# block 1

File: config.mk
export PLATFORM = sky130hd
export DESIGN_NAME = run_trace_ctrl
export DESIGN_NICKNAME = d
export VERILOG_FILES = /design/src/rtl/run_trace_pkg.sv /design/src/rtl/trace_ram.sv /design/src/rtl/run_trace_ctrl.sv
export SDC_FILE = /design/constraint.sdc
export NUM_CORES = 1
export LEC_CHECK = 0
export ABC_AREA = 1
export CAP_MARGIN = 20
export CORE_ASPECT_RATIO = 1.25
export CORE_MARGIN = 8
export CORE_UTILIZATION = 48
export CTS_BUF_LIST = sky130_fd_sc_hd__clkbuf_4 sky130_fd_sc_hd__clkbuf_8
export DETAILED_ROUTE_END_ITERATION = 16
export GPL_ROUTABILITY_DRIVEN = 0
export PLACE_DENSITY = 0.68
export SLEW_MARGIN = 20
export SYNTH_ARGS = -nofsm -noshare
export SYNTH_HDL_FRONTEND = slang
export SYNTH_HIERARCHICAL = 1
export SYNTH_SLANG_ARGS = --single-unit
File: constraint.sdc
create_clock -name clk -period 3.4 [get_ports clk]
set_input_delay 0.68 -clock clk [delete_from_list [all_inputs] [get_ports clk]]
set_output_delay 0.68 -clock clk [all_outputs]
set_load 0.05 [all_outputs]
File: src/rtl/run_trace_pkg.sv
// run_trace_pkg: shared FSM encoding and helper functions for run_trace_ctrl.
// Optional feature macro used by the design: TRACE_ALU_EN.
package run_trace_pkg;

  typedef enum logic [1:0] {
    S_IDLE  = 2'd0,
    S_RESET = 2'd1,
    S_RUN   = 2'd2,
    S_DONE  = 2'd3
  } state_e;

  // Ceiling log2 for sizing counters and addresses; clog2(1) = 0.
  function automatic int clog2(input int value);
    int r;
    int v;
    r = 0;
    v = value - 1;
    while (v > 0) begin
      r = r + 1;
      v = v >> 1;
    end
    return r;
  endfunction

  // Signature step: rotate sig left by one within w bits, then xor in data.
  // Operates on a 64-bit carrier so it serves any WIDTH up to 64.
  function automatic logic [63:0] rot_xor(input logic [63:0] sig,
                                          input logic [63:0] data,
                                          input int          w);
    logic [63:0] mask;
    logic [63:0] rot;
    mask = (w >= 64) ? {64{1'b1}} : ((64'd1 << w) - 64'd1);
    rot  = ((sig << 1) | (sig >> (w - 1))) & mask;
    return rot ^ (data & mask);
  endfunction

endpackage

File: src/rtl/trace_ram.sv
// trace_ram: DEPTH x WIDTH storage with one synchronous write port and one
// registered read port. A same-cycle read of the written address returns the old word.
module trace_ram
  import run_trace_pkg::*;
#(
  parameter  int WIDTH = 32,
  parameter  int DEPTH = 16,
  localparam int AW    = clog2(DEPTH)
) (
  input  logic             clk,
  input  logic             rst,
  input  logic             we_i,
  input  logic [AW-1:0]    waddr_i,
  input  logic [WIDTH-1:0] wdata_i,
  input  logic [AW-1:0]    raddr_i,
  output logic [WIDTH-1:0] rdata_o
);

  logic [WIDTH-1:0] mem_q [DEPTH];

  // Write port; contents are not cleared by reset.
  always_ff @(posedge clk) begin
    if (we_i) begin
      mem_q[waddr_i] <= wdata_i;
    end
  end

  // Registered read port, cleared by reset so the output starts at zero.
  always_ff @(posedge clk) begin
    if (rst) begin
      rdata_o <= '0;
    end else begin
      rdata_o <= mem_q[raddr_i];
    end
  end

endmodule

File: src/rtl/run_trace_ctrl.sv
// run_trace_ctrl: holds the processor in start_up, releases it for one bounded run,
// ends the run on HALT_WORD or after MAX_CYCLES, and captures a circular trace of
// busW together with a rolling signature.
// Optional feature macro: TRACE_ALU_EN (also trace aluresult and mix it into the signature).
module run_trace_ctrl
  import run_trace_pkg::*;
#(
  parameter int               WIDTH        = 32,
  parameter int               DEPTH        = 16,
  parameter int               MAX_CYCLES   = 64,
  parameter int               RESET_CYCLES = 1,
  parameter logic [WIDTH-1:0] HALT_WORD    = {WIDTH{1'b1}}
) (
  input  logic                            clk,
  input  logic                            start_up,
  input  logic                            go,
  output logic                            cpu_start_up,
  input  logic [WIDTH-1:0]                instruction,
  input  logic [WIDTH-1:0]                busW,
  input  logic [WIDTH-1:0]                aluresult,
  output logic                            busy,
  output logic                            done,
  output logic                            halted,
  output logic [clog2(MAX_CYCLES+1)-1:0]  cycle_count,
  output logic [clog2(DEPTH):0]           trace_count,
  input  logic [clog2(DEPTH)-1:0]         trace_rd_addr,
  output logic [WIDTH-1:0]                trace_rd_data,
  output logic [WIDTH-1:0]                trace_rd_alu,
  output logic [WIDTH-1:0]                signature
);

  localparam int AW  = clog2(DEPTH);
  localparam int TCW = AW + 1;
  localparam int CW  = clog2(MAX_CYCLES + 1);
  localparam int RW  = clog2(RESET_CYCLES + 1);

  state_e           state_q, state_d;
  logic [RW-1:0]    rst_cnt_q, rst_cnt_d;
  logic [CW-1:0]    cyc_q, cyc_d;
  logic [TCW-1:0]   tc_q, tc_d;
  logic [AW-1:0]    wr_ptr_q, wr_ptr_d;
  logic [WIDTH-1:0] sig_q, sig_d;
  logic             halted_q, halted_d;
  logic             rd_valid_q;

  logic             rst_last_s;
  logic             halt_hit_s;
  logic             timeout_s;
  logic             trace_we_s;
  logic [CW-1:0]    cyc_inc_s;
  logic [WIDTH-1:0] sig_mix_s;
  logic [63:0]      sig_wide_s;
  logic [WIDTH-1:0] sig_next_s;
  logic [AW-1:0]    rd_phys_s;
  logic             rd_hit_s;
  logic [WIDTH-1:0] busw_rdata_s;

  assign rst_last_s = (rst_cnt_q == RW'(RESET_CYCLES - 1));
  assign halt_hit_s = (instruction == HALT_WORD);
  assign cyc_inc_s  = cyc_q + CW'(1);
  assign timeout_s  = (cyc_inc_s == CW'(MAX_CYCLES));

`ifdef TRACE_ALU_EN
  assign sig_mix_s = busW ^ aluresult;
`else
  assign sig_mix_s = busW;
`endif
  assign sig_wide_s = rot_xor(64'(sig_q), 64'(sig_mix_s), WIDTH);
  assign sig_next_s = sig_wide_s[WIDTH-1:0];

  // Logical read address 0 maps to the oldest valid entry behind the write pointer.
  assign rd_phys_s = wr_ptr_q - tc_q[AW-1:0] + trace_rd_addr;
  assign rd_hit_s  = ({1'b0, trace_rd_addr} < tc_q);

  // FSM state register.
  always_ff @(posedge clk) begin
    if (start_up) begin
      state_q <= S_IDLE;
    end else begin
      state_q <= state_d;
    end
  end

  // FSM next-state logic; halt and timeout both finish a run.
  always_comb begin
    state_d = state_q;
    case (state_q)
      S_IDLE, S_DONE: begin
        if (go) state_d = S_RESET;
        else    state_d = state_q;
      end
      S_RESET: begin
        if (rst_last_s) state_d = S_RUN;
        else            state_d = S_RESET;
      end
      S_RUN: begin
        if (halt_hit_s || timeout_s) state_d = S_DONE;
        else                         state_d = S_RUN;
      end
      default: state_d = S_IDLE;
    endcase
  end

  // FSM output decode: processor is released only while running.
  always_comb begin
    cpu_start_up = 1'b1;
    busy         = 1'b0;
    done         = 1'b0;
    trace_we_s   = 1'b0;
    case (state_q)
      S_IDLE:  cpu_start_up = 1'b1;
      S_RESET: busy = 1'b1;
      S_RUN: begin
        cpu_start_up = 1'b0;
        busy         = 1'b1;
        trace_we_s   = 1'b1;
      end
      S_DONE:  done = 1'b1;
      default: cpu_start_up = 1'b1;
    endcase
  end

  // Counter, pointer and signature next values; go clears results, RUN advances them.
  always_comb begin
    rst_cnt_d = rst_cnt_q;
    cyc_d     = cyc_q;
    tc_d      = tc_q;
    wr_ptr_d  = wr_ptr_q;
    sig_d     = sig_q;
    halted_d  = halted_q;
    case (state_q)
      S_IDLE, S_DONE: begin
        if (go) begin
          rst_cnt_d = '0;
          cyc_d     = '0;
          tc_d      = '0;
          wr_ptr_d  = '0;
          sig_d     = '0;
          halted_d  = 1'b0;
        end else begin
          halted_d  = halted_q;
        end
      end
      S_RESET: begin
        if (rst_last_s) rst_cnt_d = '0;
        else            rst_cnt_d = rst_cnt_q + RW'(1);
      end
      S_RUN: begin
        cyc_d    = cyc_inc_s;
        tc_d     = (tc_q == TCW'(DEPTH)) ? tc_q : tc_q + TCW'(1);
        wr_ptr_d = wr_ptr_q + AW'(1);
        sig_d    = sig_next_s;
        if (halt_hit_s) halted_d = 1'b1;
        else            halted_d = halted_q;
      end
      default: rst_cnt_d = '0;
    endcase
  end

  // Run result registers.
  always_ff @(posedge clk) begin
    if (start_up) begin
      rst_cnt_q  <= '0;
      cyc_q      <= '0;
      tc_q       <= '0;
      wr_ptr_q   <= '0;
      sig_q      <= '0;
      halted_q   <= 1'b0;
      rd_valid_q <= 1'b0;
    end else begin
      rst_cnt_q  <= rst_cnt_d;
      cyc_q      <= cyc_d;
      tc_q       <= tc_d;
      wr_ptr_q   <= wr_ptr_d;
      sig_q      <= sig_d;
      halted_q   <= halted_d;
      rd_valid_q <= rd_hit_s;
    end
  end

  trace_ram #(.WIDTH(WIDTH), .DEPTH(DEPTH)) u_trace_busw (
    .clk     (clk),
    .rst     (start_up),
    .we_i    (trace_we_s),
    .waddr_i (wr_ptr_q),
    .wdata_i (busW),
    .raddr_i (rd_phys_s),
    .rdata_o (busw_rdata_s)
  );

`ifdef TRACE_ALU_EN
  logic [WIDTH-1:0] alu_rdata_s;

  trace_ram #(.WIDTH(WIDTH), .DEPTH(DEPTH)) u_trace_alu (
    .clk     (clk),
    .rst     (start_up),
    .we_i    (trace_we_s),
    .waddr_i (wr_ptr_q),
    .wdata_i (aluresult),
    .raddr_i (rd_phys_s),
    .rdata_o (alu_rdata_s)
  );

  assign trace_rd_alu = rd_valid_q ? alu_rdata_s : '0;
`else
  // aluresult is not traced in this build; the port reads as constant zero.
  assign trace_rd_alu = aluresult & {WIDTH{1'b0}};
`endif

  assign trace_rd_data = rd_valid_q ? busw_rdata_s : '0;
  assign halted        = halted_q;
  assign cycle_count   = cyc_q;
  assign trace_count   = tc_q;
  assign signature     = sig_q;

endmodule

# block 2

`config.mk`:
```
export PLATFORM = sky130hd
export DESIGN_NAME = masked_trace_sequencer
export DESIGN_NICKNAME = d
export VERILOG_FILES = /design/src/rtl/masked_trace_sequencer.sv
export SDC_FILE = /design/constraint.sdc
export NUM_CORES = 1
export LEC_CHECK = 0
export CORE_ASPECT_RATIO = 0.8
export CORE_MARGIN = 5
export CORE_UTILIZATION = 34
export CTS_CLUSTER_SIZE = 24
export DETAILED_ROUTE_END_ITERATION = 10
export PLACE_DENSITY = 0.66
export SETUP_SLACK_MARGIN = 0.4
export SLEW_MARGIN = 20
export SYNTH_ARGS = -nofsm -noshare
export SYNTH_HDL_FRONTEND = slang
export SYNTH_SLANG_ARGS = --single-unit
```
`constraint.sdc`:
```
create_clock -name clk -period 2 [get_ports clk]
set_input_delay 0.3 -clock clk [delete_from_list [all_inputs] [get_ports clk]]
set_output_delay 0.3 -clock clk [all_outputs]
set_load 0.01 [all_outputs]
```
`src/rtl/masked_trace_sequencer.sv`:
```
// masked_trace_sequencer
//   Acquisition sequencer for a masked two-gate gadget. For each trace it
//   drives a stimulus {r2,r1,b,a}, pulses a scope trigger, holds the stimulus
//   for a settle window, captures the gadget output and offers it to a
//   logging consumer over valid/ready. Supports fixed, random and
//   fixed-vs-random interleaved data selection.
//
// Ports
//   clk, rst      rising-edge clock, synchronous active-high reset
//   start, abort  run control (start sampled only in IDLE)
//   mode          00 fixed, 01 random, 10 interleaved, 11 random
//   fixed_ab      fixed data value {b,a}
//   dut_in        gadget stimulus: bit0 a, bit1 b, bit2 r1, bit3 r2
//   dut_out       gadget output
//   trigger       one-cycle scope trigger
//   cap_valid/cap_ready/cap_data/cap_in/cap_class  captured sample handshake
//   trace_cnt     traces accepted in the current run
//   busy, done    run status (done is a one-cycle pulse)

module masked_trace_sequencer #(
  parameter int unsigned OUT_SIZE      = 1,
  parameter int unsigned SETTLE_CYCLES = 4,
  parameter int unsigned NUM_TRACES    = 16,
  parameter logic [15:0] LFSR_SEED     = 16'hACE1
) (
  input  logic                clk,
  input  logic                rst,
  input  logic                start,
  input  logic                abort,
  input  logic [1:0]          mode,
  input  logic [1:0]          fixed_ab,
  output logic [3:0]          dut_in,
  input  logic [OUT_SIZE-1:0] dut_out,
  output logic                trigger,
  output logic                cap_valid,
  input  logic                cap_ready,
  output logic [OUT_SIZE-1:0] cap_data,
  output logic [3:0]          cap_in,
  output logic                cap_class,
  output logic [15:0]         trace_cnt,
  output logic                busy,
  output logic                done
);

  // An all-zero seed would lock the LFSR, so it is replaced by 1.
  localparam logic [15:0] SEED        = (LFSR_SEED == 16'h0000) ? 16'h0001 : LFSR_SEED;
  localparam logic [7:0]  SETTLE_LOAD = 8'(SETTLE_CYCLES - 1);
  localparam logic [15:0] LAST_CNT    = 16'(NUM_TRACES);

  typedef enum logic [2:0] {
    S_IDLE,
    S_LOAD,
    S_SETTLE,
    S_CAPTURE,
    S_ACK
  } state_t;

  state_t      state;
  logic [15:0] lfsr;
  logic [15:0] lfsr_next;
  logic [7:0]  settle_cnt;
  logic        cls_reg;
  logic        stim_cls;
  logic [1:0]  stim_ab;
  logic [3:0]  stim;
  logic [15:0] cnt_inc;

  // Next LFSR value: 16-bit Fibonacci, right shift, taps 0/2/3/5.
  always_comb begin
    lfsr_next = {lfsr[0] ^ lfsr[2] ^ lfsr[3] ^ lfsr[5], lfsr[15:1]};
  end

  // Stimulus selection from the stepped LFSR; class 1 means fixed data.
  always_comb begin
    stim_cls = 1'b0;
    case (mode)
      2'b00:   stim_cls = 1'b1;
      2'b10:   stim_cls = lfsr_next[15];
      default: stim_cls = 1'b0;
    endcase
    stim_ab = stim_cls ? fixed_ab : lfsr_next[1:0];
    stim    = {lfsr_next[3], lfsr_next[2], stim_ab};
  end

  assign cnt_inc = trace_cnt + 16'd1;
  assign busy    = (state != S_IDLE);

  // Sequencer FSM with registered outputs.
  always_ff @(posedge clk) begin
    if (rst) begin
      state      <= S_IDLE;
      lfsr       <= SEED;
      settle_cnt <= 8'd0;
      cls_reg    <= 1'b0;
      dut_in     <= 4'd0;
      trigger    <= 1'b0;
      cap_valid  <= 1'b0;
      cap_data   <= '0;
      cap_in     <= 4'd0;
      cap_class  <= 1'b0;
      trace_cnt  <= 16'd0;
      done       <= 1'b0;
    end else begin
      done <= 1'b0;
      // Abort wins over everything, including a same-cycle cap_ready.
      if (abort && (state != S_IDLE)) begin
        state     <= S_IDLE;
        cap_valid <= 1'b0;
        trigger   <= 1'b0;
      end else begin
        case (state)
          S_IDLE: begin
            // A start coinciding with the done pulse is ignored.
            if (start && !done) begin
              trace_cnt <= 16'd0;
              state     <= S_LOAD;
            end
          end
          S_LOAD: begin
            lfsr       <= lfsr_next;
            dut_in     <= stim;
            cls_reg    <= stim_cls;
            trigger    <= 1'b1;
            settle_cnt <= SETTLE_LOAD;
            state      <= S_SETTLE;
          end
          S_SETTLE: begin
            trigger <= 1'b0;
            if (settle_cnt == 8'd0) begin
              state <= S_CAPTURE;
            end else begin
              settle_cnt <= settle_cnt - 8'd1;
            end
          end
          S_CAPTURE: begin
            cap_data  <= dut_out;
            cap_in    <= dut_in;
            cap_class <= cls_reg;
            cap_valid <= 1'b1;
            state     <= S_ACK;
          end
          S_ACK: begin
            if (cap_ready) begin
              cap_valid <= 1'b0;
              trace_cnt <= cnt_inc;
              if (cnt_inc == LAST_CNT) begin
                done  <= 1'b1;
                state <= S_IDLE;
              end else begin
                state <= S_LOAD;
              end
            end
          end
          default: state <= S_IDLE;
        endcase
      end
    end
  end

endmodule

```
# block 3

<file path="src/rtl/rabbit_pkg.sv">
// Shared types and defaults for the Rabbit serial frame path.
package rabbit_pkg;

  localparam int FRAME_BITS_DEF     = 184;
  localparam int TRIG_CYCLES_DEF    = 50;
  localparam int TIMEOUT_CYCLES_DEF = 500000;
  localparam int MAX_RETRY_DEF      = 3;

  localparam int RETRY_W  = 2;
  localparam int TIMER_W  = 19;
  localparam int BITCNT_W = 8;

  typedef enum logic [2:0] {
    ST_IDLE,
    ST_TRIG,
    ST_WAIT_CLK,
    ST_SHIFT,
    ST_CHECK,
    ST_RETRY
  } state_e;

endpackage

</file>
<file path="src/rtl/rabbit_serial_sync.sv">
// Two-flop synchronizers for the Rabbit SCLK/SDIO pads plus SCLK rise detect;
// SDIO is taken from the same stage so it lines up with the rise strobe.
module rabbit_serial_sync (
  input  logic clk_i,
  input  logic rst_ni,
  input  logic sclk_i,
  input  logic sdio_i,
  output logic sclk_rise_o,
  output logic sdio_s_o
);

  logic sclk_meta_q, sclk_sync_q, sclk_dly_q;
  logic sdio_meta_q, sdio_sync_q;

  always_ff @(posedge clk_i or negedge rst_ni) begin
    if (!rst_ni) begin
      sclk_meta_q <= 1'b0;
      sclk_sync_q <= 1'b0;
      sclk_dly_q  <= 1'b0;
      sdio_meta_q <= 1'b0;
      sdio_sync_q <= 1'b0;
    end else begin
      sclk_meta_q <= sclk_i;
      sclk_sync_q <= sclk_meta_q;
      sclk_dly_q  <= sclk_sync_q;
      sdio_meta_q <= sdio_i;
      sdio_sync_q <= sdio_meta_q;
    end
  end

  assign sclk_rise_o = sclk_sync_q & ~sclk_dly_q;
  assign sdio_s_o    = sdio_sync_q;

endmodule

</file>
<file path="src/rtl/rabbit_frame_sequencer.sv">
// Triggers the Rabbit, captures one serial frame MSB-first with timeouts and retries.
// Optional even-parity acceptance check is enabled by defining RABBIT_PARITY_EN.
module rabbit_frame_sequencer
  import rabbit_pkg::*;
#(
  parameter int FRAME_BITS     = FRAME_BITS_DEF,
  parameter int TRIG_CYCLES    = TRIG_CYCLES_DEF,
  parameter int TIMEOUT_CYCLES = TIMEOUT_CYCLES_DEF,
  parameter int MAX_RETRY      = MAX_RETRY_DEF
) (
  input  logic                  fifty_MHz_int,
  input  logic                  reset_n,
  input  logic                  start_req,
  input  logic                  SCLK_PE_3,
  input  logic                  SDIO_PE_5,
  output logic                  trigger_out,
  output logic                  busy,
  output logic [FRAME_BITS-1:0] frame_data,
  output logic                  frame_valid,
  output logic                  frame_error,
  output logic [RETRY_W-1:0]    retry_count
);

  localparam logic [TIMER_W-1:0]  TRIG_LAST  = TIMER_W'(TRIG_CYCLES - 1);
  localparam logic [TIMER_W-1:0]  TMO_LAST   = TIMER_W'(TIMEOUT_CYCLES - 1);
  localparam logic [BITCNT_W-1:0] FRAME_LAST = BITCNT_W'(FRAME_BITS - 1);
  localparam logic [RETRY_W-1:0]  RETRY_MAX  = RETRY_W'(MAX_RETRY);

  state_e                state_q, state_d;
  logic [TIMER_W-1:0]    timer_q, timer_d, timer_inc;
  logic [BITCNT_W-1:0]   bitcnt_q, bitcnt_d;
  logic [FRAME_BITS-1:0] shift_q, shift_d, shift_in;
  logic [FRAME_BITS-1:0] frame_q, frame_d;
  logic [RETRY_W-1:0]    retry_q, retry_d;
  logic                  valid_q, valid_d;
  logic                  error_q, error_d;
  logic                  sclk_rise, sdio_s;

  rabbit_serial_sync u_sync (
    .clk_i       (fifty_MHz_int),
    .rst_ni      (reset_n),
    .sclk_i      (SCLK_PE_3),
    .sdio_i      (SDIO_PE_5),
    .sclk_rise_o (sclk_rise),
    .sdio_s_o    (sdio_s)
  );

  assign timer_inc = (&timer_q) ? timer_q : timer_q + 1'b1;
  assign shift_in  = {shift_q[FRAME_BITS-2:0], sdio_s};

  always_comb begin
    state_d  = state_q;
    timer_d  = timer_inc;
    bitcnt_d = bitcnt_q;
    shift_d  = shift_q;
    frame_d  = frame_q;
    retry_d  = retry_q;
    valid_d  = 1'b0;
    error_d  = 1'b0;
    case (state_q)
      ST_IDLE: begin
        timer_d = '0;
        if (start_req) begin
          state_d = ST_TRIG;
          retry_d = '0;
        end
      end
      ST_TRIG: begin
        // Rises during the trigger are dropped by keeping the shifter cleared.
        shift_d  = '0;
        bitcnt_d = '0;
        if (timer_q == TRIG_LAST) begin
          state_d = ST_WAIT_CLK;
          timer_d = '0;
        end
      end
      ST_WAIT_CLK: begin
        if (sclk_rise) begin
          shift_d  = shift_in;
          bitcnt_d = BITCNT_W'(1);
          timer_d  = '0;
          state_d  = ST_SHIFT;
        end else if (timer_q == TMO_LAST) begin
          state_d = ST_RETRY;
        end
      end
      ST_SHIFT: begin
        if (sclk_rise) begin
          shift_d  = shift_in;
          bitcnt_d = bitcnt_q + 1'b1;
          timer_d  = '0;
          if (bitcnt_q == FRAME_LAST) state_d = ST_CHECK;
        end else if (timer_q == TMO_LAST) begin
          state_d = ST_RETRY;
        end
      end
      ST_CHECK: begin
        state_d = ST_IDLE;
`ifdef RABBIT_PARITY_EN
        if (^shift_q) begin
          state_d = ST_RETRY;
        end else begin
          frame_d = shift_q;
          valid_d = 1'b1;
        end
`else
        frame_d = shift_q;
        valid_d = 1'b1;
`endif
      end
      ST_RETRY: begin
        timer_d = '0;
        if (retry_q == RETRY_MAX) begin
          error_d = 1'b1;
          state_d = ST_IDLE;
        end else begin
          retry_d  = retry_q + 1'b1;
          shift_d  = '0;
          bitcnt_d = '0;
          state_d  = ST_TRIG;
        end
      end
      default: state_d = ST_IDLE;
    endcase
  end

  always_ff @(posedge fifty_MHz_int or negedge reset_n) begin
    if (!reset_n) begin
      state_q  <= ST_IDLE;
      timer_q  <= '0;
      bitcnt_q <= '0;
      shift_q  <= '0;
      frame_q  <= '0;
      retry_q  <= '0;
      valid_q  <= 1'b0;
      error_q  <= 1'b0;
    end else begin
      state_q  <= state_d;
      timer_q  <= timer_d;
      bitcnt_q <= bitcnt_d;
      shift_q  <= shift_d;
      frame_q  <= frame_d;
      retry_q  <= retry_d;
      valid_q  <= valid_d;
      error_q  <= error_d;
    end
  end

  assign trigger_out = (state_q == ST_TRIG);
  assign busy        = (state_q != ST_IDLE);
  assign frame_data  = frame_q;
  assign frame_valid = valid_q;
  assign frame_error = error_q;
  assign retry_count = retry_q;

endmodule

</file>
<file path="config.mk">
export PLATFORM = sky130hd
export DESIGN_NAME = rabbit_frame_sequencer
export DESIGN_NICKNAME = d
export VERILOG_FILES = /design/src/rtl/rabbit_pkg.sv /design/src/rtl/rabbit_serial_sync.sv /design/src/rtl/rabbit_frame_sequencer.sv
export SDC_FILE = /design/constraint.sdc
export NUM_CORES = 1
export LEC_CHECK = 0
export CORE_ASPECT_RATIO = 1.2
export CORE_MARGIN = 3
export CORE_UTILIZATION = 59
export CTS_CLUSTER_SIZE = 14
export DETAILED_ROUTE_END_ITERATION = 10
export PLACE_DENSITY = 0.84
export SLEW_MARGIN = 15
export SYNTH_ARGS = -nofsm -noshare
export SYNTH_HDL_FRONTEND = slang
export SYNTH_HIERARCHICAL = 1
export SYNTH_SLANG_ARGS = --single-unit
</file>
<file path="constraint.sdc">
create_clock -name fifty_MHz_int -period 3.1 [get_ports fifty_MHz_int]
set_clock_uncertainty 0.15 [all_clocks]
set_input_delay 0.465 -clock fifty_MHz_int [delete_from_list [all_inputs] [get_ports fifty_MHz_int]]
set_output_delay 0.465 -clock fifty_MHz_int [all_outputs]
set_load 0.01 [all_outputs]
</file>

==> screenshots <==
Placement by cell class.
image #1
The bar under the picture is 20 um long. Fill, decap, tap and diode cells in gray.
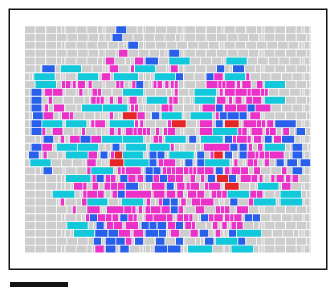
image #2
The bar under the picture is 50 um long. Fill, decap, tap and diode cells in gray.
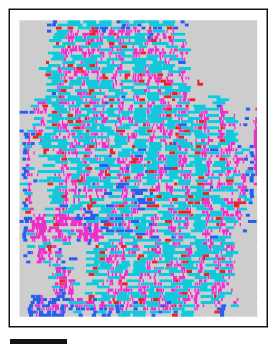
image #3
The bar under the picture is 50 um long. Fill, decap, tap and diode cells in gray.
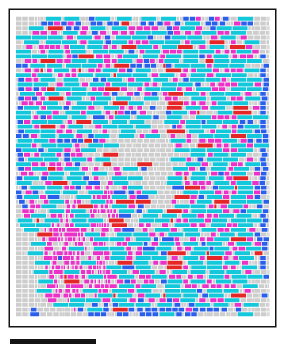
- block 2 = image #1
- block 3 = image #3
- block 1 = image #2

Key to image #3:
- remaining buffers and delay cells: blue (cells 214; share of their area 12%)
- remaining logic cells: magenta (cells 539; share of their area 26%)
- clock drivers and dummy loads: red (cells 67; share of their area 7.0%)
- registers: cyan (cells 407; share of their area 55%)

block_3/m2.png
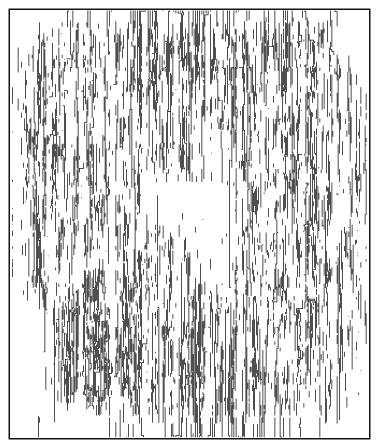
- nets with wire on the layer: 1,141
- longest straight run: 68.2 um
- main direction: vertical
- share of all routed wire: 50%
- wire length on this layer: 15,600 um

block_3/gates.png
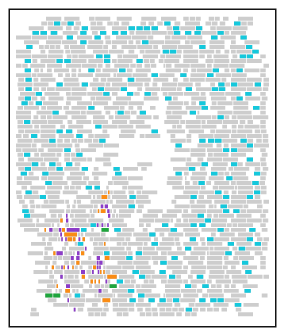
- nor cells: orange (cells 30; most used nor2_1; where south-west)
- nand cells: purple (cells 37; most used nand2_1; where south-west)
- fa/ha/maj cells: green (cells 4; most used ha_1; where south-west)
- mux cells: cyan (cells 190; most used mux2_2; where widely spread)
most numerous logic cell after layout: dfrtp_1
Non-Filler Instances: 1,557

==> Changelog: implementation, block 3 <==
## Implementation

- Status: complete, no violations
- Setup TNS Final: 0 ns
- Layout Area Growth over Synthesis: 23.2%
- Crit Path Category: register to primary output
- Final core utilization: 74.3%
- Logic area: between 0.004 and 0.005 mm^2
- Diodes inserted: 0
- Buf/Inv on CP: 1
- Layout Nets: 1,210
- Final tally of max-slew violations: 0
- Critical path arrival: approximately 2.0 ns
- Most numerous logic cells after layout: dfrtp_1, clkdlybuf4s50_1, a22o_1, mux2_2, clkbuf_16
- # Cells Yosys: roughly 1,000
- Bufs w/o clock: between 200 and 250
- Crit-path max cell delay: 0.57 ns
- Final wirelength: roughly 31 mm
- Synth warnings: 6
- Adder Area Share: 0.324%
- Async SR Flop Fraction: 100%
- Post-Syn Area per Cell: approximately 15 um^2
- FF-to-FF path depth: 4
- Min-Delay Path Class: register to register
- Post-layout period usage: 85.4%
- Tightest Pin Transition: 0.789 ns
- Endpoints failing hold: 0
- Cell-by-cell trace of the critical path: nor2_1 > and2_1 > clkdlybuf4s50_1
- Max Fanout on Critical Path: 13
- Core area: 0.0256 mm^2
- Power Density: 538 mW/mm^2
- WL met3: between 1.5 and 2 mm
- Setup ws final: 0.454 ns
- CP startpoint kind: register
- Slew margin rel.: 47.3%
- Unique cell types: approximately 60
- Multi-input gates: 534
- Met2 wire length: around 16 mm
- Routing usage on met3: under 10%
[block 3: worst register-to-register path: stages, from the launching register on]
cell,delay (ns)
dfrtp_1,0.50
inv_1,0.18
nor3_4,0.53
buf_12,0.40
mux2_2,0.48
[block 3: report_power, final]
| group | switching, uW | internal (uW) |
|---|---|---|
| logic | 103 | 22.7 |
| clock network | 1900 | 2910 |
| registers | 1.33 | 5310 |
| total | 2000 | 8250 |
[block 3: registers in the layout, indices dropped and copies added, names as in the netlist]
register            cells
shift_q               184
u_sync/sclk_dly_q       1
u_sync/sdio_s_o         1
u_sync/sclk_meta_q      1
u_sync/sdio_meta_q      1
retry_count             2
bitcnt_q                8
frame_error             1
state_q                 3
frame_data            184
frame_valid             1
timer_q                19
u_sync/sclk_sync_q      1
[block 3: worst max-delay path by stage]
stage | from | end | slack, ns | cells after the start
global placement | timer_q[2] | timer_q[9] | 0.85 | 4
finish | state_q[1] | trigger_out | 0.45 | 3
floorplan | timer_q[0] | timer_q[9] | 1.23 | 5
detailed placement | state_q[2] | frame_data[38] | 0.80 | 4
global route | state_q[1] | trigger_out | 0.34 | 3
CTS | state_q[1] | trigger_out | 0.45 | 3
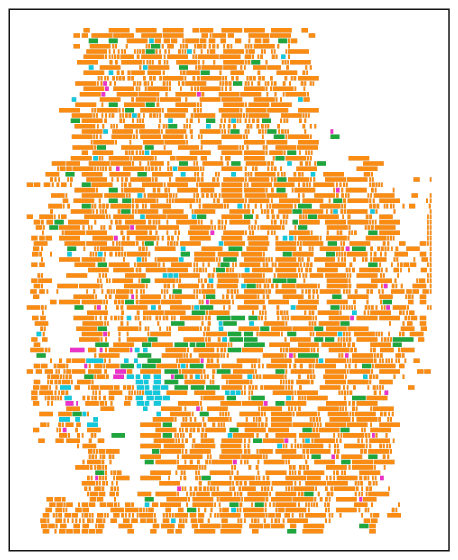
block_1/sizing.png
- x6 and larger: green (cells 144)
- x3 and x4: cyan (cells 101)
- x2: magenta (cells 42)
- x1 and smaller: orange (cells 2,506)

==> Changelog: implementation, block 1 <==
## Implementation

- Layout Nets: 2,831
- Status: complete, no violations
- Layout cells sized above 1: slightly above 10%
- Logic area: between 0.006 and 0.007 mm^2
- Final setup viols: 0
- Min-Delay Path Class: input port to register
- Routed vias: 17,900
- Internal: around 16,000 uW
- Max Fanout on Critical Path: 16
- CP endpoint kind: primary output
- DP Area: approximately 0.028 mm^2
- Final wirelength: approximately 64 mm
- Combinational power: approximately 11,000 uW
- Vias in the first global route: approximately 18,000
- Post-Layout Inst Area: a little over 0.03 mm^2
- I/O pins: 215
- Synth Seq Share: 66.0%
- Reg2reg start: wr_ptr_q[2]
- Reg clk slew, reported paths: 0.06 ns
- CTS Buffer Depth: 3
- Pleak: 0.0126 uW
- Fin crit period: roughly 3.3 ns
- Tightest Pin Transition: 0.708 ns
- Maximum clock rate: roughly 0.31 GHz
- Post_cts resized: 0
- Power Density: approximately 860 mW/mm^2
- Endpoints failing hold: 0
- Seq group: 8570 uW
- FP Util: approximately half
- Max-Cap Viols: 0
- Fin Hold WS: between 0.4 and 0.5 ns
- Overall Global Routing Usage: 20.6%
- Unique cell types: 36
-- block 1: critical path, stage by stage (launching register included) --
cell	delay (ns)
dfxtp_2	0.69
nand2_1	0.27
inv_1	0.11
clkdlybuf4s50_1	0.81
-- block 1: cells by family after synthesis --
family / after synthesis / share of synthesized area, %
compound gates: 99 / 2.06
flops: 596 / 66.0
xor+xnor: 38 / 1.29
fa+ha+maj: 17 / 0.910
simple gates: 1288 / 20.7
buf+inv: 488 / 9.02
other cells: 1 / 0.0145
-- block 1: cell usage after synthesis (22+ instances only) --
| master | count |
|---|---|
| edfxtp_1 | 512 |
| nor2_1 | 33 |
| buf_2 | 62 |
| nand3_1 | 329 |
| nand2_2 | 26 |
| buf_6 | 22 |
| xor2_1 | 33 |
| a21oi_1 | 81 |
| buf_4 | 32 |
| dfxtp_1 | 84 |
| inv_1 | 327 |
| nand2_1 | 888 |
-- block 1: final cells by class --
class	instances	share of cell area [%]
Antenna cell	2	0.0165
Timing Repair Buffer	213	7.79
Inverter	331	4.15
Clock buffer	147	5.84
Multi-Input combinational cell	1474	22.2
Clock inverter	32	0.818
Tap cell	679	2.81
Sequential cell	596	56.3
block_2/m2.png
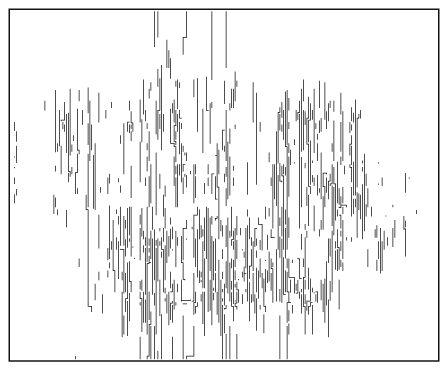
- wire length on this layer: 3,370 um
- share of all routed wire: 45%
- main direction: vertical
- nets with wire on the layer: 365

==> Changelog: implementation, block 2 <==
## Implementation

- Status: complete, no violations
- Skew-Pair Late Insertion Delay: about 0.32 ns
- Routed vias: 2,628
- Hold_buf cts: 0
- Power share of the clock group: between 20% and 30%
- Horiz. Die Dim: about 110 um
- Tot Pwr: between 2000 and 2500 uW
- Top reg by flops: trace_cnt
- XOR/XNOR Area Share: 5.50%
- Internal: 1730 uW
- Final setup viols: 0
- Hold EP: lfsr[8]
- Overall Global Routing Usage: between 10% and 20%
- Setup ws final: about 0.13 ns
- Largest registers: trace_cnt x16, lfsr x15, settle_cnt x8
- Placed cells: about 500
- Final wirelength: roughly 7.5 mm
- Synth Area in Compound Gates: about 15%
- Psw: about 760 uW
- Crit-path max cell delay: approximately 0.55 ns
- I/O pins: around 40
- CTS sink cnt: ~55
- #FFs+latches synth: 55
- Mapped Cells: approximately 330
- Diodes inserted: 0
- Unique cell types: roughly 53
- Buf/Inv on CP: 0
- Vias in the first global route: around 2,500
- Layout Nets: about 430
- Critical path endpoint: done
- Reg clk slew, reported paths: about 0.11 ns
- CP Data Required Time: around 2.3 ns
- Cell area leaders: dfxtp_1, nor2_1, nand2_1
- Max-Cap Viols: 0
- Synth Seq Share: 40.7%
- TritonCTS clock tree: done
- Max power group: registers
- DRC errors left: 0
- Endpoints failing hold: 0
- Largest net degree at the start of global routing: 36
- IO buf count: 39
- Hold path depth: 2
- Cell Area, Synth: approximately 0.0027 mm^2
- Top comb family, area: simple AND/OR/NAND/NOR gates
- Log Warnings: 31
- CP endpoint kind: register
- Reg power frac: 49.2%
- Area reported by Yosys stat: 0.00271 mm^2
- Rows: 29
- CP startpoint kind: register
- Count of library flops with an enable pin: 0
- Post-Layout Inst Area: 0.00389 mm^2
-- block 2: cell type report --
cell class	count	area, um^2	area share, %
multi-input cells	246	1620	41.6
flip-flops and latches	55	1150	29.7
repair buffers	97	855	22.0
well taps	108	135	3.47
clock buffers	5	68.8	1.77
inverters	8	30.0	0.772
clock inverters	3	27.5	0.708
-- block 2: worst reg2reg max path, delay by kind of cell, from the launching register on --
family                    cells  cell delay (ns)
xor gates and xnor gates      1             0.16
DFF                           1             0.39
and+or+nand+nor               5             1.27
-- block 2: metal layers --
layer / GRT usage, % / share of wire, %
met5: 0 / 0
met4: 5.19 / 1.3
met3: 3.51 / 5.3
met2: 21.4 / 45
met1: 21.9 / 48
-- block 2: what timing repair did --
action,4_1_cts,5_1_grt
pin swaps,9,10
setup buffers,17,6
gates resized,42,30
endpoints found under the setup margin,41,43
-- block 2: cell families after synthesis --
group	after synthesis
compound gates	66
xor+xnor	17
fa+ha+maj	4
buf+inv	30
flops	55
mux	8
simple gates	151

# block 4

block_4/clock_nets.png
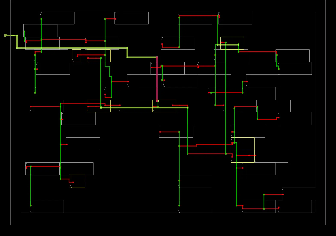

==> config.mk <==
export PLATFORM = sky130hd
export DESIGN_NAME = boot_sequencer
export DESIGN_NICKNAME = d
export VERILOG_FILES = /design/src/rtl/delay.sv /design/src/rtl/boot_sequencer.sv
export SDC_FILE = /design/constraint.sdc
export NUM_CORES = 1
export LEC_CHECK = 0
export CAP_MARGIN = 20
export CORE_ASPECT_RATIO = 0.7
export CORE_MARGIN = 2
export CORE_UTILIZATION = 60
export CTS_CLUSTER_DIAMETER = 150
export CTS_CLUSTER_SIZE = 16
export DETAILED_ROUTE_END_ITERATION = 8
export PLACE_DENSITY = 0.81
export SYNTH_ARGS = -nofsm -noshare
export SYNTH_HDL_FRONTEND = slang
export SYNTH_SLANG_ARGS = --single-unit
==> constraint.sdc <==
create_clock -name clk -period 4 [get_ports clk]
set_input_delay 0.8 -clock clk [delete_from_list [all_inputs] [get_ports clk]]
set_output_delay 0.8 -clock clk [all_outputs]
set_load 0.05 [all_outputs]
==> src/rtl/delay.sv <==
// Cycle delay used by the boot sequencer for its timed waits.
//
// Ports:
//   clk     in   system clock
//   reset   in   synchronous, active-high
//   enable  in   count while high; low clears the count
//   done    out  high in the DURATION-th consecutive enabled cycle
//
// CONTINUOUS=0 holds done high once reached, until enable drops.
// CONTINUOUS=1 restarts the count after every done.
module delay #(
    parameter int unsigned DURATION   = 16,
    parameter bit          CONTINUOUS = 1'b0
) (
    input  logic clk,
    input  logic reset,
    input  logic enable,
    output logic done
);

    localparam int unsigned    W    = $clog2(DURATION + 1);
    localparam logic [W-1:0]   LAST = W'(DURATION - 1);

    logic [W-1:0] count_q;

    always_ff @(posedge clk) begin
        if (reset || !enable) begin
            count_q <= '0;
        end else if (count_q == LAST) begin
            count_q <= CONTINUOUS ? '0 : LAST;
        end else begin
            count_q <= count_q + 1'b1;
        end
    end

    assign done = enable && (count_q == LAST);

endmodule

==> src/rtl/boot_sequencer.sv <==
// Power-on sequencer: waits for PLL lock to settle, wakes the SPI flash,
// starts the ROM loader (with retries) and releases the CPU reset once the
// program image is in place.
//
// Ports:
//   clk           in   system clock
//   reset         in   synchronous, active-high
//   pll_locked    in   PLL lock, already synchronised to clk
//   loader_done   in   ROM loader finished (level)
//   flash_wake    out  1-cycle pulse: release flash from deep power-down
//   loader_start  out  1-cycle pulse: begin image copy
//   cpu_reset     out  high until the image is loaded
//   ready         out  high in RUN only
//   fault         out  high in FAULT only
//   attempts      out  load attempts this boot, saturates at MAX_RETRIES
module boot_sequencer #(
    parameter int unsigned SETTLE_CYCLES = 16,
    parameter int unsigned WAKE_CYCLES   = 48,
    parameter int unsigned LOAD_TIMEOUT  = 65536,
    parameter int unsigned MAX_RETRIES   = 3
) (
    input  logic       clk,
    input  logic       reset,
    input  logic       pll_locked,
    input  logic       loader_done,
    output logic       flash_wake,
    output logic       loader_start,
    output logic       cpu_reset,
    output logic       ready,
    output logic       fault,
    output logic [3:0] attempts
);

    localparam logic [3:0] MAX_ATTEMPTS = 4'(MAX_RETRIES);

    typedef enum logic [2:0] {
        StWaitLock = 3'd0,
        StSettle   = 3'd1,
        StWake     = 3'd2,
        StWakeWait = 3'd3,
        StLoad     = 3'd4,
        StLoadWait = 3'd5,
        StRun      = 3'd6,
        StFault    = 3'd7
    } state_e;

    state_e     state_q, state_d;
    logic       settle_en, settle_done;
    logic       wake_en, wake_done;
    logic       load_en, load_timeout;
    logic       done_armed_q;
    logic [3:0] attempts_q;

    assign settle_en = (state_q == StSettle);
    assign wake_en   = (state_q == StWakeWait);
    // Timeout is measured from the loader_start cycle, so the LOAD cycle counts too.
    assign load_en   = (state_q == StLoad) || (state_q == StLoadWait);

    delay #(
        .DURATION   (SETTLE_CYCLES),
        .CONTINUOUS (1'b0)
    ) u_settle (
        .clk    (clk),
        .reset  (reset),
        .enable (settle_en),
        .done   (settle_done)
    );

    delay #(
        .DURATION   (WAKE_CYCLES),
        .CONTINUOUS (1'b0)
    ) u_wake (
        .clk    (clk),
        .reset  (reset),
        .enable (wake_en),
        .done   (wake_done)
    );

    delay #(
        .DURATION   (LOAD_TIMEOUT),
        .CONTINUOUS (1'b0)
    ) u_load (
        .clk    (clk),
        .reset  (reset),
        .enable (load_en),
        .done   (load_timeout)
    );

    always_comb begin
        state_d = state_q;
        if (state_q != StWaitLock && !pll_locked) begin
            state_d = StWaitLock;
        end else begin
            unique case (state_q)
                StWaitLock: if (pll_locked) state_d = StSettle;
                StSettle:   if (settle_done) state_d = StWake;
                StWake:     state_d = StWakeWait;
                StWakeWait: if (wake_done) state_d = StLoad;
                StLoad:     state_d = StLoadWait;
                StLoadWait: begin
                    // done_armed_q masks a stale done level on the first LOAD_WAIT cycle.
                    if (loader_done && done_armed_q) begin
                        state_d = StRun;
                    end else if (load_timeout) begin
                        state_d = (attempts_q < MAX_ATTEMPTS) ? StWake : StFault;
                    end
                end
                StRun:      state_d = StRun;
                StFault:    state_d = StFault;
                default:    state_d = StWaitLock;
            endcase
        end
    end

    always_ff @(posedge clk) begin
        if (reset) begin
            state_q      <= StWaitLock;
            done_armed_q <= 1'b0;
            attempts_q   <= '0;
            flash_wake   <= 1'b0;
            loader_start <= 1'b0;
            cpu_reset    <= 1'b1;
            ready        <= 1'b0;
            fault        <= 1'b0;
        end else begin
            state_q      <= state_d;
            done_armed_q <= (state_q == StLoadWait) && (state_d == StLoadWait);
            if (state_d == StWaitLock) begin
                attempts_q <= '0;
            end else if (state_d == StLoad && attempts_q < MAX_ATTEMPTS) begin
                attempts_q <= attempts_q + 1'b1;
            end
            // Outputs decode the next state so they line up with the registered state.
            flash_wake   <= (state_d == StWake);
            loader_start <= (state_d == StLoad);
            cpu_reset    <= (state_d != StRun);
            ready        <= (state_d == StRun);
            fault        <= (state_d == StFault);
        end
    end

    assign attempts = attempts_q;

endmodule

# block 5

<file path="src/rtl/cpu_mem_arbiter_pkg.sv">
// cpu_mem_arbiter shared definitions.
// One-hot state codes and default bus widths.
package cpu_mem_arbiter_pkg;

  localparam int ADDR_W_DEF = 32;
  localparam int DATA_W_DEF = 32;

  localparam int ST_W = 5;

  localparam int B_IDLE = 0;
  localparam int B_IREQ = 1;
  localparam int B_DREQ = 2;
  localparam int B_IRSP = 3;
  localparam int B_DRSP = 4;

  localparam logic [ST_W-1:0] S_IDLE = 5'b00001;
  localparam logic [ST_W-1:0] S_IREQ = 5'b00010;
  localparam logic [ST_W-1:0] S_DREQ = 5'b00100;
  localparam logic [ST_W-1:0] S_IRSP = 5'b01000;
  localparam logic [ST_W-1:0] S_DRSP = 5'b10000;

endpackage

</file>
<file path="src/rtl/cpu_mem_arbiter.sv">
// cpu_mem_arbiter: merges CPU fetch and load/store onto one bus.
// One transaction in flight; data side wins ties in IDLE.
module cpu_mem_arbiter
  import cpu_mem_arbiter_pkg::*;
#(
  parameter int ADDR_W = ADDR_W_DEF,
  parameter int DATA_W = DATA_W_DEF
) (
  input  logic                clk,
  input  logic                rst,
  input  logic [ADDR_W-1:0]   PC,
  input  logic                Inst_Req_Valid,
  output logic                Inst_Req_Ready,
  output logic [DATA_W-1:0]   Instruction,
  output logic                Inst_Valid,
  input  logic                Inst_Ready,
  input  logic [ADDR_W-1:0]   Address,
  input  logic                MemWrite,
  input  logic                MemRead,
  input  logic [DATA_W-1:0]   Write_data,
  input  logic [DATA_W/8-1:0] Write_strb,
  output logic                Mem_Req_Ready,
  output logic [DATA_W-1:0]   Read_data,
  output logic                Read_data_Valid,
  input  logic                Read_data_Ready,
  output logic                mem_req_valid,
  input  logic                mem_req_ready,
  output logic [ADDR_W-1:0]   mem_addr,
  output logic                mem_wen,
  output logic [DATA_W-1:0]   mem_wdata,
  output logic [DATA_W/8-1:0] mem_wstrb,
  input  logic [DATA_W-1:0]   mem_rdata,
  input  logic                mem_rdata_valid,
  output logic                mem_rdata_ready,
  output logic [31:0]         inst_grant_cnt,
  output logic [31:0]         data_grant_cnt
);

  localparam int STRB_W = DATA_W / 8;

  logic [ST_W-1:0]   state_q, state_d;
  logic [ADDR_W-1:0] addr_q, addr_d;
  logic [DATA_W-1:0] wdata_q, wdata_d;
  logic [STRB_W-1:0] wstrb_q, wstrb_d;
  logic              wen_q, wen_d;
  logic [31:0]       icnt_q, icnt_d;
  logic [31:0]       dcnt_q, dcnt_d;

  assign mem_req_valid  = state_q[B_IREQ] | state_q[B_DREQ];
  assign mem_addr       = addr_q;
  assign mem_wen        = wen_q;
  assign mem_wdata      = wdata_q;
  assign mem_wstrb      = wstrb_q;
  assign Instruction    = mem_rdata;
  assign Read_data      = mem_rdata;
  assign inst_grant_cnt = icnt_q;
  assign data_grant_cnt = dcnt_q;

  // Next-state, request capture and response steering.
  always_comb begin
    state_d         = state_q;
    addr_d          = addr_q;
    wdata_d         = wdata_q;
    wstrb_d         = wstrb_q;
    wen_d           = wen_q;
    icnt_d          = icnt_q;
    dcnt_d          = dcnt_q;
    Inst_Req_Ready  = 1'b0;
    Mem_Req_Ready   = 1'b0;
    Inst_Valid      = 1'b0;
    Read_data_Valid = 1'b0;
    mem_rdata_ready = 1'b0;
    unique case (1'b1)
      state_q[B_IDLE]: begin
        if (MemRead | MemWrite) begin
          Mem_Req_Ready = 1'b1;
          addr_d        = Address;
          wdata_d       = Write_data;
          wstrb_d       = Write_strb;
          wen_d         = MemWrite;
          dcnt_d        = dcnt_q + 32'd1;
          state_d       = S_DREQ;
        end else if (Inst_Req_Valid) begin
          Inst_Req_Ready = 1'b1;
          addr_d         = PC;
          wstrb_d        = '0;
          wen_d          = 1'b0;
          icnt_d         = icnt_q + 32'd1;
          state_d        = S_IREQ;
        end
      end
      state_q[B_IREQ]: begin
        if (mem_req_ready) state_d = S_IRSP;
      end
      state_q[B_DREQ]: begin
        if (mem_req_ready) state_d = wen_q ? S_IDLE : S_DRSP;
      end
      state_q[B_IRSP]: begin
        Inst_Valid      = mem_rdata_valid;
        mem_rdata_ready = Inst_Ready;
        if (mem_rdata_valid && Inst_Ready) state_d = S_IDLE;
      end
      state_q[B_DRSP]: begin
        Read_data_Valid = mem_rdata_valid;
        mem_rdata_ready = Read_data_Ready;
        if (mem_rdata_valid && Read_data_Ready) state_d = S_IDLE;
      end
      default: state_d = S_IDLE;
    endcase
  end

  // State, request register bank and grant counters.
  always_ff @(posedge clk or negedge rst) begin
    if (!rst) begin
      state_q <= S_IDLE;
      addr_q  <= '0;
      wdata_q <= '0;
      wstrb_q <= '0;
      wen_q   <= 1'b0;
      icnt_q  <= '0;
      dcnt_q  <= '0;
    end else begin
      state_q <= state_d;
      addr_q  <= addr_d;
      wdata_q <= wdata_d;
      wstrb_q <= wstrb_d;
      wen_q   <= wen_d;
      icnt_q  <= icnt_d;
      dcnt_q  <= dcnt_d;
    end
  end

endmodule
</file>
<file path="config.mk">
export PLATFORM = sky130hd
export DESIGN_NAME = cpu_mem_arbiter
export DESIGN_NICKNAME = d
export VERILOG_FILES = /design/src/rtl/cpu_mem_arbiter_pkg.sv /design/src/rtl/cpu_mem_arbiter.sv
export SDC_FILE = /design/constraint.sdc
export NUM_CORES = 1
export LEC_CHECK = 0
export CAP_MARGIN = 40
export CELL_PAD_IN_SITES_DETAIL_PLACEMENT = 1
export CELL_PAD_IN_SITES_GLOBAL_PLACEMENT = 2
export CORE_UTILIZATION = 20
export CTS_BUF_LIST = sky130_fd_sc_hd__clkbuf_4 sky130_fd_sc_hd__clkbuf_8 sky130_fd_sc_hd__clkbuf_16
export CTS_CLUSTER_SIZE = 16
export DETAILED_ROUTE_END_ITERATION = 6
export PLACE_DENSITY_LB_ADDON = 0.3
export SYNTH_ARGS = -nofsm -noshare
export SYNTH_HDL_FRONTEND = slang
export SYNTH_SLANG_ARGS = --single-unit
</file>
<file path="constraint.sdc">
create_clock -name clk -period 1.5 [get_ports clk]
set_clock_uncertainty 0.15 [all_clocks]
set_input_delay 0.3 -clock clk [delete_from_list [all_inputs] [get_ports clk]]
set_output_delay 0.3 -clock clk [all_outputs]
set_load 0.05 [all_outputs]
</file>
# block 6

`src/rtl/rvfi_imem_responder.sv`:
```
`default_nettype none
// ============================================================================
// Module      : rvfi_imem_responder
// Description : Instruction-fetch responder for formal/simulation harnesses.
//               The halfword at imem_addr always reads back imem_data; all
//               other halfwords come from fill_data. Up to DEPTH requests are
//               buffered and answered in order after a minimum LATENCY.
// Revision    : 1.0 - initial release
// ============================================================================
module rvfi_imem_responder #(
  parameter int unsigned XLEN    = 32,
  parameter int unsigned DEPTH   = 4,
  parameter int unsigned LATENCY = 1
) (
  input  logic            clock,
  input  logic            reset,
  input  logic [XLEN-1:0] imem_addr,
  input  logic [15:0]     imem_data,
  input  logic [31:0]     fill_data,
  input  logic            req_valid,
  output logic            req_ready,
  input  logic [XLEN-1:0] req_addr,
  output logic            rsp_valid,
  input  logic            rsp_ready,
  output logic [31:0]     rsp_data,
  output logic            rsp_err
);

  // DEPTH is a power of two, so a log2-wide pointer wraps modulo DEPTH for free.
  localparam int unsigned PTR_W = (DEPTH > 1) ? $clog2(DEPTH) : 1;
  localparam int unsigned CNT_W = PTR_W + 1;
  // LATENCY is at most 15, so four bits hold any age value.
  localparam int unsigned AGE_W = 4;

  localparam logic [CNT_W-1:0] C_DEPTH    = CNT_W'(DEPTH);
  localparam logic [CNT_W-1:0] C_CNT_ZERO = '0;
  localparam logic [AGE_W-1:0] C_LATENCY  = AGE_W'(LATENCY);
  localparam logic [AGE_W-1:0] C_AGE_ZERO = '0;

  // Per-entry storage: response word, misalignment flag, remaining wait cycles.
  logic [31:0]      data_q [DEPTH];
  logic [DEPTH-1:0] err_q;
  logic [AGE_W-1:0] age_q  [DEPTH];

  logic [PTR_W-1:0] rptr_q, rptr_d;
  logic [PTR_W-1:0] wptr_q, wptr_d;
  logic [CNT_W-1:0] count_q, count_d;

  logic            w_push;
  logic            w_pop;
  logic            w_head_ready;
  logic            w_misaligned;
  logic            w_lo_hit;
  logic            w_hi_hit;
  logic [XLEN-1:0] w_addr_hi;
  logic [15:0]     w_lo;
  logic [15:0]     w_hi;
  logic [31:0]     w_wdata;

  // Ready depends only on occupancy: a full buffer refuses a push even if the
  // head is being popped in the same cycle.
  assign req_ready = (count_q != C_DEPTH);
  assign w_push    = req_valid && req_ready;
  assign w_pop     = rsp_valid && rsp_ready;

  // Response word is assembled at accept time from the inputs seen that cycle,
  // so later changes on imem_addr/imem_data never disturb stored entries.
  // The upper halfword address is computed in XLEN bits and wraps at the top.
  assign w_addr_hi    = req_addr + XLEN'(2);
  assign w_lo_hit     = (req_addr == imem_addr);
  assign w_hi_hit     = (w_addr_hi == imem_addr);
  assign w_lo         = w_lo_hit ? imem_data : fill_data[15:0];
  assign w_hi         = w_hi_hit ? imem_data : fill_data[31:16];
  assign w_misaligned = req_addr[0];
  assign w_wdata      = w_misaligned ? 32'd0 : {w_hi, w_lo};

  // Head is presentable once it exists and has finished its wait; outputs are
  // forced to zero otherwise so nothing stale is ever visible.
  assign w_head_ready = (count_q != C_CNT_ZERO) && (age_q[rptr_q] == C_AGE_ZERO);
  assign rsp_valid    = w_head_ready;
  assign rsp_data     = w_head_ready ? data_q[rptr_q] : 32'd0;
  assign rsp_err      = w_head_ready && err_q[rptr_q];

  // Pointer and occupancy next-state from the push/pop handshakes.
  always_comb begin
    rptr_d  = rptr_q;
    wptr_d  = wptr_q;
    count_d = count_q;
    if (w_push) begin
      wptr_d = wptr_q + PTR_W'(1);
    end
    if (w_pop) begin
      rptr_d = rptr_q + PTR_W'(1);
    end
    case ({w_push, w_pop})
      2'b10:   count_d = count_q + CNT_W'(1);
      2'b01:   count_d = count_q - CNT_W'(1);
      default: count_d = count_q;
    endcase
  end

  // Pointer and occupancy registers; reset discards every pending entry.
  always_ff @(posedge clock or posedge reset) begin
    if (reset) begin
      rptr_q  <= '0;
      wptr_q  <= '0;
      count_q <= '0;
    end else begin
      rptr_q  <= rptr_d;
      wptr_q  <= wptr_d;
      count_q <= count_d;
    end
  end

  // Entry storage: write on push, and age every slot toward zero each cycle
  // so entries queued behind the head mature in parallel.
  always_ff @(posedge clock or posedge reset) begin
    if (reset) begin
      for (int i = 0; i < DEPTH; i++) begin
        data_q[i] <= '0;
        age_q[i]  <= '0;
      end
      err_q <= '0;
    end else begin
      for (int i = 0; i < DEPTH; i++) begin
        if (w_push && (wptr_q == PTR_W'(i))) begin
          data_q[i] <= w_wdata;
          err_q[i]  <= w_misaligned;
          age_q[i]  <= C_LATENCY;
        end else if (age_q[i] != C_AGE_ZERO) begin
          age_q[i] <= age_q[i] - AGE_W'(1);
        end
      end
    end
  end

`ifdef FORMAL
  // Occupancy never exceeds the buffer size; errored responses carry no data.
  always_comb begin
    if (!reset) begin
      a_count_bound : assert (count_q <= C_DEPTH);
      a_err_zero    : assert (!(rsp_valid && rsp_err && (rsp_data != 32'd0)));
    end
  end

  // A presented response holds steady until it is taken.
  property p_rsp_stable;
    @(posedge clock) disable iff (reset)
      (rsp_valid && !rsp_ready) |=> (rsp_valid && $stable(rsp_data) && $stable(rsp_err));
  endproperty
  a_rsp_stable : assert property (p_rsp_stable);
`endif

endmodule
`default_nettype wire
```
`config.mk`:
```
export PLATFORM = sky130hd
export DESIGN_NAME = rvfi_imem_responder
export DESIGN_NICKNAME = d
export VERILOG_FILES = /design/src/rtl/rvfi_imem_responder.sv
export SDC_FILE = /design/constraint.sdc
export NUM_CORES = 1
export LEC_CHECK = 0
export CORE_UTILIZATION = 50
export DETAILED_ROUTE_END_ITERATION = 8
export HOLD_SLACK_MARGIN = 0.12
export PLACE_DENSITY = 0.82
export SETUP_SLACK_MARGIN = 0.1
export SLEW_MARGIN = 0
export SYNTH_ARGS = -nofsm -noshare
export SYNTH_HDL_FRONTEND = slang
export SYNTH_SLANG_ARGS = --single-unit
```
`constraint.sdc`:
```
create_clock -name clock -period 14.6 [get_ports clock]
set_clock_uncertainty 0.2 [all_clocks]
set_input_delay 2.19 -clock clock [delete_from_list [all_inputs] [get_ports clock]]
set_output_delay 2.19 -clock clock [all_outputs]
set_load 0.05 [all_outputs]
```
# block 7

### src/rtl/affinex_pkg.sv
// Shared types and constants for the affine-transform line rasterizer.
package affinex_pkg;

    // Default signed coordinate width (pixel in/out).
    localparam int unsigned DEF_COORD_W = 16;

    typedef logic signed [DEF_COORD_W-1:0] coord_t;
    typedef logic signed [DEF_COORD_W+1:0] err_t;

    typedef enum logic [1:0] {
        StIdle,
        StSetup,
        StDraw
    } raster_state_e;

    // Vertex command encoding on in_move_i.
    localparam logic CMD_MOVE = 1'b1;
    localparam logic CMD_LINE = 1'b0;

endpackage

### src/rtl/affinex_bresenham_step.sv
// One combinational Bresenham step: advances the pen by at most one pixel
// in x and/or y and updates the error term. Shared by setup and draw.
module affinex_bresenham_step #(
    parameter int unsigned COORD_W = 16
) (
    input  logic signed [COORD_W-1:0] pos_x_i,
    input  logic signed [COORD_W-1:0] pos_y_i,
    input  logic signed [COORD_W+1:0] err_i,
    input  logic signed [COORD_W:0]   dx_i,
    input  logic signed [COORD_W:0]   dy_i,
    input  logic                      sx_neg_i,
    input  logic                      sy_neg_i,
    output logic signed [COORD_W-1:0] pos_x_o,
    output logic signed [COORD_W-1:0] pos_y_o,
    output logic signed [COORD_W+1:0] err_o
);

    logic signed [COORD_W+2:0] e2;
    logic signed [COORD_W+2:0] dx_ext;
    logic signed [COORD_W+2:0] dy_ext;
    logic                      step_x;
    logic                      step_y;

    assign e2     = {err_i, 1'b0};
    assign dx_ext = {{2{dx_i[COORD_W]}}, dx_i};
    assign dy_ext = {{2{dy_i[COORD_W]}}, dy_i};
    assign step_x = (e2 >= dy_ext);
    assign step_y = (e2 <= dx_ext);

    // Both axis updates use the same pre-step e2.
    always_comb begin
        err_o   = err_i;
        pos_x_o = pos_x_i;
        pos_y_o = pos_y_i;
        if (step_x) begin
            err_o   = err_o + {dy_i[COORD_W], dy_i};
            pos_x_o = sx_neg_i ? pos_x_i - COORD_W'(1) : pos_x_i + COORD_W'(1);
        end
        if (step_y) begin
            err_o   = err_o + {dx_i[COORD_W], dx_i};
            pos_y_o = sy_neg_i ? pos_y_i - COORD_W'(1) : pos_y_i + COORD_W'(1);
        end
    end

endmodule

### src/rtl/affinex_line_raster.sv
// Streaming Bresenham line rasterizer: move-to / line-to vertices in,
// one pixel per cycle out with valid/ready. Joint pixels of a polyline are
// emitted once because each line-to skips its start pixel.
// Optional screen clipping is enabled by defining AFFINEX_CLIP_EN.
module affinex_line_raster
    import affinex_pkg::*;
#(
    parameter int unsigned COORD_W   = DEF_COORD_W,
    parameter int unsigned FRAC_BITS = 0,
    parameter int unsigned SCR_W     = 320,
    parameter int unsigned SCR_H     = 240
) (
    input  logic                      clk,
    input  logic                      rst_n,
    input  logic                      in_valid_i,
    output logic                      in_ready_o,
    input  logic                      in_move_i,
    input  logic signed [COORD_W-1:0] in_x_i,
    input  logic signed [COORD_W-1:0] in_y_i,
    output logic                      px_valid_o,
    input  logic                      px_ready_i,
    output logic signed [COORD_W-1:0] px_x_o,
    output logic signed [COORD_W-1:0] px_y_o,
    output logic                      px_last_o,
    output logic                      seg_done_o,
    output logic                      busy_o,
    output logic [15:0]               clip_cnt_o
);

`ifdef AFFINEX_CLIP_EN
    localparam bit ClipEn = 1'b1;
`else
    localparam bit ClipEn = 1'b0;
`endif

    typedef logic signed [COORD_W-1:0] crd_t;
    typedef logic signed [COORD_W:0]   dlt_t;
    typedef logic signed [COORD_W+1:0] acc_t;

    raster_state_e state_q, state_d;
    crd_t  pos_x_q, pos_x_d, pos_y_q, pos_y_d;
    crd_t  tgt_x_q, tgt_x_d, tgt_y_q, tgt_y_d;
    crd_t  cur_x_q, cur_x_d, cur_y_q, cur_y_d;
    dlt_t  dx_q, dx_d, dy_q, dy_d;
    acc_t  err_q, err_d;
    logic  sx_neg_q, sx_neg_d, sy_neg_q, sy_neg_d;
    logic  move_q, move_d;
    logic [15:0] clip_cnt_q, clip_cnt_d;

    crd_t  in_px_x, in_px_y, step_x, step_y;
    dlt_t  diff_x, diff_y, abs_x, abs_y;
    acc_t  step_err;
    logic  at_target, off_screen, clipped, advance;

    assign in_px_x   = in_x_i >>> FRAC_BITS;
    assign in_px_y   = in_y_i >>> FRAC_BITS;
    assign diff_x    = {in_px_x[COORD_W-1], in_px_x} - {cur_x_q[COORD_W-1], cur_x_q};
    assign diff_y    = {in_px_y[COORD_W-1], in_px_y} - {cur_y_q[COORD_W-1], cur_y_q};
    assign abs_x     = diff_x[COORD_W] ? -diff_x : diff_x;
    assign abs_y     = diff_y[COORD_W] ? -diff_y : diff_y;
    assign at_target = (pos_x_q == tgt_x_q) && (pos_y_q == tgt_y_q);
    assign off_screen = (int'(pos_x_q) < 0) || (int'(pos_x_q) >= int'(SCR_W)) ||
                        (int'(pos_y_q) < 0) || (int'(pos_y_q) >= int'(SCR_H));
    // A clipped pixel consumes its draw cycle without a handshake.
    assign clipped   = ClipEn && (state_q == StDraw) && off_screen;
    assign advance   = clipped || px_ready_i;

    affinex_bresenham_step #(
        .COORD_W (COORD_W)
    ) u_step (
        .pos_x_i  (pos_x_q),
        .pos_y_i  (pos_y_q),
        .err_i    (err_q),
        .dx_i     (dx_q),
        .dy_i     (dy_q),
        .sx_neg_i (sx_neg_q),
        .sy_neg_i (sy_neg_q),
        .pos_x_o  (step_x),
        .pos_y_o  (step_y),
        .err_o    (step_err)
    );

    // State register.
    always_ff @(posedge clk or negedge rst_n) begin
        if (!rst_n) state_q <= StIdle;
        else        state_q <= state_d;
    end

    // Next-state logic.
    always_comb begin
        state_d = state_q;
        unique case (state_q)
            StIdle:  if (in_valid_i) state_d = StSetup;
            StSetup: if (!move_q && at_target) state_d = StIdle;
                     else                      state_d = StDraw;
            StDraw:  if (advance && at_target) state_d = StIdle;
            default: state_d = StIdle;
        endcase
    end

    // Outputs decoded from state; no added latency.
    always_comb begin
        in_ready_o = (state_q == StIdle);
        busy_o     = (state_q != StIdle);
        px_valid_o = (state_q == StDraw) && !clipped;
        px_last_o  = px_valid_o && at_target;
        seg_done_o = ((state_q == StSetup) && !move_q && at_target) ||
                     ((state_q == StDraw) && at_target && advance);
        px_x_o     = pos_x_q;
        px_y_o     = pos_y_q;
        clip_cnt_o = ClipEn ? clip_cnt_q : 16'h0000;
    end

    // Segment datapath: latch the command, pre-step, then step per pixel.
    always_comb begin
        pos_x_d    = pos_x_q;
        pos_y_d    = pos_y_q;
        tgt_x_d    = tgt_x_q;
        tgt_y_d    = tgt_y_q;
        cur_x_d    = cur_x_q;
        cur_y_d    = cur_y_q;
        dx_d       = dx_q;
        dy_d       = dy_q;
        err_d      = err_q;
        sx_neg_d   = sx_neg_q;
        sy_neg_d   = sy_neg_q;
        move_d     = move_q;
        clip_cnt_d = clip_cnt_q;
        unique case (state_q)
            StIdle: begin
                if (in_valid_i) begin
                    tgt_x_d  = in_px_x;
                    tgt_y_d  = in_px_y;
                    dx_d     = abs_x;
                    dy_d     = -abs_y;
                    sx_neg_d = diff_x[COORD_W];
                    sy_neg_d = diff_y[COORD_W];
                    err_d    = {abs_x[COORD_W], abs_x} - {abs_y[COORD_W], abs_y};
                    pos_x_d  = cur_x_q;
                    pos_y_d  = cur_y_q;
                    move_d   = (in_move_i == CMD_MOVE);
                end
            end
            StSetup: begin
                if (move_q) begin
                    pos_x_d = tgt_x_q;
                    pos_y_d = tgt_y_q;
                end else if (!at_target) begin
                    // Start pixel is the previous segment's end; skip it.
                    pos_x_d = step_x;
                    pos_y_d = step_y;
                    err_d   = step_err;
                end
            end
            StDraw: begin
                if (advance) begin
                    if (at_target) begin
                        cur_x_d = tgt_x_q;
                        cur_y_d = tgt_y_q;
                    end else begin
                        pos_x_d = step_x;
                        pos_y_d = step_y;
                        err_d   = step_err;
                    end
                end
                if (clipped && (clip_cnt_q != 16'hFFFF)) clip_cnt_d = clip_cnt_q + 16'd1;
            end
            default: ;
        endcase
    end

    // Datapath registers.
    always_ff @(posedge clk or negedge rst_n) begin
        if (!rst_n) begin
            pos_x_q    <= '0;
            pos_y_q    <= '0;
            tgt_x_q    <= '0;
            tgt_y_q    <= '0;
            cur_x_q    <= '0;
            cur_y_q    <= '0;
            dx_q       <= '0;
            dy_q       <= '0;
            err_q      <= '0;
            sx_neg_q   <= 1'b0;
            sy_neg_q   <= 1'b0;
            move_q     <= 1'b0;
            clip_cnt_q <= '0;
        end else begin
            pos_x_q    <= pos_x_d;
            pos_y_q    <= pos_y_d;
            tgt_x_q    <= tgt_x_d;
            tgt_y_q    <= tgt_y_d;
            cur_x_q    <= cur_x_d;
            cur_y_q    <= cur_y_d;
            dx_q       <= dx_d;
            dy_q       <= dy_d;
            err_q      <= err_d;
            sx_neg_q   <= sx_neg_d;
            sy_neg_q   <= sy_neg_d;
            move_q     <= move_d;
            clip_cnt_q <= clip_cnt_d;
        end
    end

endmodule
### config.mk
export PLATFORM = sky130hd
export DESIGN_NAME = affinex_line_raster
export DESIGN_NICKNAME = d
export VERILOG_FILES = /design/src/rtl/affinex_pkg.sv /design/src/rtl/affinex_bresenham_step.sv /design/src/rtl/affinex_line_raster.sv
export SDC_FILE = /design/constraint.sdc
export NUM_CORES = 1
export LEC_CHECK = 0
export CORE_MARGIN = 2
export CORE_UTILIZATION = 60
export DETAILED_ROUTE_END_ITERATION = 8
export PLACE_DENSITY = 0.85
export SKIP_LAST_GASP = 1
export SYNTH_ARGS = -nofsm -noshare
export SYNTH_HDL_FRONTEND = slang
export SYNTH_HIERARCHICAL = 1
export SYNTH_SLANG_ARGS = --single-unit
### constraint.sdc
create_clock -name clk -period 8.4 [get_ports clk]
set_input_delay 1.68 -clock clk [delete_from_list [all_inputs] [get_ports clk]]
set_output_delay 1.68 -clock clk [all_outputs]
set_load 0.1 [all_outputs]
block_4/m2.png
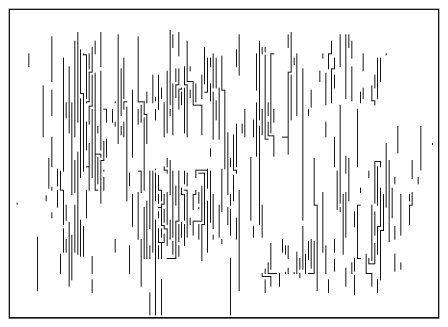
- longest straight run: 24.1 um
- main direction: vertical
routed vias: 1,369
final wirelength: 3.38 mm
M2 GR Usage: 32.4%

Notes on block_4/clock_nets.png above:
CTS sink cnt: 41
Clock Skew: 0.00755 ns
# clk buffers: 6
Skew-Pair Late Insertion Delay: 0.29 ns

==> Changelog: implementation, block 4 <==
## Implementation

- Status: complete, no violations
- Cell with the most instances after synthesis: dfxtp_1
- CP Data Required Time: 4.18 ns
- CP startpoint kind: register
- Layout Nets: 213
- Synth Area in Simple Gates: approximately a quarter
- Post-detail-place hpwl: 2.50 mm
- Critical path endpoint: cpu_reset
- Non-Filler Instances: ~240
- Hold EP: u_settle.count_q[0]
- Slew margin rel.: roughly 67%
- Gr busiest metal: met2
- RSZ-0062 raised after global routing: false
- Drt pass-1 iters: 4
- Global-route wire length before repair: 5.57 mm
- Max-Cap Viols: 0
- Main flop type: dfxtp_1
- Chip Area: 0.00335 mm^2
- Die Span Y: a little under 50 um
- MUX area fraction: 0%
- Routing usage on met3: about 6%
- Post-CTS Setup Bufs: 0
- CP max stage cell: dfxtp_1
- FF-to-FF setup slack: 1.34 ns
- Routed len/inst: between 10 and 15 um
- #FFs+latches synth: 41
- Final setup viols: 0
- Non-clk invs: 7
- CP Launch Point: u_load.count_q[0]
- CP endpoint kind: register
- Post-Syn Area per Cell: 9.18 um^2
- Top layer in use: met4
- Area leader, netlist: dfxtp_1
- Unique cell types: 40
- Mapped Cells: approximately 190
- Min-Delay Path Class: register to register
- Setup ws final: ~1.3 ns
- Seq/total area: between 40 and 50%
- Clock-cell share of area: under 10%
- Setup TNS Final: 0 ns
- TritonCTS clock tree: done
- Final-layout non-clock buffer area share: about 6.1%
- Reg clk slew, reported paths: 0.08 ns
## block 4: placed cells by master (no fill, tap or decap), drive strengths merged, types with 2 or more instances in the layout
master	n
dfxtp	41
a21oi	23
nor2	19
clkdlybuf4s50	12
xor2	10
nand2	9
xnor2	9
nand3	7
inv	7
nor3	6
ha	6
clkbuf	6
and3	5
nand2b	5
or2	4
and4	3
nor2b	3
and2	3
o211ai	3
or3	2
nand4	2
nor4	2
clkinv	2
## block 4: critical path, delay by kind of cell (launching register included)
family	cells	cell delay, ns
AND-OR/OR-AND	3	0.55
adder cells (fa/ha/maj)	2	0.51
flip-flops	1	0.40
AND/OR/NAND/NOR	5	1.09
## block 4: registers in the layout, summed over array words and instances (netlist names)
| register | cells |
|---|---|
| attempts | 4 |
| cpu_reset | 1 |
| done_armed_q | 1 |
| fault | 1 |
| flash_wake | 1 |
| loader_start | 1 |
| ready | 1 |
| state_q | 3 |
| u_load.count_q | 17 |
| u_settle.count_q | 5 |
| u_wake.count_q | 6 |
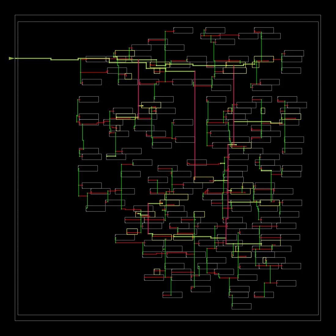
block_6/clock_nets.png
Flops: 155
# clk buffers: 22
CTS sink cnt: 155
CTS Buf Count: 17
Skew-Pair Late Insertion Delay: 0.42 ns

==> Changelog: implementation, block 6 <==
## Implementation

- Status: complete, no violations
- TritonCTS clock tree: done
- Cell-by-cell trace of the critical path: buf_2 > buf_4 > xor2_1 > or3_1 > or3_1 > or4_1 > or4_2 > buf_4 > or4_2 > o211ai_1
- XOR/XNOR Area Share: 4.44%
- Area leader, netlist: dfrtp_1
- IO buf count: 150
- Tightest Pin Transition: 1.24 ns
- Top comb family, area: simple AND/OR/NAND/NOR gates
- Global-route wire length before repair: 46.5 mm
- Critical path endpoint: data_q[84]
- Post-layout period usage: between 40% and 50%
- Area reported by Yosys stat: 0.0102 mm^2
- Tap Count: roughly 270
- Filler cells: ~1,600
- Die Span Y: 145 um
- Crit-path max cell delay: 1.28 ns
- CP Data Required Time: about 15 ns
- DRT iter0 DRCs: just over 900
- Synth top cells by count: nand2_1, dfrtp_1, nor2_1
- Log Warnings: 35
- CP endpoint kind: register
- Buf/Inv on CP: 3
- DRC errors left: 0
- Routed len/inst: approximately 19 um
- Combinational fraction of the cell area: 47.4%
- Endpoints failing hold: 0
- Synth top area share: 38.1%
- Initial antenna violation count: 1
- Final tally of max-slew violations: 0
- Drt pass-1 iters: 5
- Multi-input gates: approximately 860
- Layout Nets: 1,351
- Cell area leaders: dfrtp_1, nand2_1, mux4_2
- Global route overflow: 0
- Post-DRT Antenna Nets: 0
- Vias/cell: between 6 and 7
-- block 6: per-stage QoR --
stage          util (%)  cells  cell area, um^2  hold WS [ns]
5_1_grt            62.4   1498            12300         0.296
2_1_floorplan         -   1140            10200         0.241
4_1_cts            62.4   1498            12300         0.276
3_5_place_dp       59.4   1466            11700         0.262
6_report           62.4   1498            12300         0.272
3_3_place_gp       59.4   1466            11700         0.253
-- block 6: metal layers --
metal / up-vias / wire (um) / track usage, %
met5: - / 13 / 0
met4: 2 / 1000 / 12.7
met3: 74 / 1980 / 5.76
met2: 418 / 14100 / 47.9
met1: 4528 / 11800 / 36.9
li1: 4301 / - / -
-- block 6: registers in the layout, indices dropped and copies added, names as in the netlist --
signal / count
age_q: 16
count_q: 3
data_q: 128
err_q: 4
rptr_q: 2
wptr_q: 2
-- block 6: cell families (layout without fill, tap and decap cells) --
kind of cell | count (synthesis) | count (layout)
flip-flops | 155 | 155
AND/OR/NAND/NOR | 506 | 506
AND-OR/OR-AND | 234 | 234
multiplexers | 58 | 58
buffers and inverters | 122 | 215
adder cells (fa/ha/maj) | 15 | 15
XOR/XNOR | 50 | 50
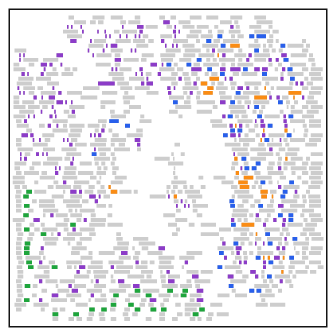
block_5/gates.png
- nor cells: orange (cells 32; most used nor2_1)
- xor and xnor cells: blue (cells 62; most used xnor2_1)
- nand cells: purple (cells 220; most used nand2_1; where widely spread)
- mux cells: green (cells 32; most used mux2i_1)

==> Changelog: implementation, block 5 <==
## Implementation

- Status: complete, but fails checks
- Failing checks: negative setup slack
- CP startpoint kind: register
- Synth Seq Share: around 53%
- CP Launch Point: state_q[0]
- FP Util: between 20 and 25%
- FF-to-FF path depth: 9
- Met2 wire length: between 10 and 15 mm
- Chip Area: roughly 0.033 mm^2
- Cell-by-cell trace of the critical path: buf_6 > o21ai_4 > inv_2 > buf_12 > buf_12
- Delay-heaviest family, CP: flip-flops
- Crit Path Category: register to primary output
- Layout Nets: about 1,200
- Post-DRT Antenna Nets: 0
- Final wirelength: 25.1 mm
- Max-Cap Viols: 0
- RSZ-0062 raised after global routing: true
- Fin Hold WS: 0.170 ns
- Global route overflow: 0
- Post-Syn Nets: slightly below 800
- Final setup viols: 193
- Drt pass-1 iters: 4
- Gr busiest metal: met2
- Vias/cell: between 4 and 5
- Critical path depth: 5
- Logic area: 0.00310 mm^2
- DRC errors left: 0
- Setup ws final: -0.512 ns
- Routing usage on met3: 5.37%
- Diodes inserted: 0
- Main flop type: dfrtp_1
- Overall Global Routing Usage: 15.3%
- Synth warnings: 0
- Final tally of max-slew violations: 0
- Placed cells: approximately 1,400
==> block 5: state kept, by name, indices dropped and copies added (netlist names) <==
register / flops
state_q: 5
inst_grant_cnt: 32
mem_wdata: 32
mem_wstrb: 4
mem_addr: 32
data_grant_cnt: 32
mem_wen: 1
==> block 5: layout make-up <==
type	count	area share, %
clock buffers	20	3.18
repair buffers	506	46.0
flip-flops and latches	138	24.4
inverters	9	0.259
multi-input cells	410	21.4
well taps	435	3.76
clock inverters	12	0.968
==> block 5: timing repair <==
| item | in CTS | in global routing |
|---|---|---|
| setup endpoints to repair | 201 | 220 |
| resized | 187 | 118 |
| hold buffers | 1 | 0 |
| endpoints found under the hold margin | 137 | 0 |
| pin swaps | 67 | 39 |
| gates cloned | 14 | 3 |
| buffers inserted | 106 | 41 |
block_7/sizing.png
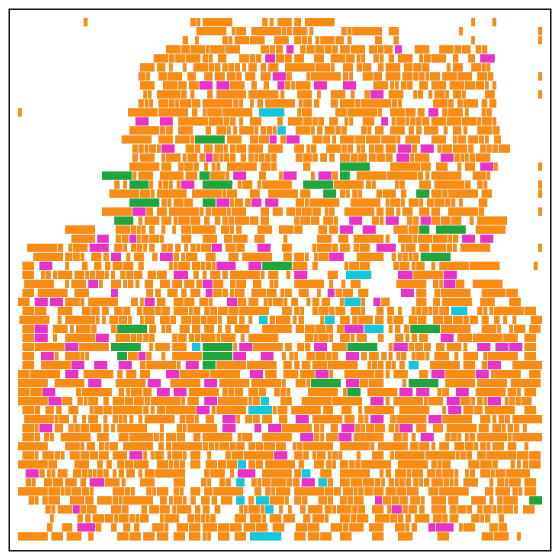
- x1 and smaller: orange (cells 1,652)
- x3 and x4: cyan (cells 20)
- x2: magenta (cells 137)
- x6 and larger: green (cells 29)
bufs w/o clock: 82
Layout Area Growth over Synthesis: 10.1%
Post-Layout Inst Area: 0.0167 mm^2
setup ws final: 1.73 ns

==> Changelog: implementation, block 7 <==
## Implementation

- Status: complete, no violations
- Main flop type: dfrtp_1
- Skew-Pair Late Insertion Delay: about 0.44 ns
- Post-Syn Area per Cell: 8.45 um^2
- Post-DRT Antenna Nets: 0
- Log Warnings: 30
- Unique cell types: 88
- Gr busiest metal: met2
- Area reported by Yosys stat: ~0.015 mm^2
- Hold path depth: 2
- Overall Global Routing Usage: between 30% and 40%
- FF-to-FF path depth: 24
- Area leader, netlist: dfrtp_1
- Most numerous logic cell after layout: nand2_1
- FF-to-FF setup slack: approximately 2.3 ns
- DRT iter0 DRCs: 1,235
- Post-CTS Setup Bufs: 0
- Delay-heaviest family, CP: AND-OR/OR-AND gates
- Final wirelength: ~40 mm
- Diodes inserted: 0
- Combinational fraction of the cell area: a little under two thirds
- Hold_buf cts: 0
- Synth Seq Share: between 20% and 30%
- Crit Path Category: input port to register
- M2 GR Usage: between 50% and 60%
- Reg2reg start: dy_q[16]
- Adder Area Share: 13.7%
- WL met3: 2.44 mm
- Cell Area, Synth: roughly 0.015 mm^2
- CTS root buffer: clkbuf_16
- Min-Delay Path Class: register to register
- Hold EP: dy_q[7]
-- block 7: synthesized netlist by cell type, types with 22 or more instances --
master	count
o211ai_1	47
inv_1	114
o21ai_0	151
clkbuf_1	50
xor2_1	58
mux2i_1	40
a21o_1	38
nor3_1	36
a21oi_1	126
nand2_1	183
mux2_2	94
ha_1	153
dfrtp_1	153
xnor2_1	102
nand3_1	29
o21a_1	22
nor2_1	95
-- block 7: cells by family (layout without fill, tap and decap cells) --
kind of cell	count (synthesis)	count (layout)
other	1	16
adder cells (fa/ha/maj)	161	161
flip-flops	153	153
multiplexers	135	135
AND/OR/NAND/NOR	460	460
XOR/XNOR	165	165
AND-OR/OR-AND	520	520
buffers and inverters	195	228
-- block 7: flip-flops by register name (all words and copies together) (netlist names), 16 cells and up --
signal   flops
tgt_x_q     16
px_y_o      16
px_x_o      16
cur_y_q     16
err_q       18
tgt_y_q     16
dy_q        17
dx_q        17
cur_x_q     16

==> screenshots <==
Placement by cell class.
picture 1
The bar under the picture is 50 um long. Fill, decap, tap and diode cells in gray.
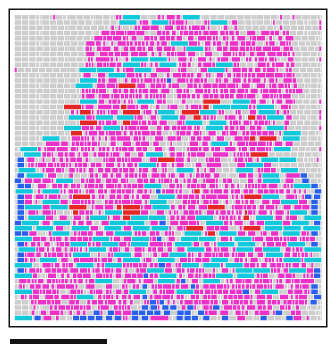
picture 2
The bar under the picture is 20 um long. Fill, decap, tap and diode cells in gray.
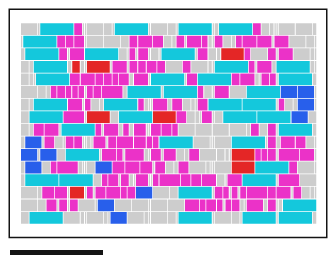
picture 3
The bar under the picture is 50 um long. Fill, decap, tap and diode cells in gray.
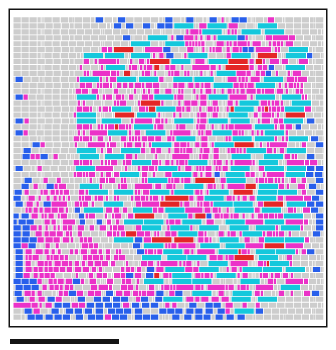
picture 4
The bar under the picture is 50 um long. Fill, decap, tap and diode cells in gray.
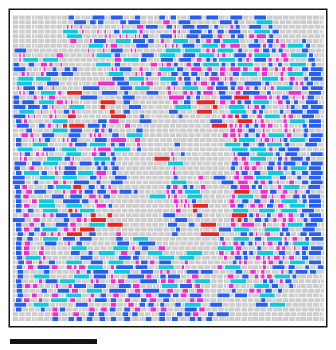
Picture 2 is block 4.
Picture 1 is block 7.
Picture 3 is block 6.
Picture 4 is block 5.
Of these, largest die: picture 4

Key to picture 4:
- registers: cyan (cells 138; share of their area 25%)
- remaining buffers and delay cells: blue (cells 506; share of their area 48%)
- clock drivers and dummy loads: red (cells 32; share of their area 4.3%)
- remaining logic cells: magenta (cells 419; share of their area 23%)


# block 8

block_8/class_map.png
The bar under the picture is 20 um long. Fill, decap, tap and diode cells in gray.
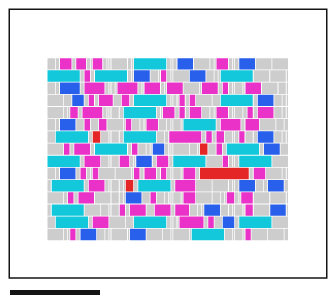

===== config.mk =====
export PLATFORM = sky130hd
export DESIGN_NAME = serial_subtractor
export DESIGN_NICKNAME = d
export VERILOG_FILES = /design/src/rtl/serial_subtractor.sv
export SDC_FILE = /design/constraint.sdc
export NUM_CORES = 1
export LEC_CHECK = 0
export CAP_MARGIN = 20
export CELL_PAD_IN_SITES_DETAIL_PLACEMENT = 1
export CELL_PAD_IN_SITES_GLOBAL_PLACEMENT = 1
export CORE_ASPECT_RATIO = 0.8
export CORE_MARGIN = 8
export CORE_UTILIZATION = 40
export CTS_BUF_LIST = sky130_fd_sc_hd__clkbuf_2
export CTS_CLUSTER_SIZE = 30
export DETAILED_ROUTE_END_ITERATION = 10
export GPL_ROUTABILITY_DRIVEN = 0
export PLACE_DENSITY_LB_ADDON = 0.1
export SLEW_MARGIN = 20
export SYNTH_ARGS = -nofsm -noshare
export SYNTH_HDL_FRONTEND = slang
export SYNTH_SLANG_ARGS = --single-unit

===== constraint.sdc =====
create_clock -name clk -period 2.1 [get_ports clk]
set_input_delay 0.315 -clock clk [delete_from_list [all_inputs] [get_ports clk]]
set_output_delay 0.315 -clock clk [all_outputs]
set_load 0.02 [all_outputs]

===== src/rtl/serial_subtractor.sv =====
// Bit-serial ripple-borrow subtractor: diff = a - b - bin, one bit per clock, LSB first.
//
// Handshakes: a transfer happens on a rising edge where both valid and ready are high.
// Operand side: in_valid/in_ready. in_ready is high only in IDLE and only while rst is low.
// Result side: out_valid/out_ready. out_valid stays high, and diff/bout/ovf stay stable,
// until out_ready is seen.
module serial_subtractor #(
  parameter int WIDTH = 3
) (
  input  logic             clk,
  input  logic             rst,
  input  logic             in_valid,
  output logic             in_ready,
  input  logic [WIDTH-1:0] a,
  input  logic [WIDTH-1:0] b,
  input  logic             bin,
  output logic             out_valid,
  input  logic             out_ready,
  output logic [WIDTH-1:0] diff,
  output logic             bout,
  output logic             ovf,
  output logic             busy
);

  localparam int CW = $clog2(WIDTH) + 1;

  typedef enum logic [1:0] {
    IDLE  = 2'd0,
    SHIFT = 2'd1,
    DONE  = 2'd2
  } state_t;

  state_t state;
  state_t state_next;

  // Working registers. diff_sh collects the low WIDTH-1 result bits. The last bit
  // is merged in on the final edge, so diff itself only changes when a result completes.
  logic [WIDTH-1:0] a_sh;
  logic [WIDTH-1:0] b_sh;
  logic [WIDTH-2:0] diff_sh;
  logic             a_msb;
  logic             b_msb;
  logic             borrow;
  logic [CW-1:0]    count;

  logic             ai;
  logic             bi;
  logic             d;
  logic             br_next;
  logic             last_bit;
  logic [WIDTH-1:0] diff_cat;

  assign ai       = a_sh[0];
  assign bi       = b_sh[0];
  assign d        = ai ^ bi ^ borrow;
  assign br_next  = (~ai & bi) | (~(ai ^ bi) & borrow);
  assign last_bit = (count == CW'(WIDTH - 1));
  assign diff_cat = {d, diff_sh};

  assign in_ready = (state == IDLE) && !rst;
  assign busy     = (state == SHIFT);

  // State register.
  always_ff @(posedge clk) begin
    if (rst) state <= IDLE;
    else     state <= state_next;
  end

  // Next-state logic: accept, shift WIDTH bits, then hold until the result is taken.
  always_comb begin
    state_next = state;
    case (state)
      IDLE:    if (in_valid)  state_next = SHIFT;
      SHIFT:   if (last_bit)  state_next = DONE;
      DONE:    if (out_ready) state_next = IDLE;
      default: state_next = IDLE;
    endcase
  end

  // Datapath: latch operands on accept, ripple one borrow per edge, publish on the last bit.
  always_ff @(posedge clk) begin
    if (rst) begin
      a_sh      <= '0;
      b_sh      <= '0;
      diff_sh   <= '0;
      a_msb     <= 1'b0;
      b_msb     <= 1'b0;
      borrow    <= 1'b0;
      count     <= '0;
      diff      <= '0;
      bout      <= 1'b0;
      ovf       <= 1'b0;
      out_valid <= 1'b0;
    end else begin
      case (state)
        IDLE: begin
          if (in_valid) begin
            a_sh   <= a;
            b_sh   <= b;
            a_msb  <= a[WIDTH-1];
            b_msb  <= b[WIDTH-1];
            borrow <= bin;
            count  <= '0;
          end
        end
        SHIFT: begin
          a_sh    <= a_sh >> 1;
          b_sh    <= b_sh >> 1;
          diff_sh <= diff_cat[WIDTH-1:1];
          borrow  <= br_next;
          count   <= count + CW'(1);
          if (last_bit) begin
            diff      <= diff_cat;
            bout      <= br_next;
            ovf       <= (a_msb != b_msb) && (d != a_msb);
            out_valid <= 1'b1;
          end
        end
        DONE: begin
          if (out_ready) out_valid <= 1'b0;
        end
        default: ;
      endcase
    end
  end

endmodule


# block 9

===== src/rtl/byte_stream_formatter_if.sv =====
// byte_stream_formatter_if
//   Groups the word input handshake, the character output handshake and the
//   busy flag of byte_stream_formatter.
//   slave  : formatter side (consumes words, produces characters)
//   master : environment side (produces words, consumes characters)
//   in_valid/in_ready/in_data/mode   word input, mode 0 = hex, 1 = binary
//   out_valid/out_ready/out_char/out_last   ASCII character output
//   busy                             formatter has work pending
interface byte_stream_formatter_if #(
    parameter int DATA_W = 8
) ();
    logic              in_valid;
    logic              in_ready;
    logic [DATA_W-1:0] in_data;
    logic              mode;
    logic              out_valid;
    logic              out_ready;
    logic [7:0]        out_char;
    logic              out_last;
    logic              busy;

    modport slave (
        input  in_valid, in_data, mode, out_ready,
        output in_ready, out_valid, out_char, out_last, busy
    );

    modport master (
        output in_valid, in_data, mode, out_ready,
        input  in_ready, out_valid, out_char, out_last, busy
    );
endinterface


===== src/rtl/byte_stream_formatter.sv =====
// byte_stream_formatter
//   Converts DATA_W-bit words into ASCII text, one character per output
//   handshake: lowercase hex (MS nibble first) or binary (MSB first), each
//   word terminated by 0x0A with out_last=1. Words pass through a DEPTH-entry
//   FIFO; words equal to FILTER_VAL are accepted and dropped when FILTER_EN=1.
// Ports
//   clk       clock, rising edge
//   reset_n   asynchronous reset, active low
//   bus       byte_stream_formatter_if.slave (word in / char out / busy)
//   word_cnt  words emitted, saturating         (only with BSF_STATS_EN)
//   drop_cnt  filtered words, saturating        (only with BSF_STATS_EN)
// Configuration macro
//   BSF_STATS_EN  adds the word_cnt / drop_cnt statistics outputs.
//
// state | meaning
// ------+--------------------------------------------------------------
// IDLE  | no word in flight, waiting for the FIFO to hold a word
// EMIT  | presenting digit characters of the current word
// EOL   | presenting the terminating newline (out_last=1)
module byte_stream_formatter #(
    parameter int         DATA_W     = 8,
    parameter int         DEPTH      = 4,
    parameter bit         FILTER_EN  = 1'b1,
    parameter logic [7:0] FILTER_VAL = 8'h0A
) (
    input  logic                     clk,
    input  logic                     reset_n,
    byte_stream_formatter_if.slave   bus
`ifdef BSF_STATS_EN
    ,
    output logic [15:0]              word_cnt,
    output logic [15:0]              drop_cnt
`endif
);
    localparam int AW = $clog2(DEPTH);
    localparam int CW = $clog2(DATA_W + 1);
    localparam int EW = (DATA_W > 8) ? DATA_W : 8;
    localparam logic [CW-1:0] HEX_LAST = CW'(DATA_W / 4 - 1);
    localparam logic [CW-1:0] BIN_LAST = CW'(DATA_W - 1);

    typedef enum logic [1:0] {IDLE, EMIT, EOL} state_t;

    state_t            state;
    logic [DATA_W:0]   mem [DEPTH];
    logic [AW-1:0]     wr_ptr, rd_ptr;
    logic [AW:0]       count;
    logic              full, accept, filtered, push, pop;
    logic [DATA_W:0]   head;
    logic [DATA_W-1:0] sh, sh_shift;
    logic              cur_bin;
    logic [CW-1:0]     chars_left;
    logic              out_valid_q, out_last_q;
    logic [7:0]        out_char_q;

    // ASCII for the most significant digit of v
    function automatic logic [7:0] digit_char(input logic bin, input logic [DATA_W-1:0] v);
        logic [3:0] nib;
        nib = v[DATA_W-1 -: 4];
        if (bin)
            return v[DATA_W-1] ? 8'h31 : 8'h30;
        else if (nib < 4'd10)
            return 8'h30 + {4'h0, nib};
        else
            return 8'h57 + {4'h0, nib};
    endfunction

    assign full     = (count == (AW+1)'(DEPTH));
    assign filtered = FILTER_EN && (EW'(bus.in_data) == EW'(FILTER_VAL));
    assign accept   = bus.in_valid && !full;
    assign push     = accept && !filtered;
    // Head is consumed when idle, or at the newline handshake so the next word
    // follows without a bubble cycle.
    assign pop      = (count != '0) && ((state == IDLE) || (state == EOL && bus.out_ready));
    assign head     = mem[rd_ptr];
    assign sh_shift = cur_bin ? (sh << 1) : (sh << 4);

    assign bus.in_ready  = !full;
    assign bus.out_valid = out_valid_q;
    assign bus.out_char  = out_char_q;
    assign bus.out_last  = out_last_q;
    assign bus.busy      = (count != '0) || (state != IDLE);

    always_ff @(posedge clk) begin
        if (push)
            mem[wr_ptr] <= {bus.mode, bus.in_data};
    end

    always_ff @(posedge clk or negedge reset_n) begin
        if (!reset_n) begin
            wr_ptr <= '0;
            rd_ptr <= '0;
            count  <= '0;
        end else begin
            if (push)
                wr_ptr <= wr_ptr + 1'b1;
            if (pop)
                rd_ptr <= rd_ptr + 1'b1;
            if (push && !pop)
                count <= count + 1'b1;
            else if (pop && !push)
                count <= count - 1'b1;
        end
    end

    always_ff @(posedge clk or negedge reset_n) begin
        if (!reset_n) begin
            state       <= IDLE;
            out_valid_q <= 1'b0;
            out_char_q  <= 8'h00;
            out_last_q  <= 1'b0;
            sh          <= '0;
            cur_bin     <= 1'b0;
            chars_left  <= '0;
        end else begin
            case (state)
                IDLE: begin
                    if (pop) begin
                        state       <= EMIT;
                        out_valid_q <= 1'b1;
                        out_last_q  <= 1'b0;
                        sh          <= head[DATA_W-1:0];
                        cur_bin     <= head[DATA_W];
                        out_char_q  <= digit_char(head[DATA_W], head[DATA_W-1:0]);
                        chars_left  <= head[DATA_W] ? BIN_LAST : HEX_LAST;
                    end
                end
                EMIT: begin
                    if (bus.out_ready) begin
                        if (chars_left == '0) begin
                            state      <= EOL;
                            out_char_q <= 8'h0A;
                            out_last_q <= 1'b1;
                        end else begin
                            sh         <= sh_shift;
                            out_char_q <= digit_char(cur_bin, sh_shift);
                            chars_left <= chars_left - CW'(1);
                        end
                    end
                end
                EOL: begin
                    if (bus.out_ready) begin
                        out_last_q <= 1'b0;
                        if (pop) begin
                            state      <= EMIT;
                            sh         <= head[DATA_W-1:0];
                            cur_bin    <= head[DATA_W];
                            out_char_q <= digit_char(head[DATA_W], head[DATA_W-1:0]);
                            chars_left <= head[DATA_W] ? BIN_LAST : HEX_LAST;
                        end else begin
                            state       <= IDLE;
                            out_valid_q <= 1'b0;
                            out_char_q  <= 8'h00;
                        end
                    end
                end
                default: begin
                    state       <= IDLE;
                    out_valid_q <= 1'b0;
                    out_last_q  <= 1'b0;
                end
            endcase
        end
    end

`ifdef BSF_STATS_EN
    always_ff @(posedge clk or negedge reset_n) begin
        if (!reset_n) begin
            word_cnt <= '0;
            drop_cnt <= '0;
        end else begin
            if (state == EOL && bus.out_ready && word_cnt != 16'hFFFF)
                word_cnt <= word_cnt + 16'd1;
            if (accept && filtered && drop_cnt != 16'hFFFF)
                drop_cnt <= drop_cnt + 16'd1;
        end
    end
`endif
endmodule


===== src/flat_wrapper.sv =====
// flat-port wrapper written by rule: the top's interface ports become plain ports
module byte_stream_formatter_flat 
#(
    parameter int         DATA_W     = 8,
    parameter int         DEPTH      = 4,
    parameter bit         FILTER_EN  = 1'b1,
    parameter logic [7:0] FILTER_VAL = 8'h0A
)
  (clk, reset_n, bus_in_valid, bus_in_data, bus_mode, bus_out_ready, bus_in_ready, bus_out_valid, bus_out_char, bus_out_last, bus_busy);
  byte_stream_formatter_if #(.DATA_W(DATA_W)) bus_i ();
  input  logic clk;
  input  logic reset_n;
  input wire logic [$bits(bus_i.in_valid)-1:0] bus_in_valid;
  input wire logic [$bits(bus_i.in_data)-1:0] bus_in_data;
  input wire logic [$bits(bus_i.mode)-1:0] bus_mode;
  input wire logic [$bits(bus_i.out_ready)-1:0] bus_out_ready;
  output wire logic [$bits(bus_i.in_ready)-1:0] bus_in_ready;
  output wire logic [$bits(bus_i.out_valid)-1:0] bus_out_valid;
  output wire logic [$bits(bus_i.out_char)-1:0] bus_out_char;
  output wire logic [$bits(bus_i.out_last)-1:0] bus_out_last;
  output wire logic [$bits(bus_i.busy)-1:0] bus_busy;
  assign bus_i.in_valid = bus_in_valid;
  assign bus_i.in_data = bus_in_data;
  assign bus_i.mode = bus_mode;
  assign bus_i.out_ready = bus_out_ready;
  assign bus_in_ready = bus_i.in_ready;
  assign bus_out_valid = bus_i.out_valid;
  assign bus_out_char = bus_i.out_char;
  assign bus_out_last = bus_i.out_last;
  assign bus_busy = bus_i.busy;
  byte_stream_formatter #(.DATA_W(DATA_W), .DEPTH(DEPTH), .FILTER_EN(FILTER_EN), .FILTER_VAL(FILTER_VAL)) u_core (.clk(clk), .reset_n(reset_n), .bus(bus_i));
endmodule

===== config.mk =====
export PLATFORM = sky130hd
export DESIGN_NAME = byte_stream_formatter_flat
export DESIGN_NICKNAME = d
export VERILOG_FILES = /design/src/rtl/byte_stream_formatter_if.sv /design/src/rtl/byte_stream_formatter.sv /design/src/flat_wrapper.sv
export SDC_FILE = /design/constraint.sdc
export NUM_CORES = 1
export LEC_CHECK = 0
export ABC_AREA = 1
export CORE_MARGIN = 10
export CORE_UTILIZATION = 60
export CTS_CLUSTER_DIAMETER = 60
export DETAILED_ROUTE_END_ITERATION = 10
export GPL_TIMING_DRIVEN = 1
export HOLD_SLACK_MARGIN = 0.05
export PLACE_DENSITY = 0.8
export SYNTH_ARGS = -nofsm -noshare
export SYNTH_HDL_FRONTEND = slang
export SYNTH_SLANG_ARGS = --single-unit

===== constraint.sdc =====
create_clock -name clk -period 6.4 [get_ports clk]
set_input_delay 1.92 -clock clk [delete_from_list [all_inputs] [get_ports clk]]
set_output_delay 1.92 -clock clk [all_outputs]
set_load 0.1 [all_outputs]

# block 10

File: src/rtl/tl_pkg.sv
// Shared TileLink-UL A-channel definitions: opcodes, FSM states and the
// layout of the request record handed to the D-channel responder.
package tl_pkg;

   // TileLink-UL opcodes accepted by the slave
   localparam logic [2:0] PUT_FULL    = 3'd0;
   localparam logic [2:0] PUT_PARTIAL = 3'd1;
   localparam logic [2:0] GET         = 3'd4;

   // Front-end states: waiting for a header, mid-burst, or holding a finished
   // message until the request FIFO has room
   typedef enum logic [1:0] {
      IDLE  = 2'd0,
      BURST = 2'd1,
      HOLD  = 2'd2
   } state_t;

   // Request record is {err, opcode, size, source, address}, address in the LSBs
   function automatic int rq_w(input int size_w, input int src_w, input int addr_w);
      return 4 + size_w + src_w + addr_w;
   endfunction

   function automatic int rq_addr_lsb();
      return 0;
   endfunction

   function automatic int rq_src_lsb(input int addr_w);
      return addr_w;
   endfunction

   function automatic int rq_size_lsb(input int src_w, input int addr_w);
      return addr_w + src_w;
   endfunction

   function automatic int rq_op_lsb(input int size_w, input int src_w, input int addr_w);
      return addr_w + src_w + size_w;
   endfunction

   function automatic int rq_err_bit(input int size_w, input int src_w, input int addr_w);
      return addr_w + src_w + size_w + 3;
   endfunction

   // Opcode classification helpers
   function automatic logic is_legal_opcode(input logic [2:0] op);
      return (op == PUT_FULL) || (op == PUT_PARTIAL) || (op == GET);
   endfunction

   function automatic logic is_put_opcode(input logic [2:0] op);
      return (op == PUT_FULL) || (op == PUT_PARTIAL);
   endfunction

endpackage

File: src/rtl/tl_beat_counter.sv
// Beat bookkeeping for one A-channel message: derives the beat count from the
// header size, counts accepted beats and flags the final one.
module tl_beat_counter
   import tl_pkg::*;
#(
   parameter int SIZE_W = 3,
   parameter int LDB    = 3,
   parameter int NB_W   = 4
) (
   input  logic              clk,
   input  logic              rst,
   input  logic [SIZE_W-1:0] size,
   input  logic              single,
   input  logic              first,
   input  logic              step,
   output logic [NB_W-1:0]   beat_cnt,
   output logic              last
);

   localparam logic [SIZE_W:0] LDB_EXT = (SIZE_W + 1)'(LDB);

   logic [SIZE_W:0] size_ext;
   logic [SIZE_W:0] shamt;
   logic [NB_W-1:0] nb_calc;
   logic [NB_W-1:0] nb_q;

   // Beat count of the header on the bus; Gets and illegal requests are one beat
   always_comb begin
      size_ext = {1'b0, size};
      shamt    = '0;
      nb_calc  = NB_W'(1);
      if (!single && (size_ext > LDB_EXT)) begin
         shamt   = size_ext - LDB_EXT;
         nb_calc = NB_W'(1) << shamt;
      end
   end

   // Final beat: judged from the live header on the first beat, else from the latched count
   always_comb begin
      if (first) begin
         last = (nb_calc == NB_W'(1));
      end else begin
         last = (beat_cnt == (nb_q - NB_W'(1)));
      end
   end

   // Latch the beat count on the first beat and advance or clear on every accepted beat
   always_ff @(posedge clk) begin
      if (rst) begin
         beat_cnt <= '0;
         nb_q     <= '0;
      end else if (step) begin
         if (first) begin
            nb_q <= nb_calc;
         end
         if (last) begin
            beat_cnt <= '0;
         end else begin
            beat_cnt <= beat_cnt + NB_W'(1);
         end
      end
   end

endmodule

File: src/rtl/tl_a_slave_v2.sv
// TileLink-UL A-channel slave front end: accepts PutFullData, PutPartialData
// and Get, turns Put bursts into per-beat memory writes and pushes one request
// record per message to the D-channel responder's FIFO.
module tl_a_slave_v2
   import tl_pkg::*;
#(
   parameter int DATA_W   = 64,
   parameter int ADDR_W   = 32,
   parameter int SIZE_W   = 3,
   parameter int SRC_W    = 4,
   parameter int MAX_SIZE = 6,
   localparam int DB      = DATA_W / 8,
   localparam int LDB     = $clog2(DB),
   localparam int RQ_W    = rq_w(SIZE_W, SRC_W, ADDR_W)
) (
   input  logic              clk,
   input  logic              rst,
   input  logic              a_valid,
   output logic              a_ready,
   input  logic [2:0]        a_opcode,
   input  logic [SIZE_W-1:0] a_size,
   input  logic [SRC_W-1:0]  a_source,
   input  logic [ADDR_W-1:0] a_address,
   input  logic [DB-1:0]     a_mask,
   input  logic [DATA_W-1:0] a_data,
   output logic              o_wen,
   output logic [ADDR_W-1:0] o_waddr,
   output logic [DB-1:0]     o_wmask,
   output logic [DATA_W-1:0] o_wdata,
   input  logic              i_wr_full,
   output logic [RQ_W-1:0]   o_req,
   output logic              o_push_req,
   input  logic              i_req_full
);

   localparam int NB_W = (MAX_SIZE > LDB) ? (MAX_SIZE - LDB + 1) : 1;
   localparam logic [SIZE_W:0] MAX_EXT = (SIZE_W + 1)'(MAX_SIZE);

   localparam int RQ_ADDR = rq_addr_lsb();
   localparam int RQ_SRC  = rq_src_lsb(ADDR_W);
   localparam int RQ_SIZE = rq_size_lsb(SRC_W, ADDR_W);
   localparam int RQ_OP   = rq_op_lsb(SIZE_W, SRC_W, ADDR_W);
   localparam int RQ_ERR  = rq_err_bit(SIZE_W, SRC_W, ADDR_W);

   state_t state_q;
   state_t state_d;

   logic [2:0]        op_q;
   logic [SIZE_W-1:0] size_q;
   logic [SRC_W-1:0]  src_q;
   logic [ADDR_W-1:0] addr_q;
   logic              err_q;

   logic              in_legal;
   logic              in_put;
   logic              accept;
   logic              first;
   logic              last;
   logic [NB_W-1:0]   beat_cnt;
   logic              push_d;

   logic [2:0]        hdr_op;
   logic [SIZE_W-1:0] hdr_size;
   logic [SRC_W-1:0]  hdr_src;
   logic [ADDR_W-1:0] hdr_addr;
   logic              hdr_err;
   logic [RQ_W-1:0]   rec_d;

   // Classify the header currently on the bus
   always_comb begin
      in_legal = ({1'b0, a_size} <= MAX_EXT) && is_legal_opcode(a_opcode);
      in_put   = in_legal && is_put_opcode(a_opcode);
   end

   // Ready depends on which sink the beat is headed for; nothing is taken in HOLD or reset
   always_comb begin
      a_ready = 1'b0;
      if (!rst) begin
         case (state_q)
            IDLE:    a_ready = in_put ? !i_wr_full : !i_req_full;
            BURST:   a_ready = !i_wr_full;
            default: a_ready = 1'b0;
         endcase
      end
   end

   assign accept = a_valid && a_ready;
   assign first  = accept && (state_q == IDLE);

   tl_beat_counter #(
      .SIZE_W (SIZE_W),
      .LDB    (LDB),
      .NB_W   (NB_W)
   ) u_beat_counter (
      .clk      (clk),
      .rst      (rst),
      .size     (a_size),
      .single   (!in_put),
      .first    (first),
      .step     (accept),
      .beat_cnt (beat_cnt),
      .last     (last)
   );

   // State register
   always_ff @(posedge clk) begin
      if (rst) begin
         state_q <= IDLE;
      end else begin
         state_q <= state_d;
      end
   end

   // Next state and the decision to push a record on the coming edge
   always_comb begin
      state_d = state_q;
      push_d  = 1'b0;
      case (state_q)
         IDLE: begin
            if (accept) begin
               if (!last) begin
                  state_d = BURST;
               end else if (i_req_full) begin
                  state_d = HOLD;
               end else begin
                  state_d = IDLE;
                  push_d  = 1'b1;
               end
            end
         end
         BURST: begin
            if (accept && last) begin
               if (i_req_full) begin
                  state_d = HOLD;
               end else begin
                  state_d = IDLE;
                  push_d  = 1'b1;
               end
            end
         end
         HOLD: begin
            if (!i_req_full) begin
               state_d = IDLE;
               push_d  = 1'b1;
            end
         end
         default: begin
            state_d = IDLE;
         end
      endcase
   end

   // Memory write path, live in the accept cycle and zeroed otherwise
   always_comb begin
      o_wen   = 1'b0;
      o_waddr = '0;
      o_wmask = '0;
      o_wdata = '0;
      if (accept && ((state_q == BURST) || ((state_q == IDLE) && in_put))) begin
         o_wen   = 1'b1;
         o_wdata = a_data;
         if (state_q == IDLE) begin
            o_waddr = a_address;
            o_wmask = (a_opcode == PUT_PARTIAL) ? a_mask : '1;
         end else begin
            o_waddr = addr_q + (ADDR_W'(beat_cnt) << LDB);
            o_wmask = (op_q == PUT_PARTIAL) ? a_mask : '1;
         end
      end
   end

   // Header of the message being completed: live on a first-beat completion, latched otherwise
   always_comb begin
      if (state_q == IDLE) begin
         hdr_op   = a_opcode;
         hdr_size = a_size;
         hdr_src  = a_source;
         hdr_addr = a_address;
         hdr_err  = !in_legal;
      end else begin
         hdr_op   = op_q;
         hdr_size = size_q;
         hdr_src  = src_q;
         hdr_addr = addr_q;
         hdr_err  = err_q;
      end
      rec_d                       = '0;
      rec_d[RQ_ERR]               = hdr_err;
      rec_d[RQ_OP +: 3]           = hdr_op;
      rec_d[RQ_SIZE +: SIZE_W]    = hdr_size;
      rec_d[RQ_SRC +: SRC_W]      = hdr_src;
      rec_d[RQ_ADDR +: ADDR_W]    = hdr_addr;
   end

   // Capture the header on the first beat; later beats reuse it
   always_ff @(posedge clk) begin
      if (rst) begin
         op_q   <= '0;
         size_q <= '0;
         src_q  <= '0;
         addr_q <= '0;
         err_q  <= 1'b0;
      end else if (first) begin
         op_q   <= a_opcode;
         size_q <= a_size;
         src_q  <= a_source;
         addr_q <= a_address;
         err_q  <= !in_legal;
      end
   end

   // One-cycle registered push of the request record
   always_ff @(posedge clk) begin
      if (rst) begin
         o_push_req <= 1'b0;
         o_req      <= '0;
      end else begin
         o_push_req <= push_d;
         o_req      <= push_d ? rec_d : '0;
      end
   end

endmodule

File: config.mk
export PLATFORM = sky130hd
export DESIGN_NAME = tl_a_slave_v2
export DESIGN_NICKNAME = d
export VERILOG_FILES = /design/src/rtl/tl_pkg.sv /design/src/rtl/tl_beat_counter.sv /design/src/rtl/tl_a_slave_v2.sv
export SDC_FILE = /design/constraint.sdc
export NUM_CORES = 1
export LEC_CHECK = 0
export ABC_CLOCK_PERIOD_IN_PS = 5400
export CAP_MARGIN = 20
export CORE_UTILIZATION = 45
export CTS_BUF_LIST = sky130_fd_sc_hd__clkbuf_4 sky130_fd_sc_hd__clkbuf_8
export CTS_CLUSTER_SIZE = 25
export DETAILED_ROUTE_END_ITERATION = 8
export GPL_ROUTABILITY_DRIVEN = 0
export PLACE_DENSITY = 0.89
export SETUP_SLACK_MARGIN = 0.15
export SLEW_MARGIN = 30
export SYNTH_ARGS = -nofsm -noshare
export SYNTH_HDL_FRONTEND = slang
export SYNTH_HIERARCHICAL = 1
export SYNTH_SLANG_ARGS = --single-unit
File: constraint.sdc
create_clock -name clk -period 5.4 [get_ports clk]
set_input_delay 0.81 -clock clk [delete_from_list [all_inputs] [get_ports clk]]
set_output_delay 0.81 -clock clk [all_outputs]
set_load 0.01 [all_outputs]
block_10/gates.png
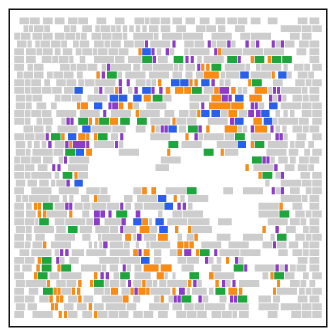
- nor cells: orange (cells 122; most used nor2_1; where widely spread)
- xor and xnor cells: blue (cells 31; most used xnor2_1)
- nand cells: purple (cells 110; most used nand2_1; where widely spread)
- mux cells: green (cells 47; most used mux2i_1; where widely spread)

block_10/sizing.png
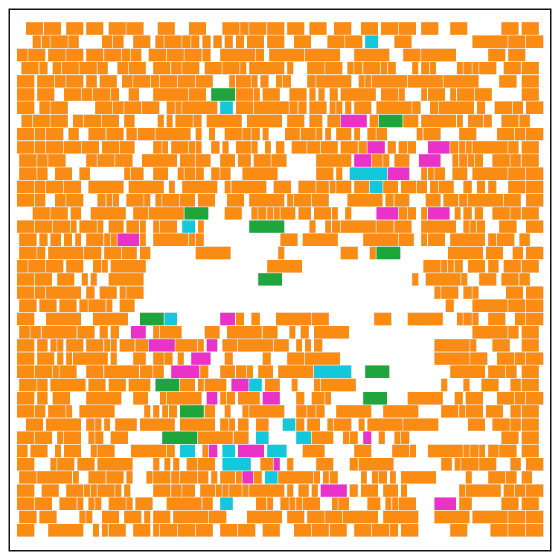
- x3 and x4: cyan (cells 17)
- x6 and larger: green (cells 12)
- x1 and smaller: orange (cells 860)
- x2: magenta (cells 25)

==> Changelog: implementation, block 10 <==
## Implementation

- Status: complete, but fails checks
- Failing checks: design-rule violations
- Multi-input gates: 512
- Mapped Cells: ~670
- Hold_buf cts: 0
- DRC errors left: 41
- Reg clk slew, reported paths: around 0.10 ns
- Seq/total area: a little under a quarter
- # Cells Yosys: 667
- Reg2reg start: state_q[1]
- Setup TNS Final: 0 ns
- # clk buffers: 12
- Global-route wire length before repair: ~26 mm
- Final core utilization: a little under three quarters
- H-Tree Depth: 3
==> block 10: critical path, cell delays in order <==
cell             delay, ns
clkdlybuf4s50_1       0.53
a311oi_2              0.43
nor2_1                0.06
or3_1                 0.39
inv_2                 0.43
buf_12                0.26
o21ai_0               0.13
a21oi_1               0.19
clkdlybuf4s50_1       0.56
==> block 10: layer usage <==
layer | up-vias | share of wire [%] | global-route usage, %
li1 | 2719 | - | -
met1 | 2597 | 39 | 28.4
met2 | 229 | 51 | 50.6
met3 | 19 | 7.6 | 6.51
met4 | 0 | 1.7 | 8.47
met5 | - | 0 | 0
==> block 10: state kept, by name, indices dropped and copies added, names as in the netlist <==
signal	count
o_req	43
addr_q	32
src_q	4
u_beat_counter/beat_cnt	4
u_beat_counter/nb_q	4
op_q	3
size_q	3
state_q	2
err_q	1
o_push_req	1
==> block 10: logic make-up after synthesis <==
| group | synth area share (%) |
|---|---|
| xor gates and xnor gates | 5.05 |
| DFF | 36.1 |
| buffers and inverters | 5.47 |
| AOI/OAI and AO/OA | 12.7 |
| adders and majority gates | 2.24 |
| muxes | 8.78 |
| and+or+nand+nor | 29.6 |
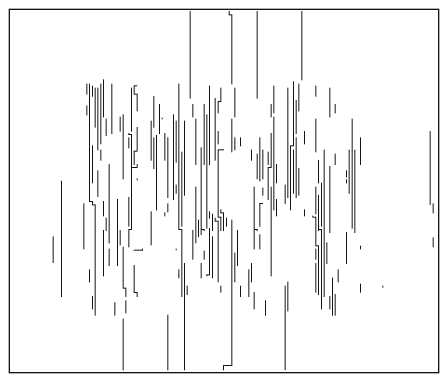
block_8/m2.png
- main direction: vertical
- share of all routed wire: 47%
- wire length on this layer: 1,080 um

block_8/sizing.png
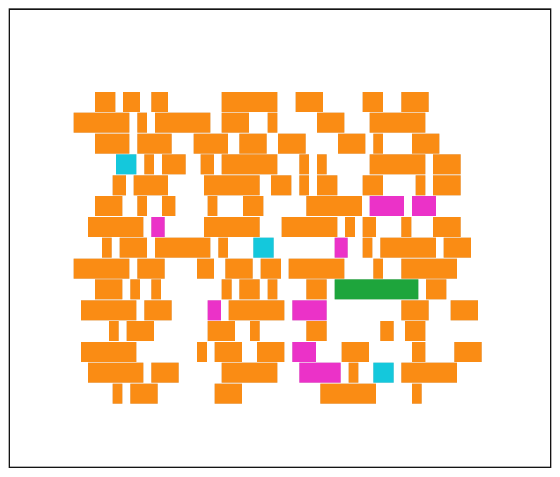
- x3 and x4: cyan (cells 3)
- x6 and larger: green (cells 1)
- x1 and smaller: orange (cells 104)
- x2: magenta (cells 8)

Notes on block_8/class_map.png above:
- clock drivers and dummy loads: red (cells 4; share of their area 3.8%)
- remaining logic cells: magenta (cells 69; share of their area 41%)
- registers: cyan (cells 22; share of their area 38%)
- remaining buffers and delay cells: blue (cells 21; share of their area 18%)

==> Changelog: implementation, block 8 <==
## Implementation

- Status: complete, no violations
- Skew-Pair Late Insertion Delay: about 0.35 ns
- Buf/Inv on CP: 1
- Count of library flops with an enable pin: 0
- Diodes inserted: 0
- # clk buffers: 3
- Delay-heaviest family, CP: buffers and inverters
- #FFs+latches synth: 22
- DP Area: 0.00115 mm^2
- TritonCTS clock tree: done
- Top comb family, area: simple AND/OR/NAND/NOR gates
- XOR/XNOR Area Share: 0%
- Endpoints failing hold: 0
- Mapped Cells: a little under 100
- Layout cells sized above 1: around 10%
- Layout Area Growth over Synthesis: 26.4%
- Dominant kind of cell by area: combinational gates
- CTS root buffer: clkbuf_2
- H-Tree Depth: 1
- Horiz. Die Dim: slightly above 70 um
- Routed len/inst: approximately 16 um
- Critical path depth: 2
- Synth warnings: 0
- Multi-input gates: around 66
- Tightest Pin Transition: between 0.4 and 0.5 ns
- Initial antenna violation count: 0
- Critical path arrival: about 1.7 ns
- Async SR Flop Fraction: 0%
## block 8: cell families (layout without fill, tap and decap cells)
group	count (synthesis)	count (layout)
adders and majority gates	3	3
and+or+nand+nor	34	34
muxes	11	11
DFF	22	22
buffers and inverters	9	28
AOI/OAI and AO/OA	18	18
## block 8: routing by layer
layer	up-vias	routed length [um]	GRT usage (%)
li1	380	-	-
met1	367	1040	13.0
met2	15	1080	19.6
met4	0	51	6.00
met5	-	0	0
met3	6	113	4.52
## block 8: cells in the final DEF, fill, tap and decap left out, types with 2 or more instances in the layout
cell and count:
dfxtp_1 22, clkdlybuf4s50_1 17, nand3b_1 2, mux2i_1 11, a22oi_1 2, buf_4 3
or3b_2 2, nor2_1 20, ha_1 2, a21oi_1 4, inv_1 3, nand2_1 3
a211oi_1 6, clkbuf_2 3, nand2b_1 2
## block 8: timing repair
item,CTS,global route
resized,0,1
setup endpoints to repair,0,1
hold buffers,0,0
hold endpoints to repair,0,0
## block 8: through the flow
step | cells
floorplan | 97
global placement | 137
global route | 141
finish | 141
detailed placement | 137
CTS | 141
block_9/m2.png
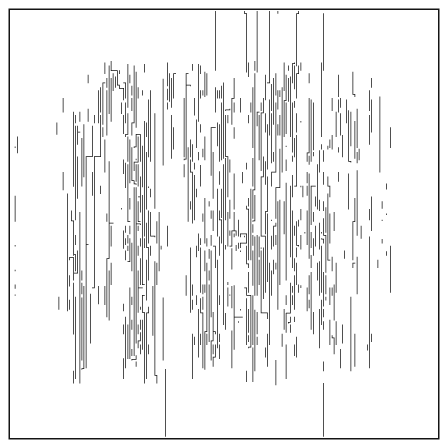
- nets with wire on the layer: 337
- longest straight run: 46.6 um

==> Changelog: implementation, block 9 <==
## Implementation

- Post-DRT Antenna Nets: 0
- Status: complete, no violations
- Synth warnings: 0
- Final wirelength: 6.85 mm
- Area reported by Yosys stat: approximately 0.0033 mm^2
- Mapped Cells: about 370
- Critical hold path startpoint: u_core.bus.out_char[1]
- XOR/XNOR Area Share: between 1 and 1.5%
- Synth Seq Share: about 54%
- FP Util: around three fifths
- Routed vias: 2,515
- RePlAce Congestion: roughly 0.98
- Filler cells: between 400 and 500
- Critical path arrival: around 2.4 ns
- Post_cts resized: 0
- Maximum clock rate: around 0.23 GHz
[block 9: cell type report]
class                           instances  share of cell area [%]
Multi-Input combinational cell        250                    34.7
Inverter                               41                    4.10
Sequential cell                        65                    48.2
Clock buffer                            9                    3.30
Clock inverter                          7                    1.00
Timing Repair Buffer                   24                    6.34
Tap cell                               72                    2.40
[block 9: critical path, delay by kind of cell (launching register included)]
kind                     cells  cell delay (ns)
buffers and inverters        2             1.25
adder cells (fa/ha/maj)      1             0.25
AND/OR/NAND/NOR              1             0.15
flip-flops                   1             0.43
[block 9: through the flow]
step	hold slack [ns]
after detailed placement	0.480
after global routing	0.522
after CTS	0.497
final	0.490
after global placement	0.469
after floorplan	0.489
[block 9: routing by layer]
| layer | up-vias | track usage (%) | part of all wire [%] |
|---|---|---|---|
| met5 | - | 0 | 0 |
| met4 | 0 | 8.10 | 1.9 |
| met3 | 18 | 4.12 | 5.7 |
| met2 | 77 | 27.1 | 49 |
| met1 | 1159 | 19.4 | 43 |
| li1 | 1261 | - | - |

==> screenshots <==
Clock routing.
Plate I
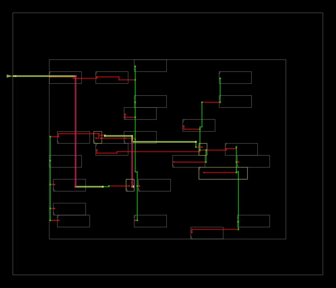
Plate II
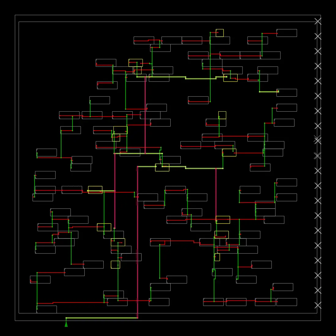
Plate III
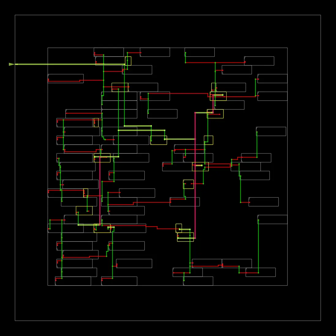
| picture | from |
|---|---|
| Plate I | block 8 |
| Plate II | block 10 |
| Plate III | block 9 |



==> layout pictures side by side <==
Cell sizes after repair.
(a)
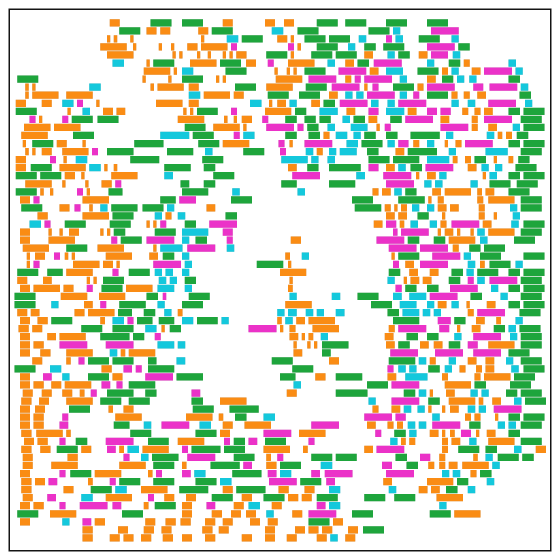
(b)
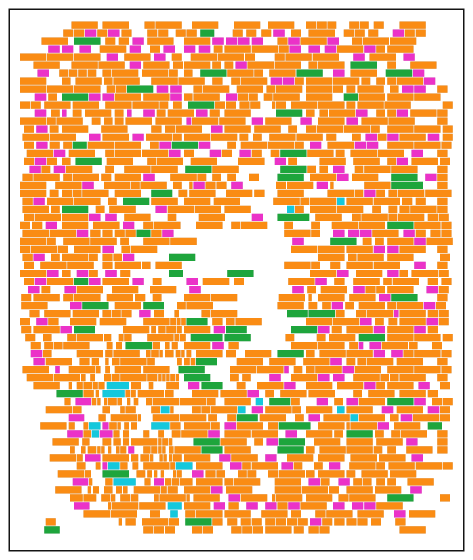
(c)
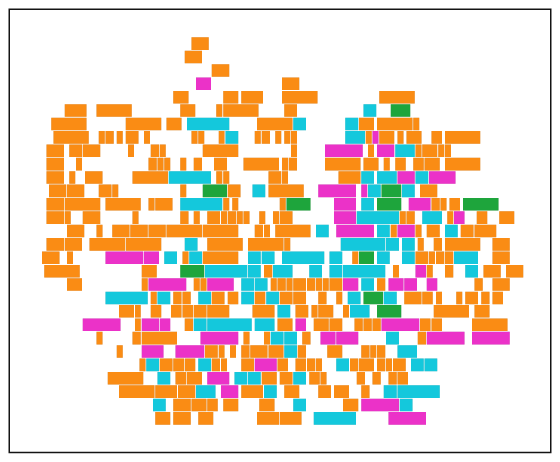
(d)
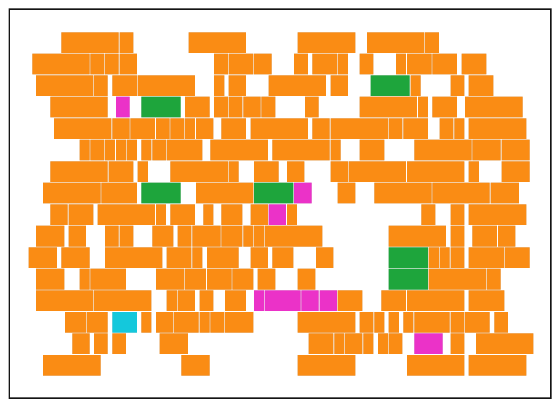
(e)
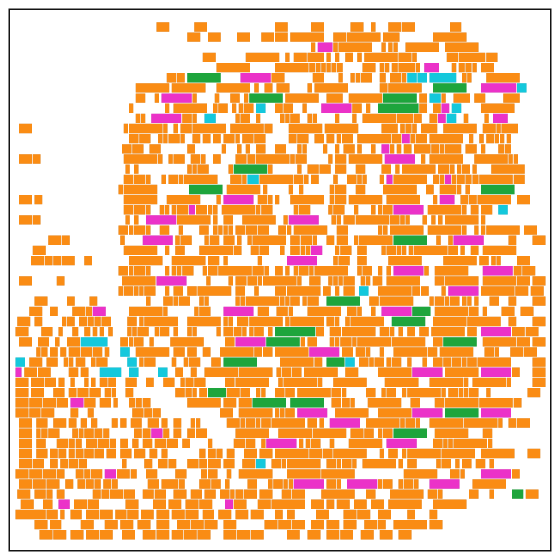
(f)
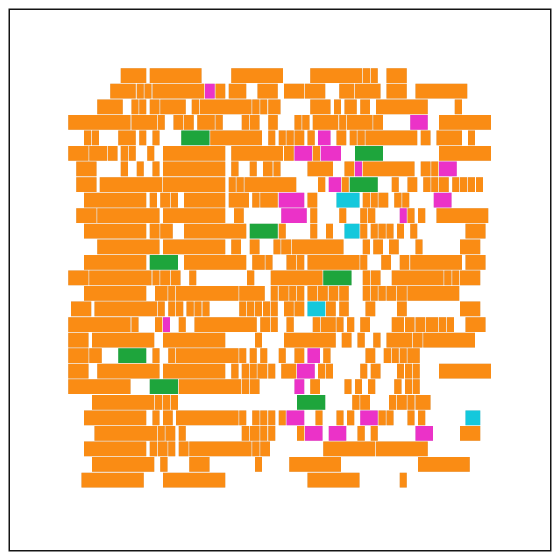
Block 3 is (b).
Block 4 is (d).
Block 6 is (e).
Block 5 is (a).
Block 2 is (c).
Block 9 is (f).

Key to (a):
- x2: magenta (cells 156)
- x6 and larger: green (cells 284)
- x3 and x4: cyan (cells 197)
- x1 and smaller: orange (cells 458)


==> gallery <==
Met2 routing.
panel A
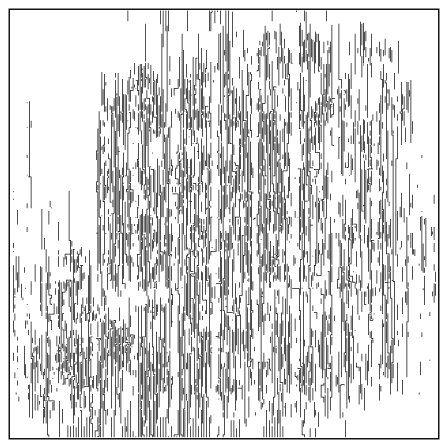
panel B
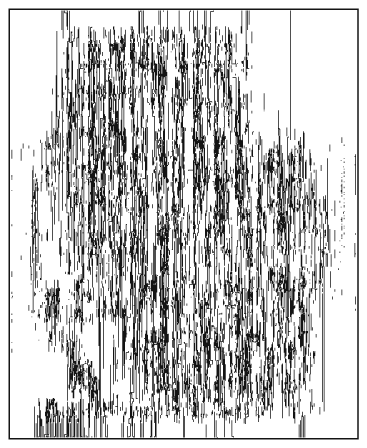
panel C
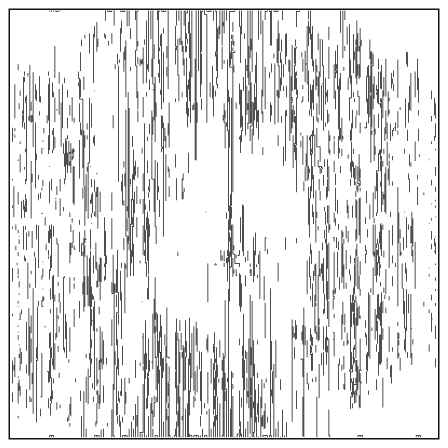
panel D
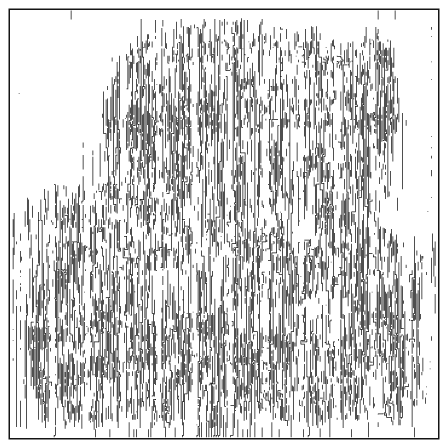
panel E
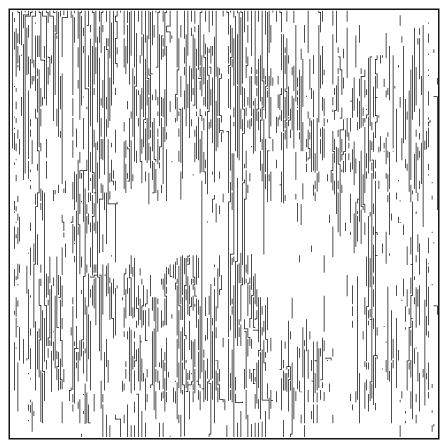
Panel D comes from block 7.
Panel C comes from block 5.
Panel A comes from block 6.
Panel E comes from block 10.
Panel B comes from block 1.

Key to panel D:
- longest straight run: 64.6 um
- main direction: vertical
- share of all routed wire: 47%
- nets with wire on the layer: 1,721

Power figures rest on the tool's default switching activity, not on a simulated workload.
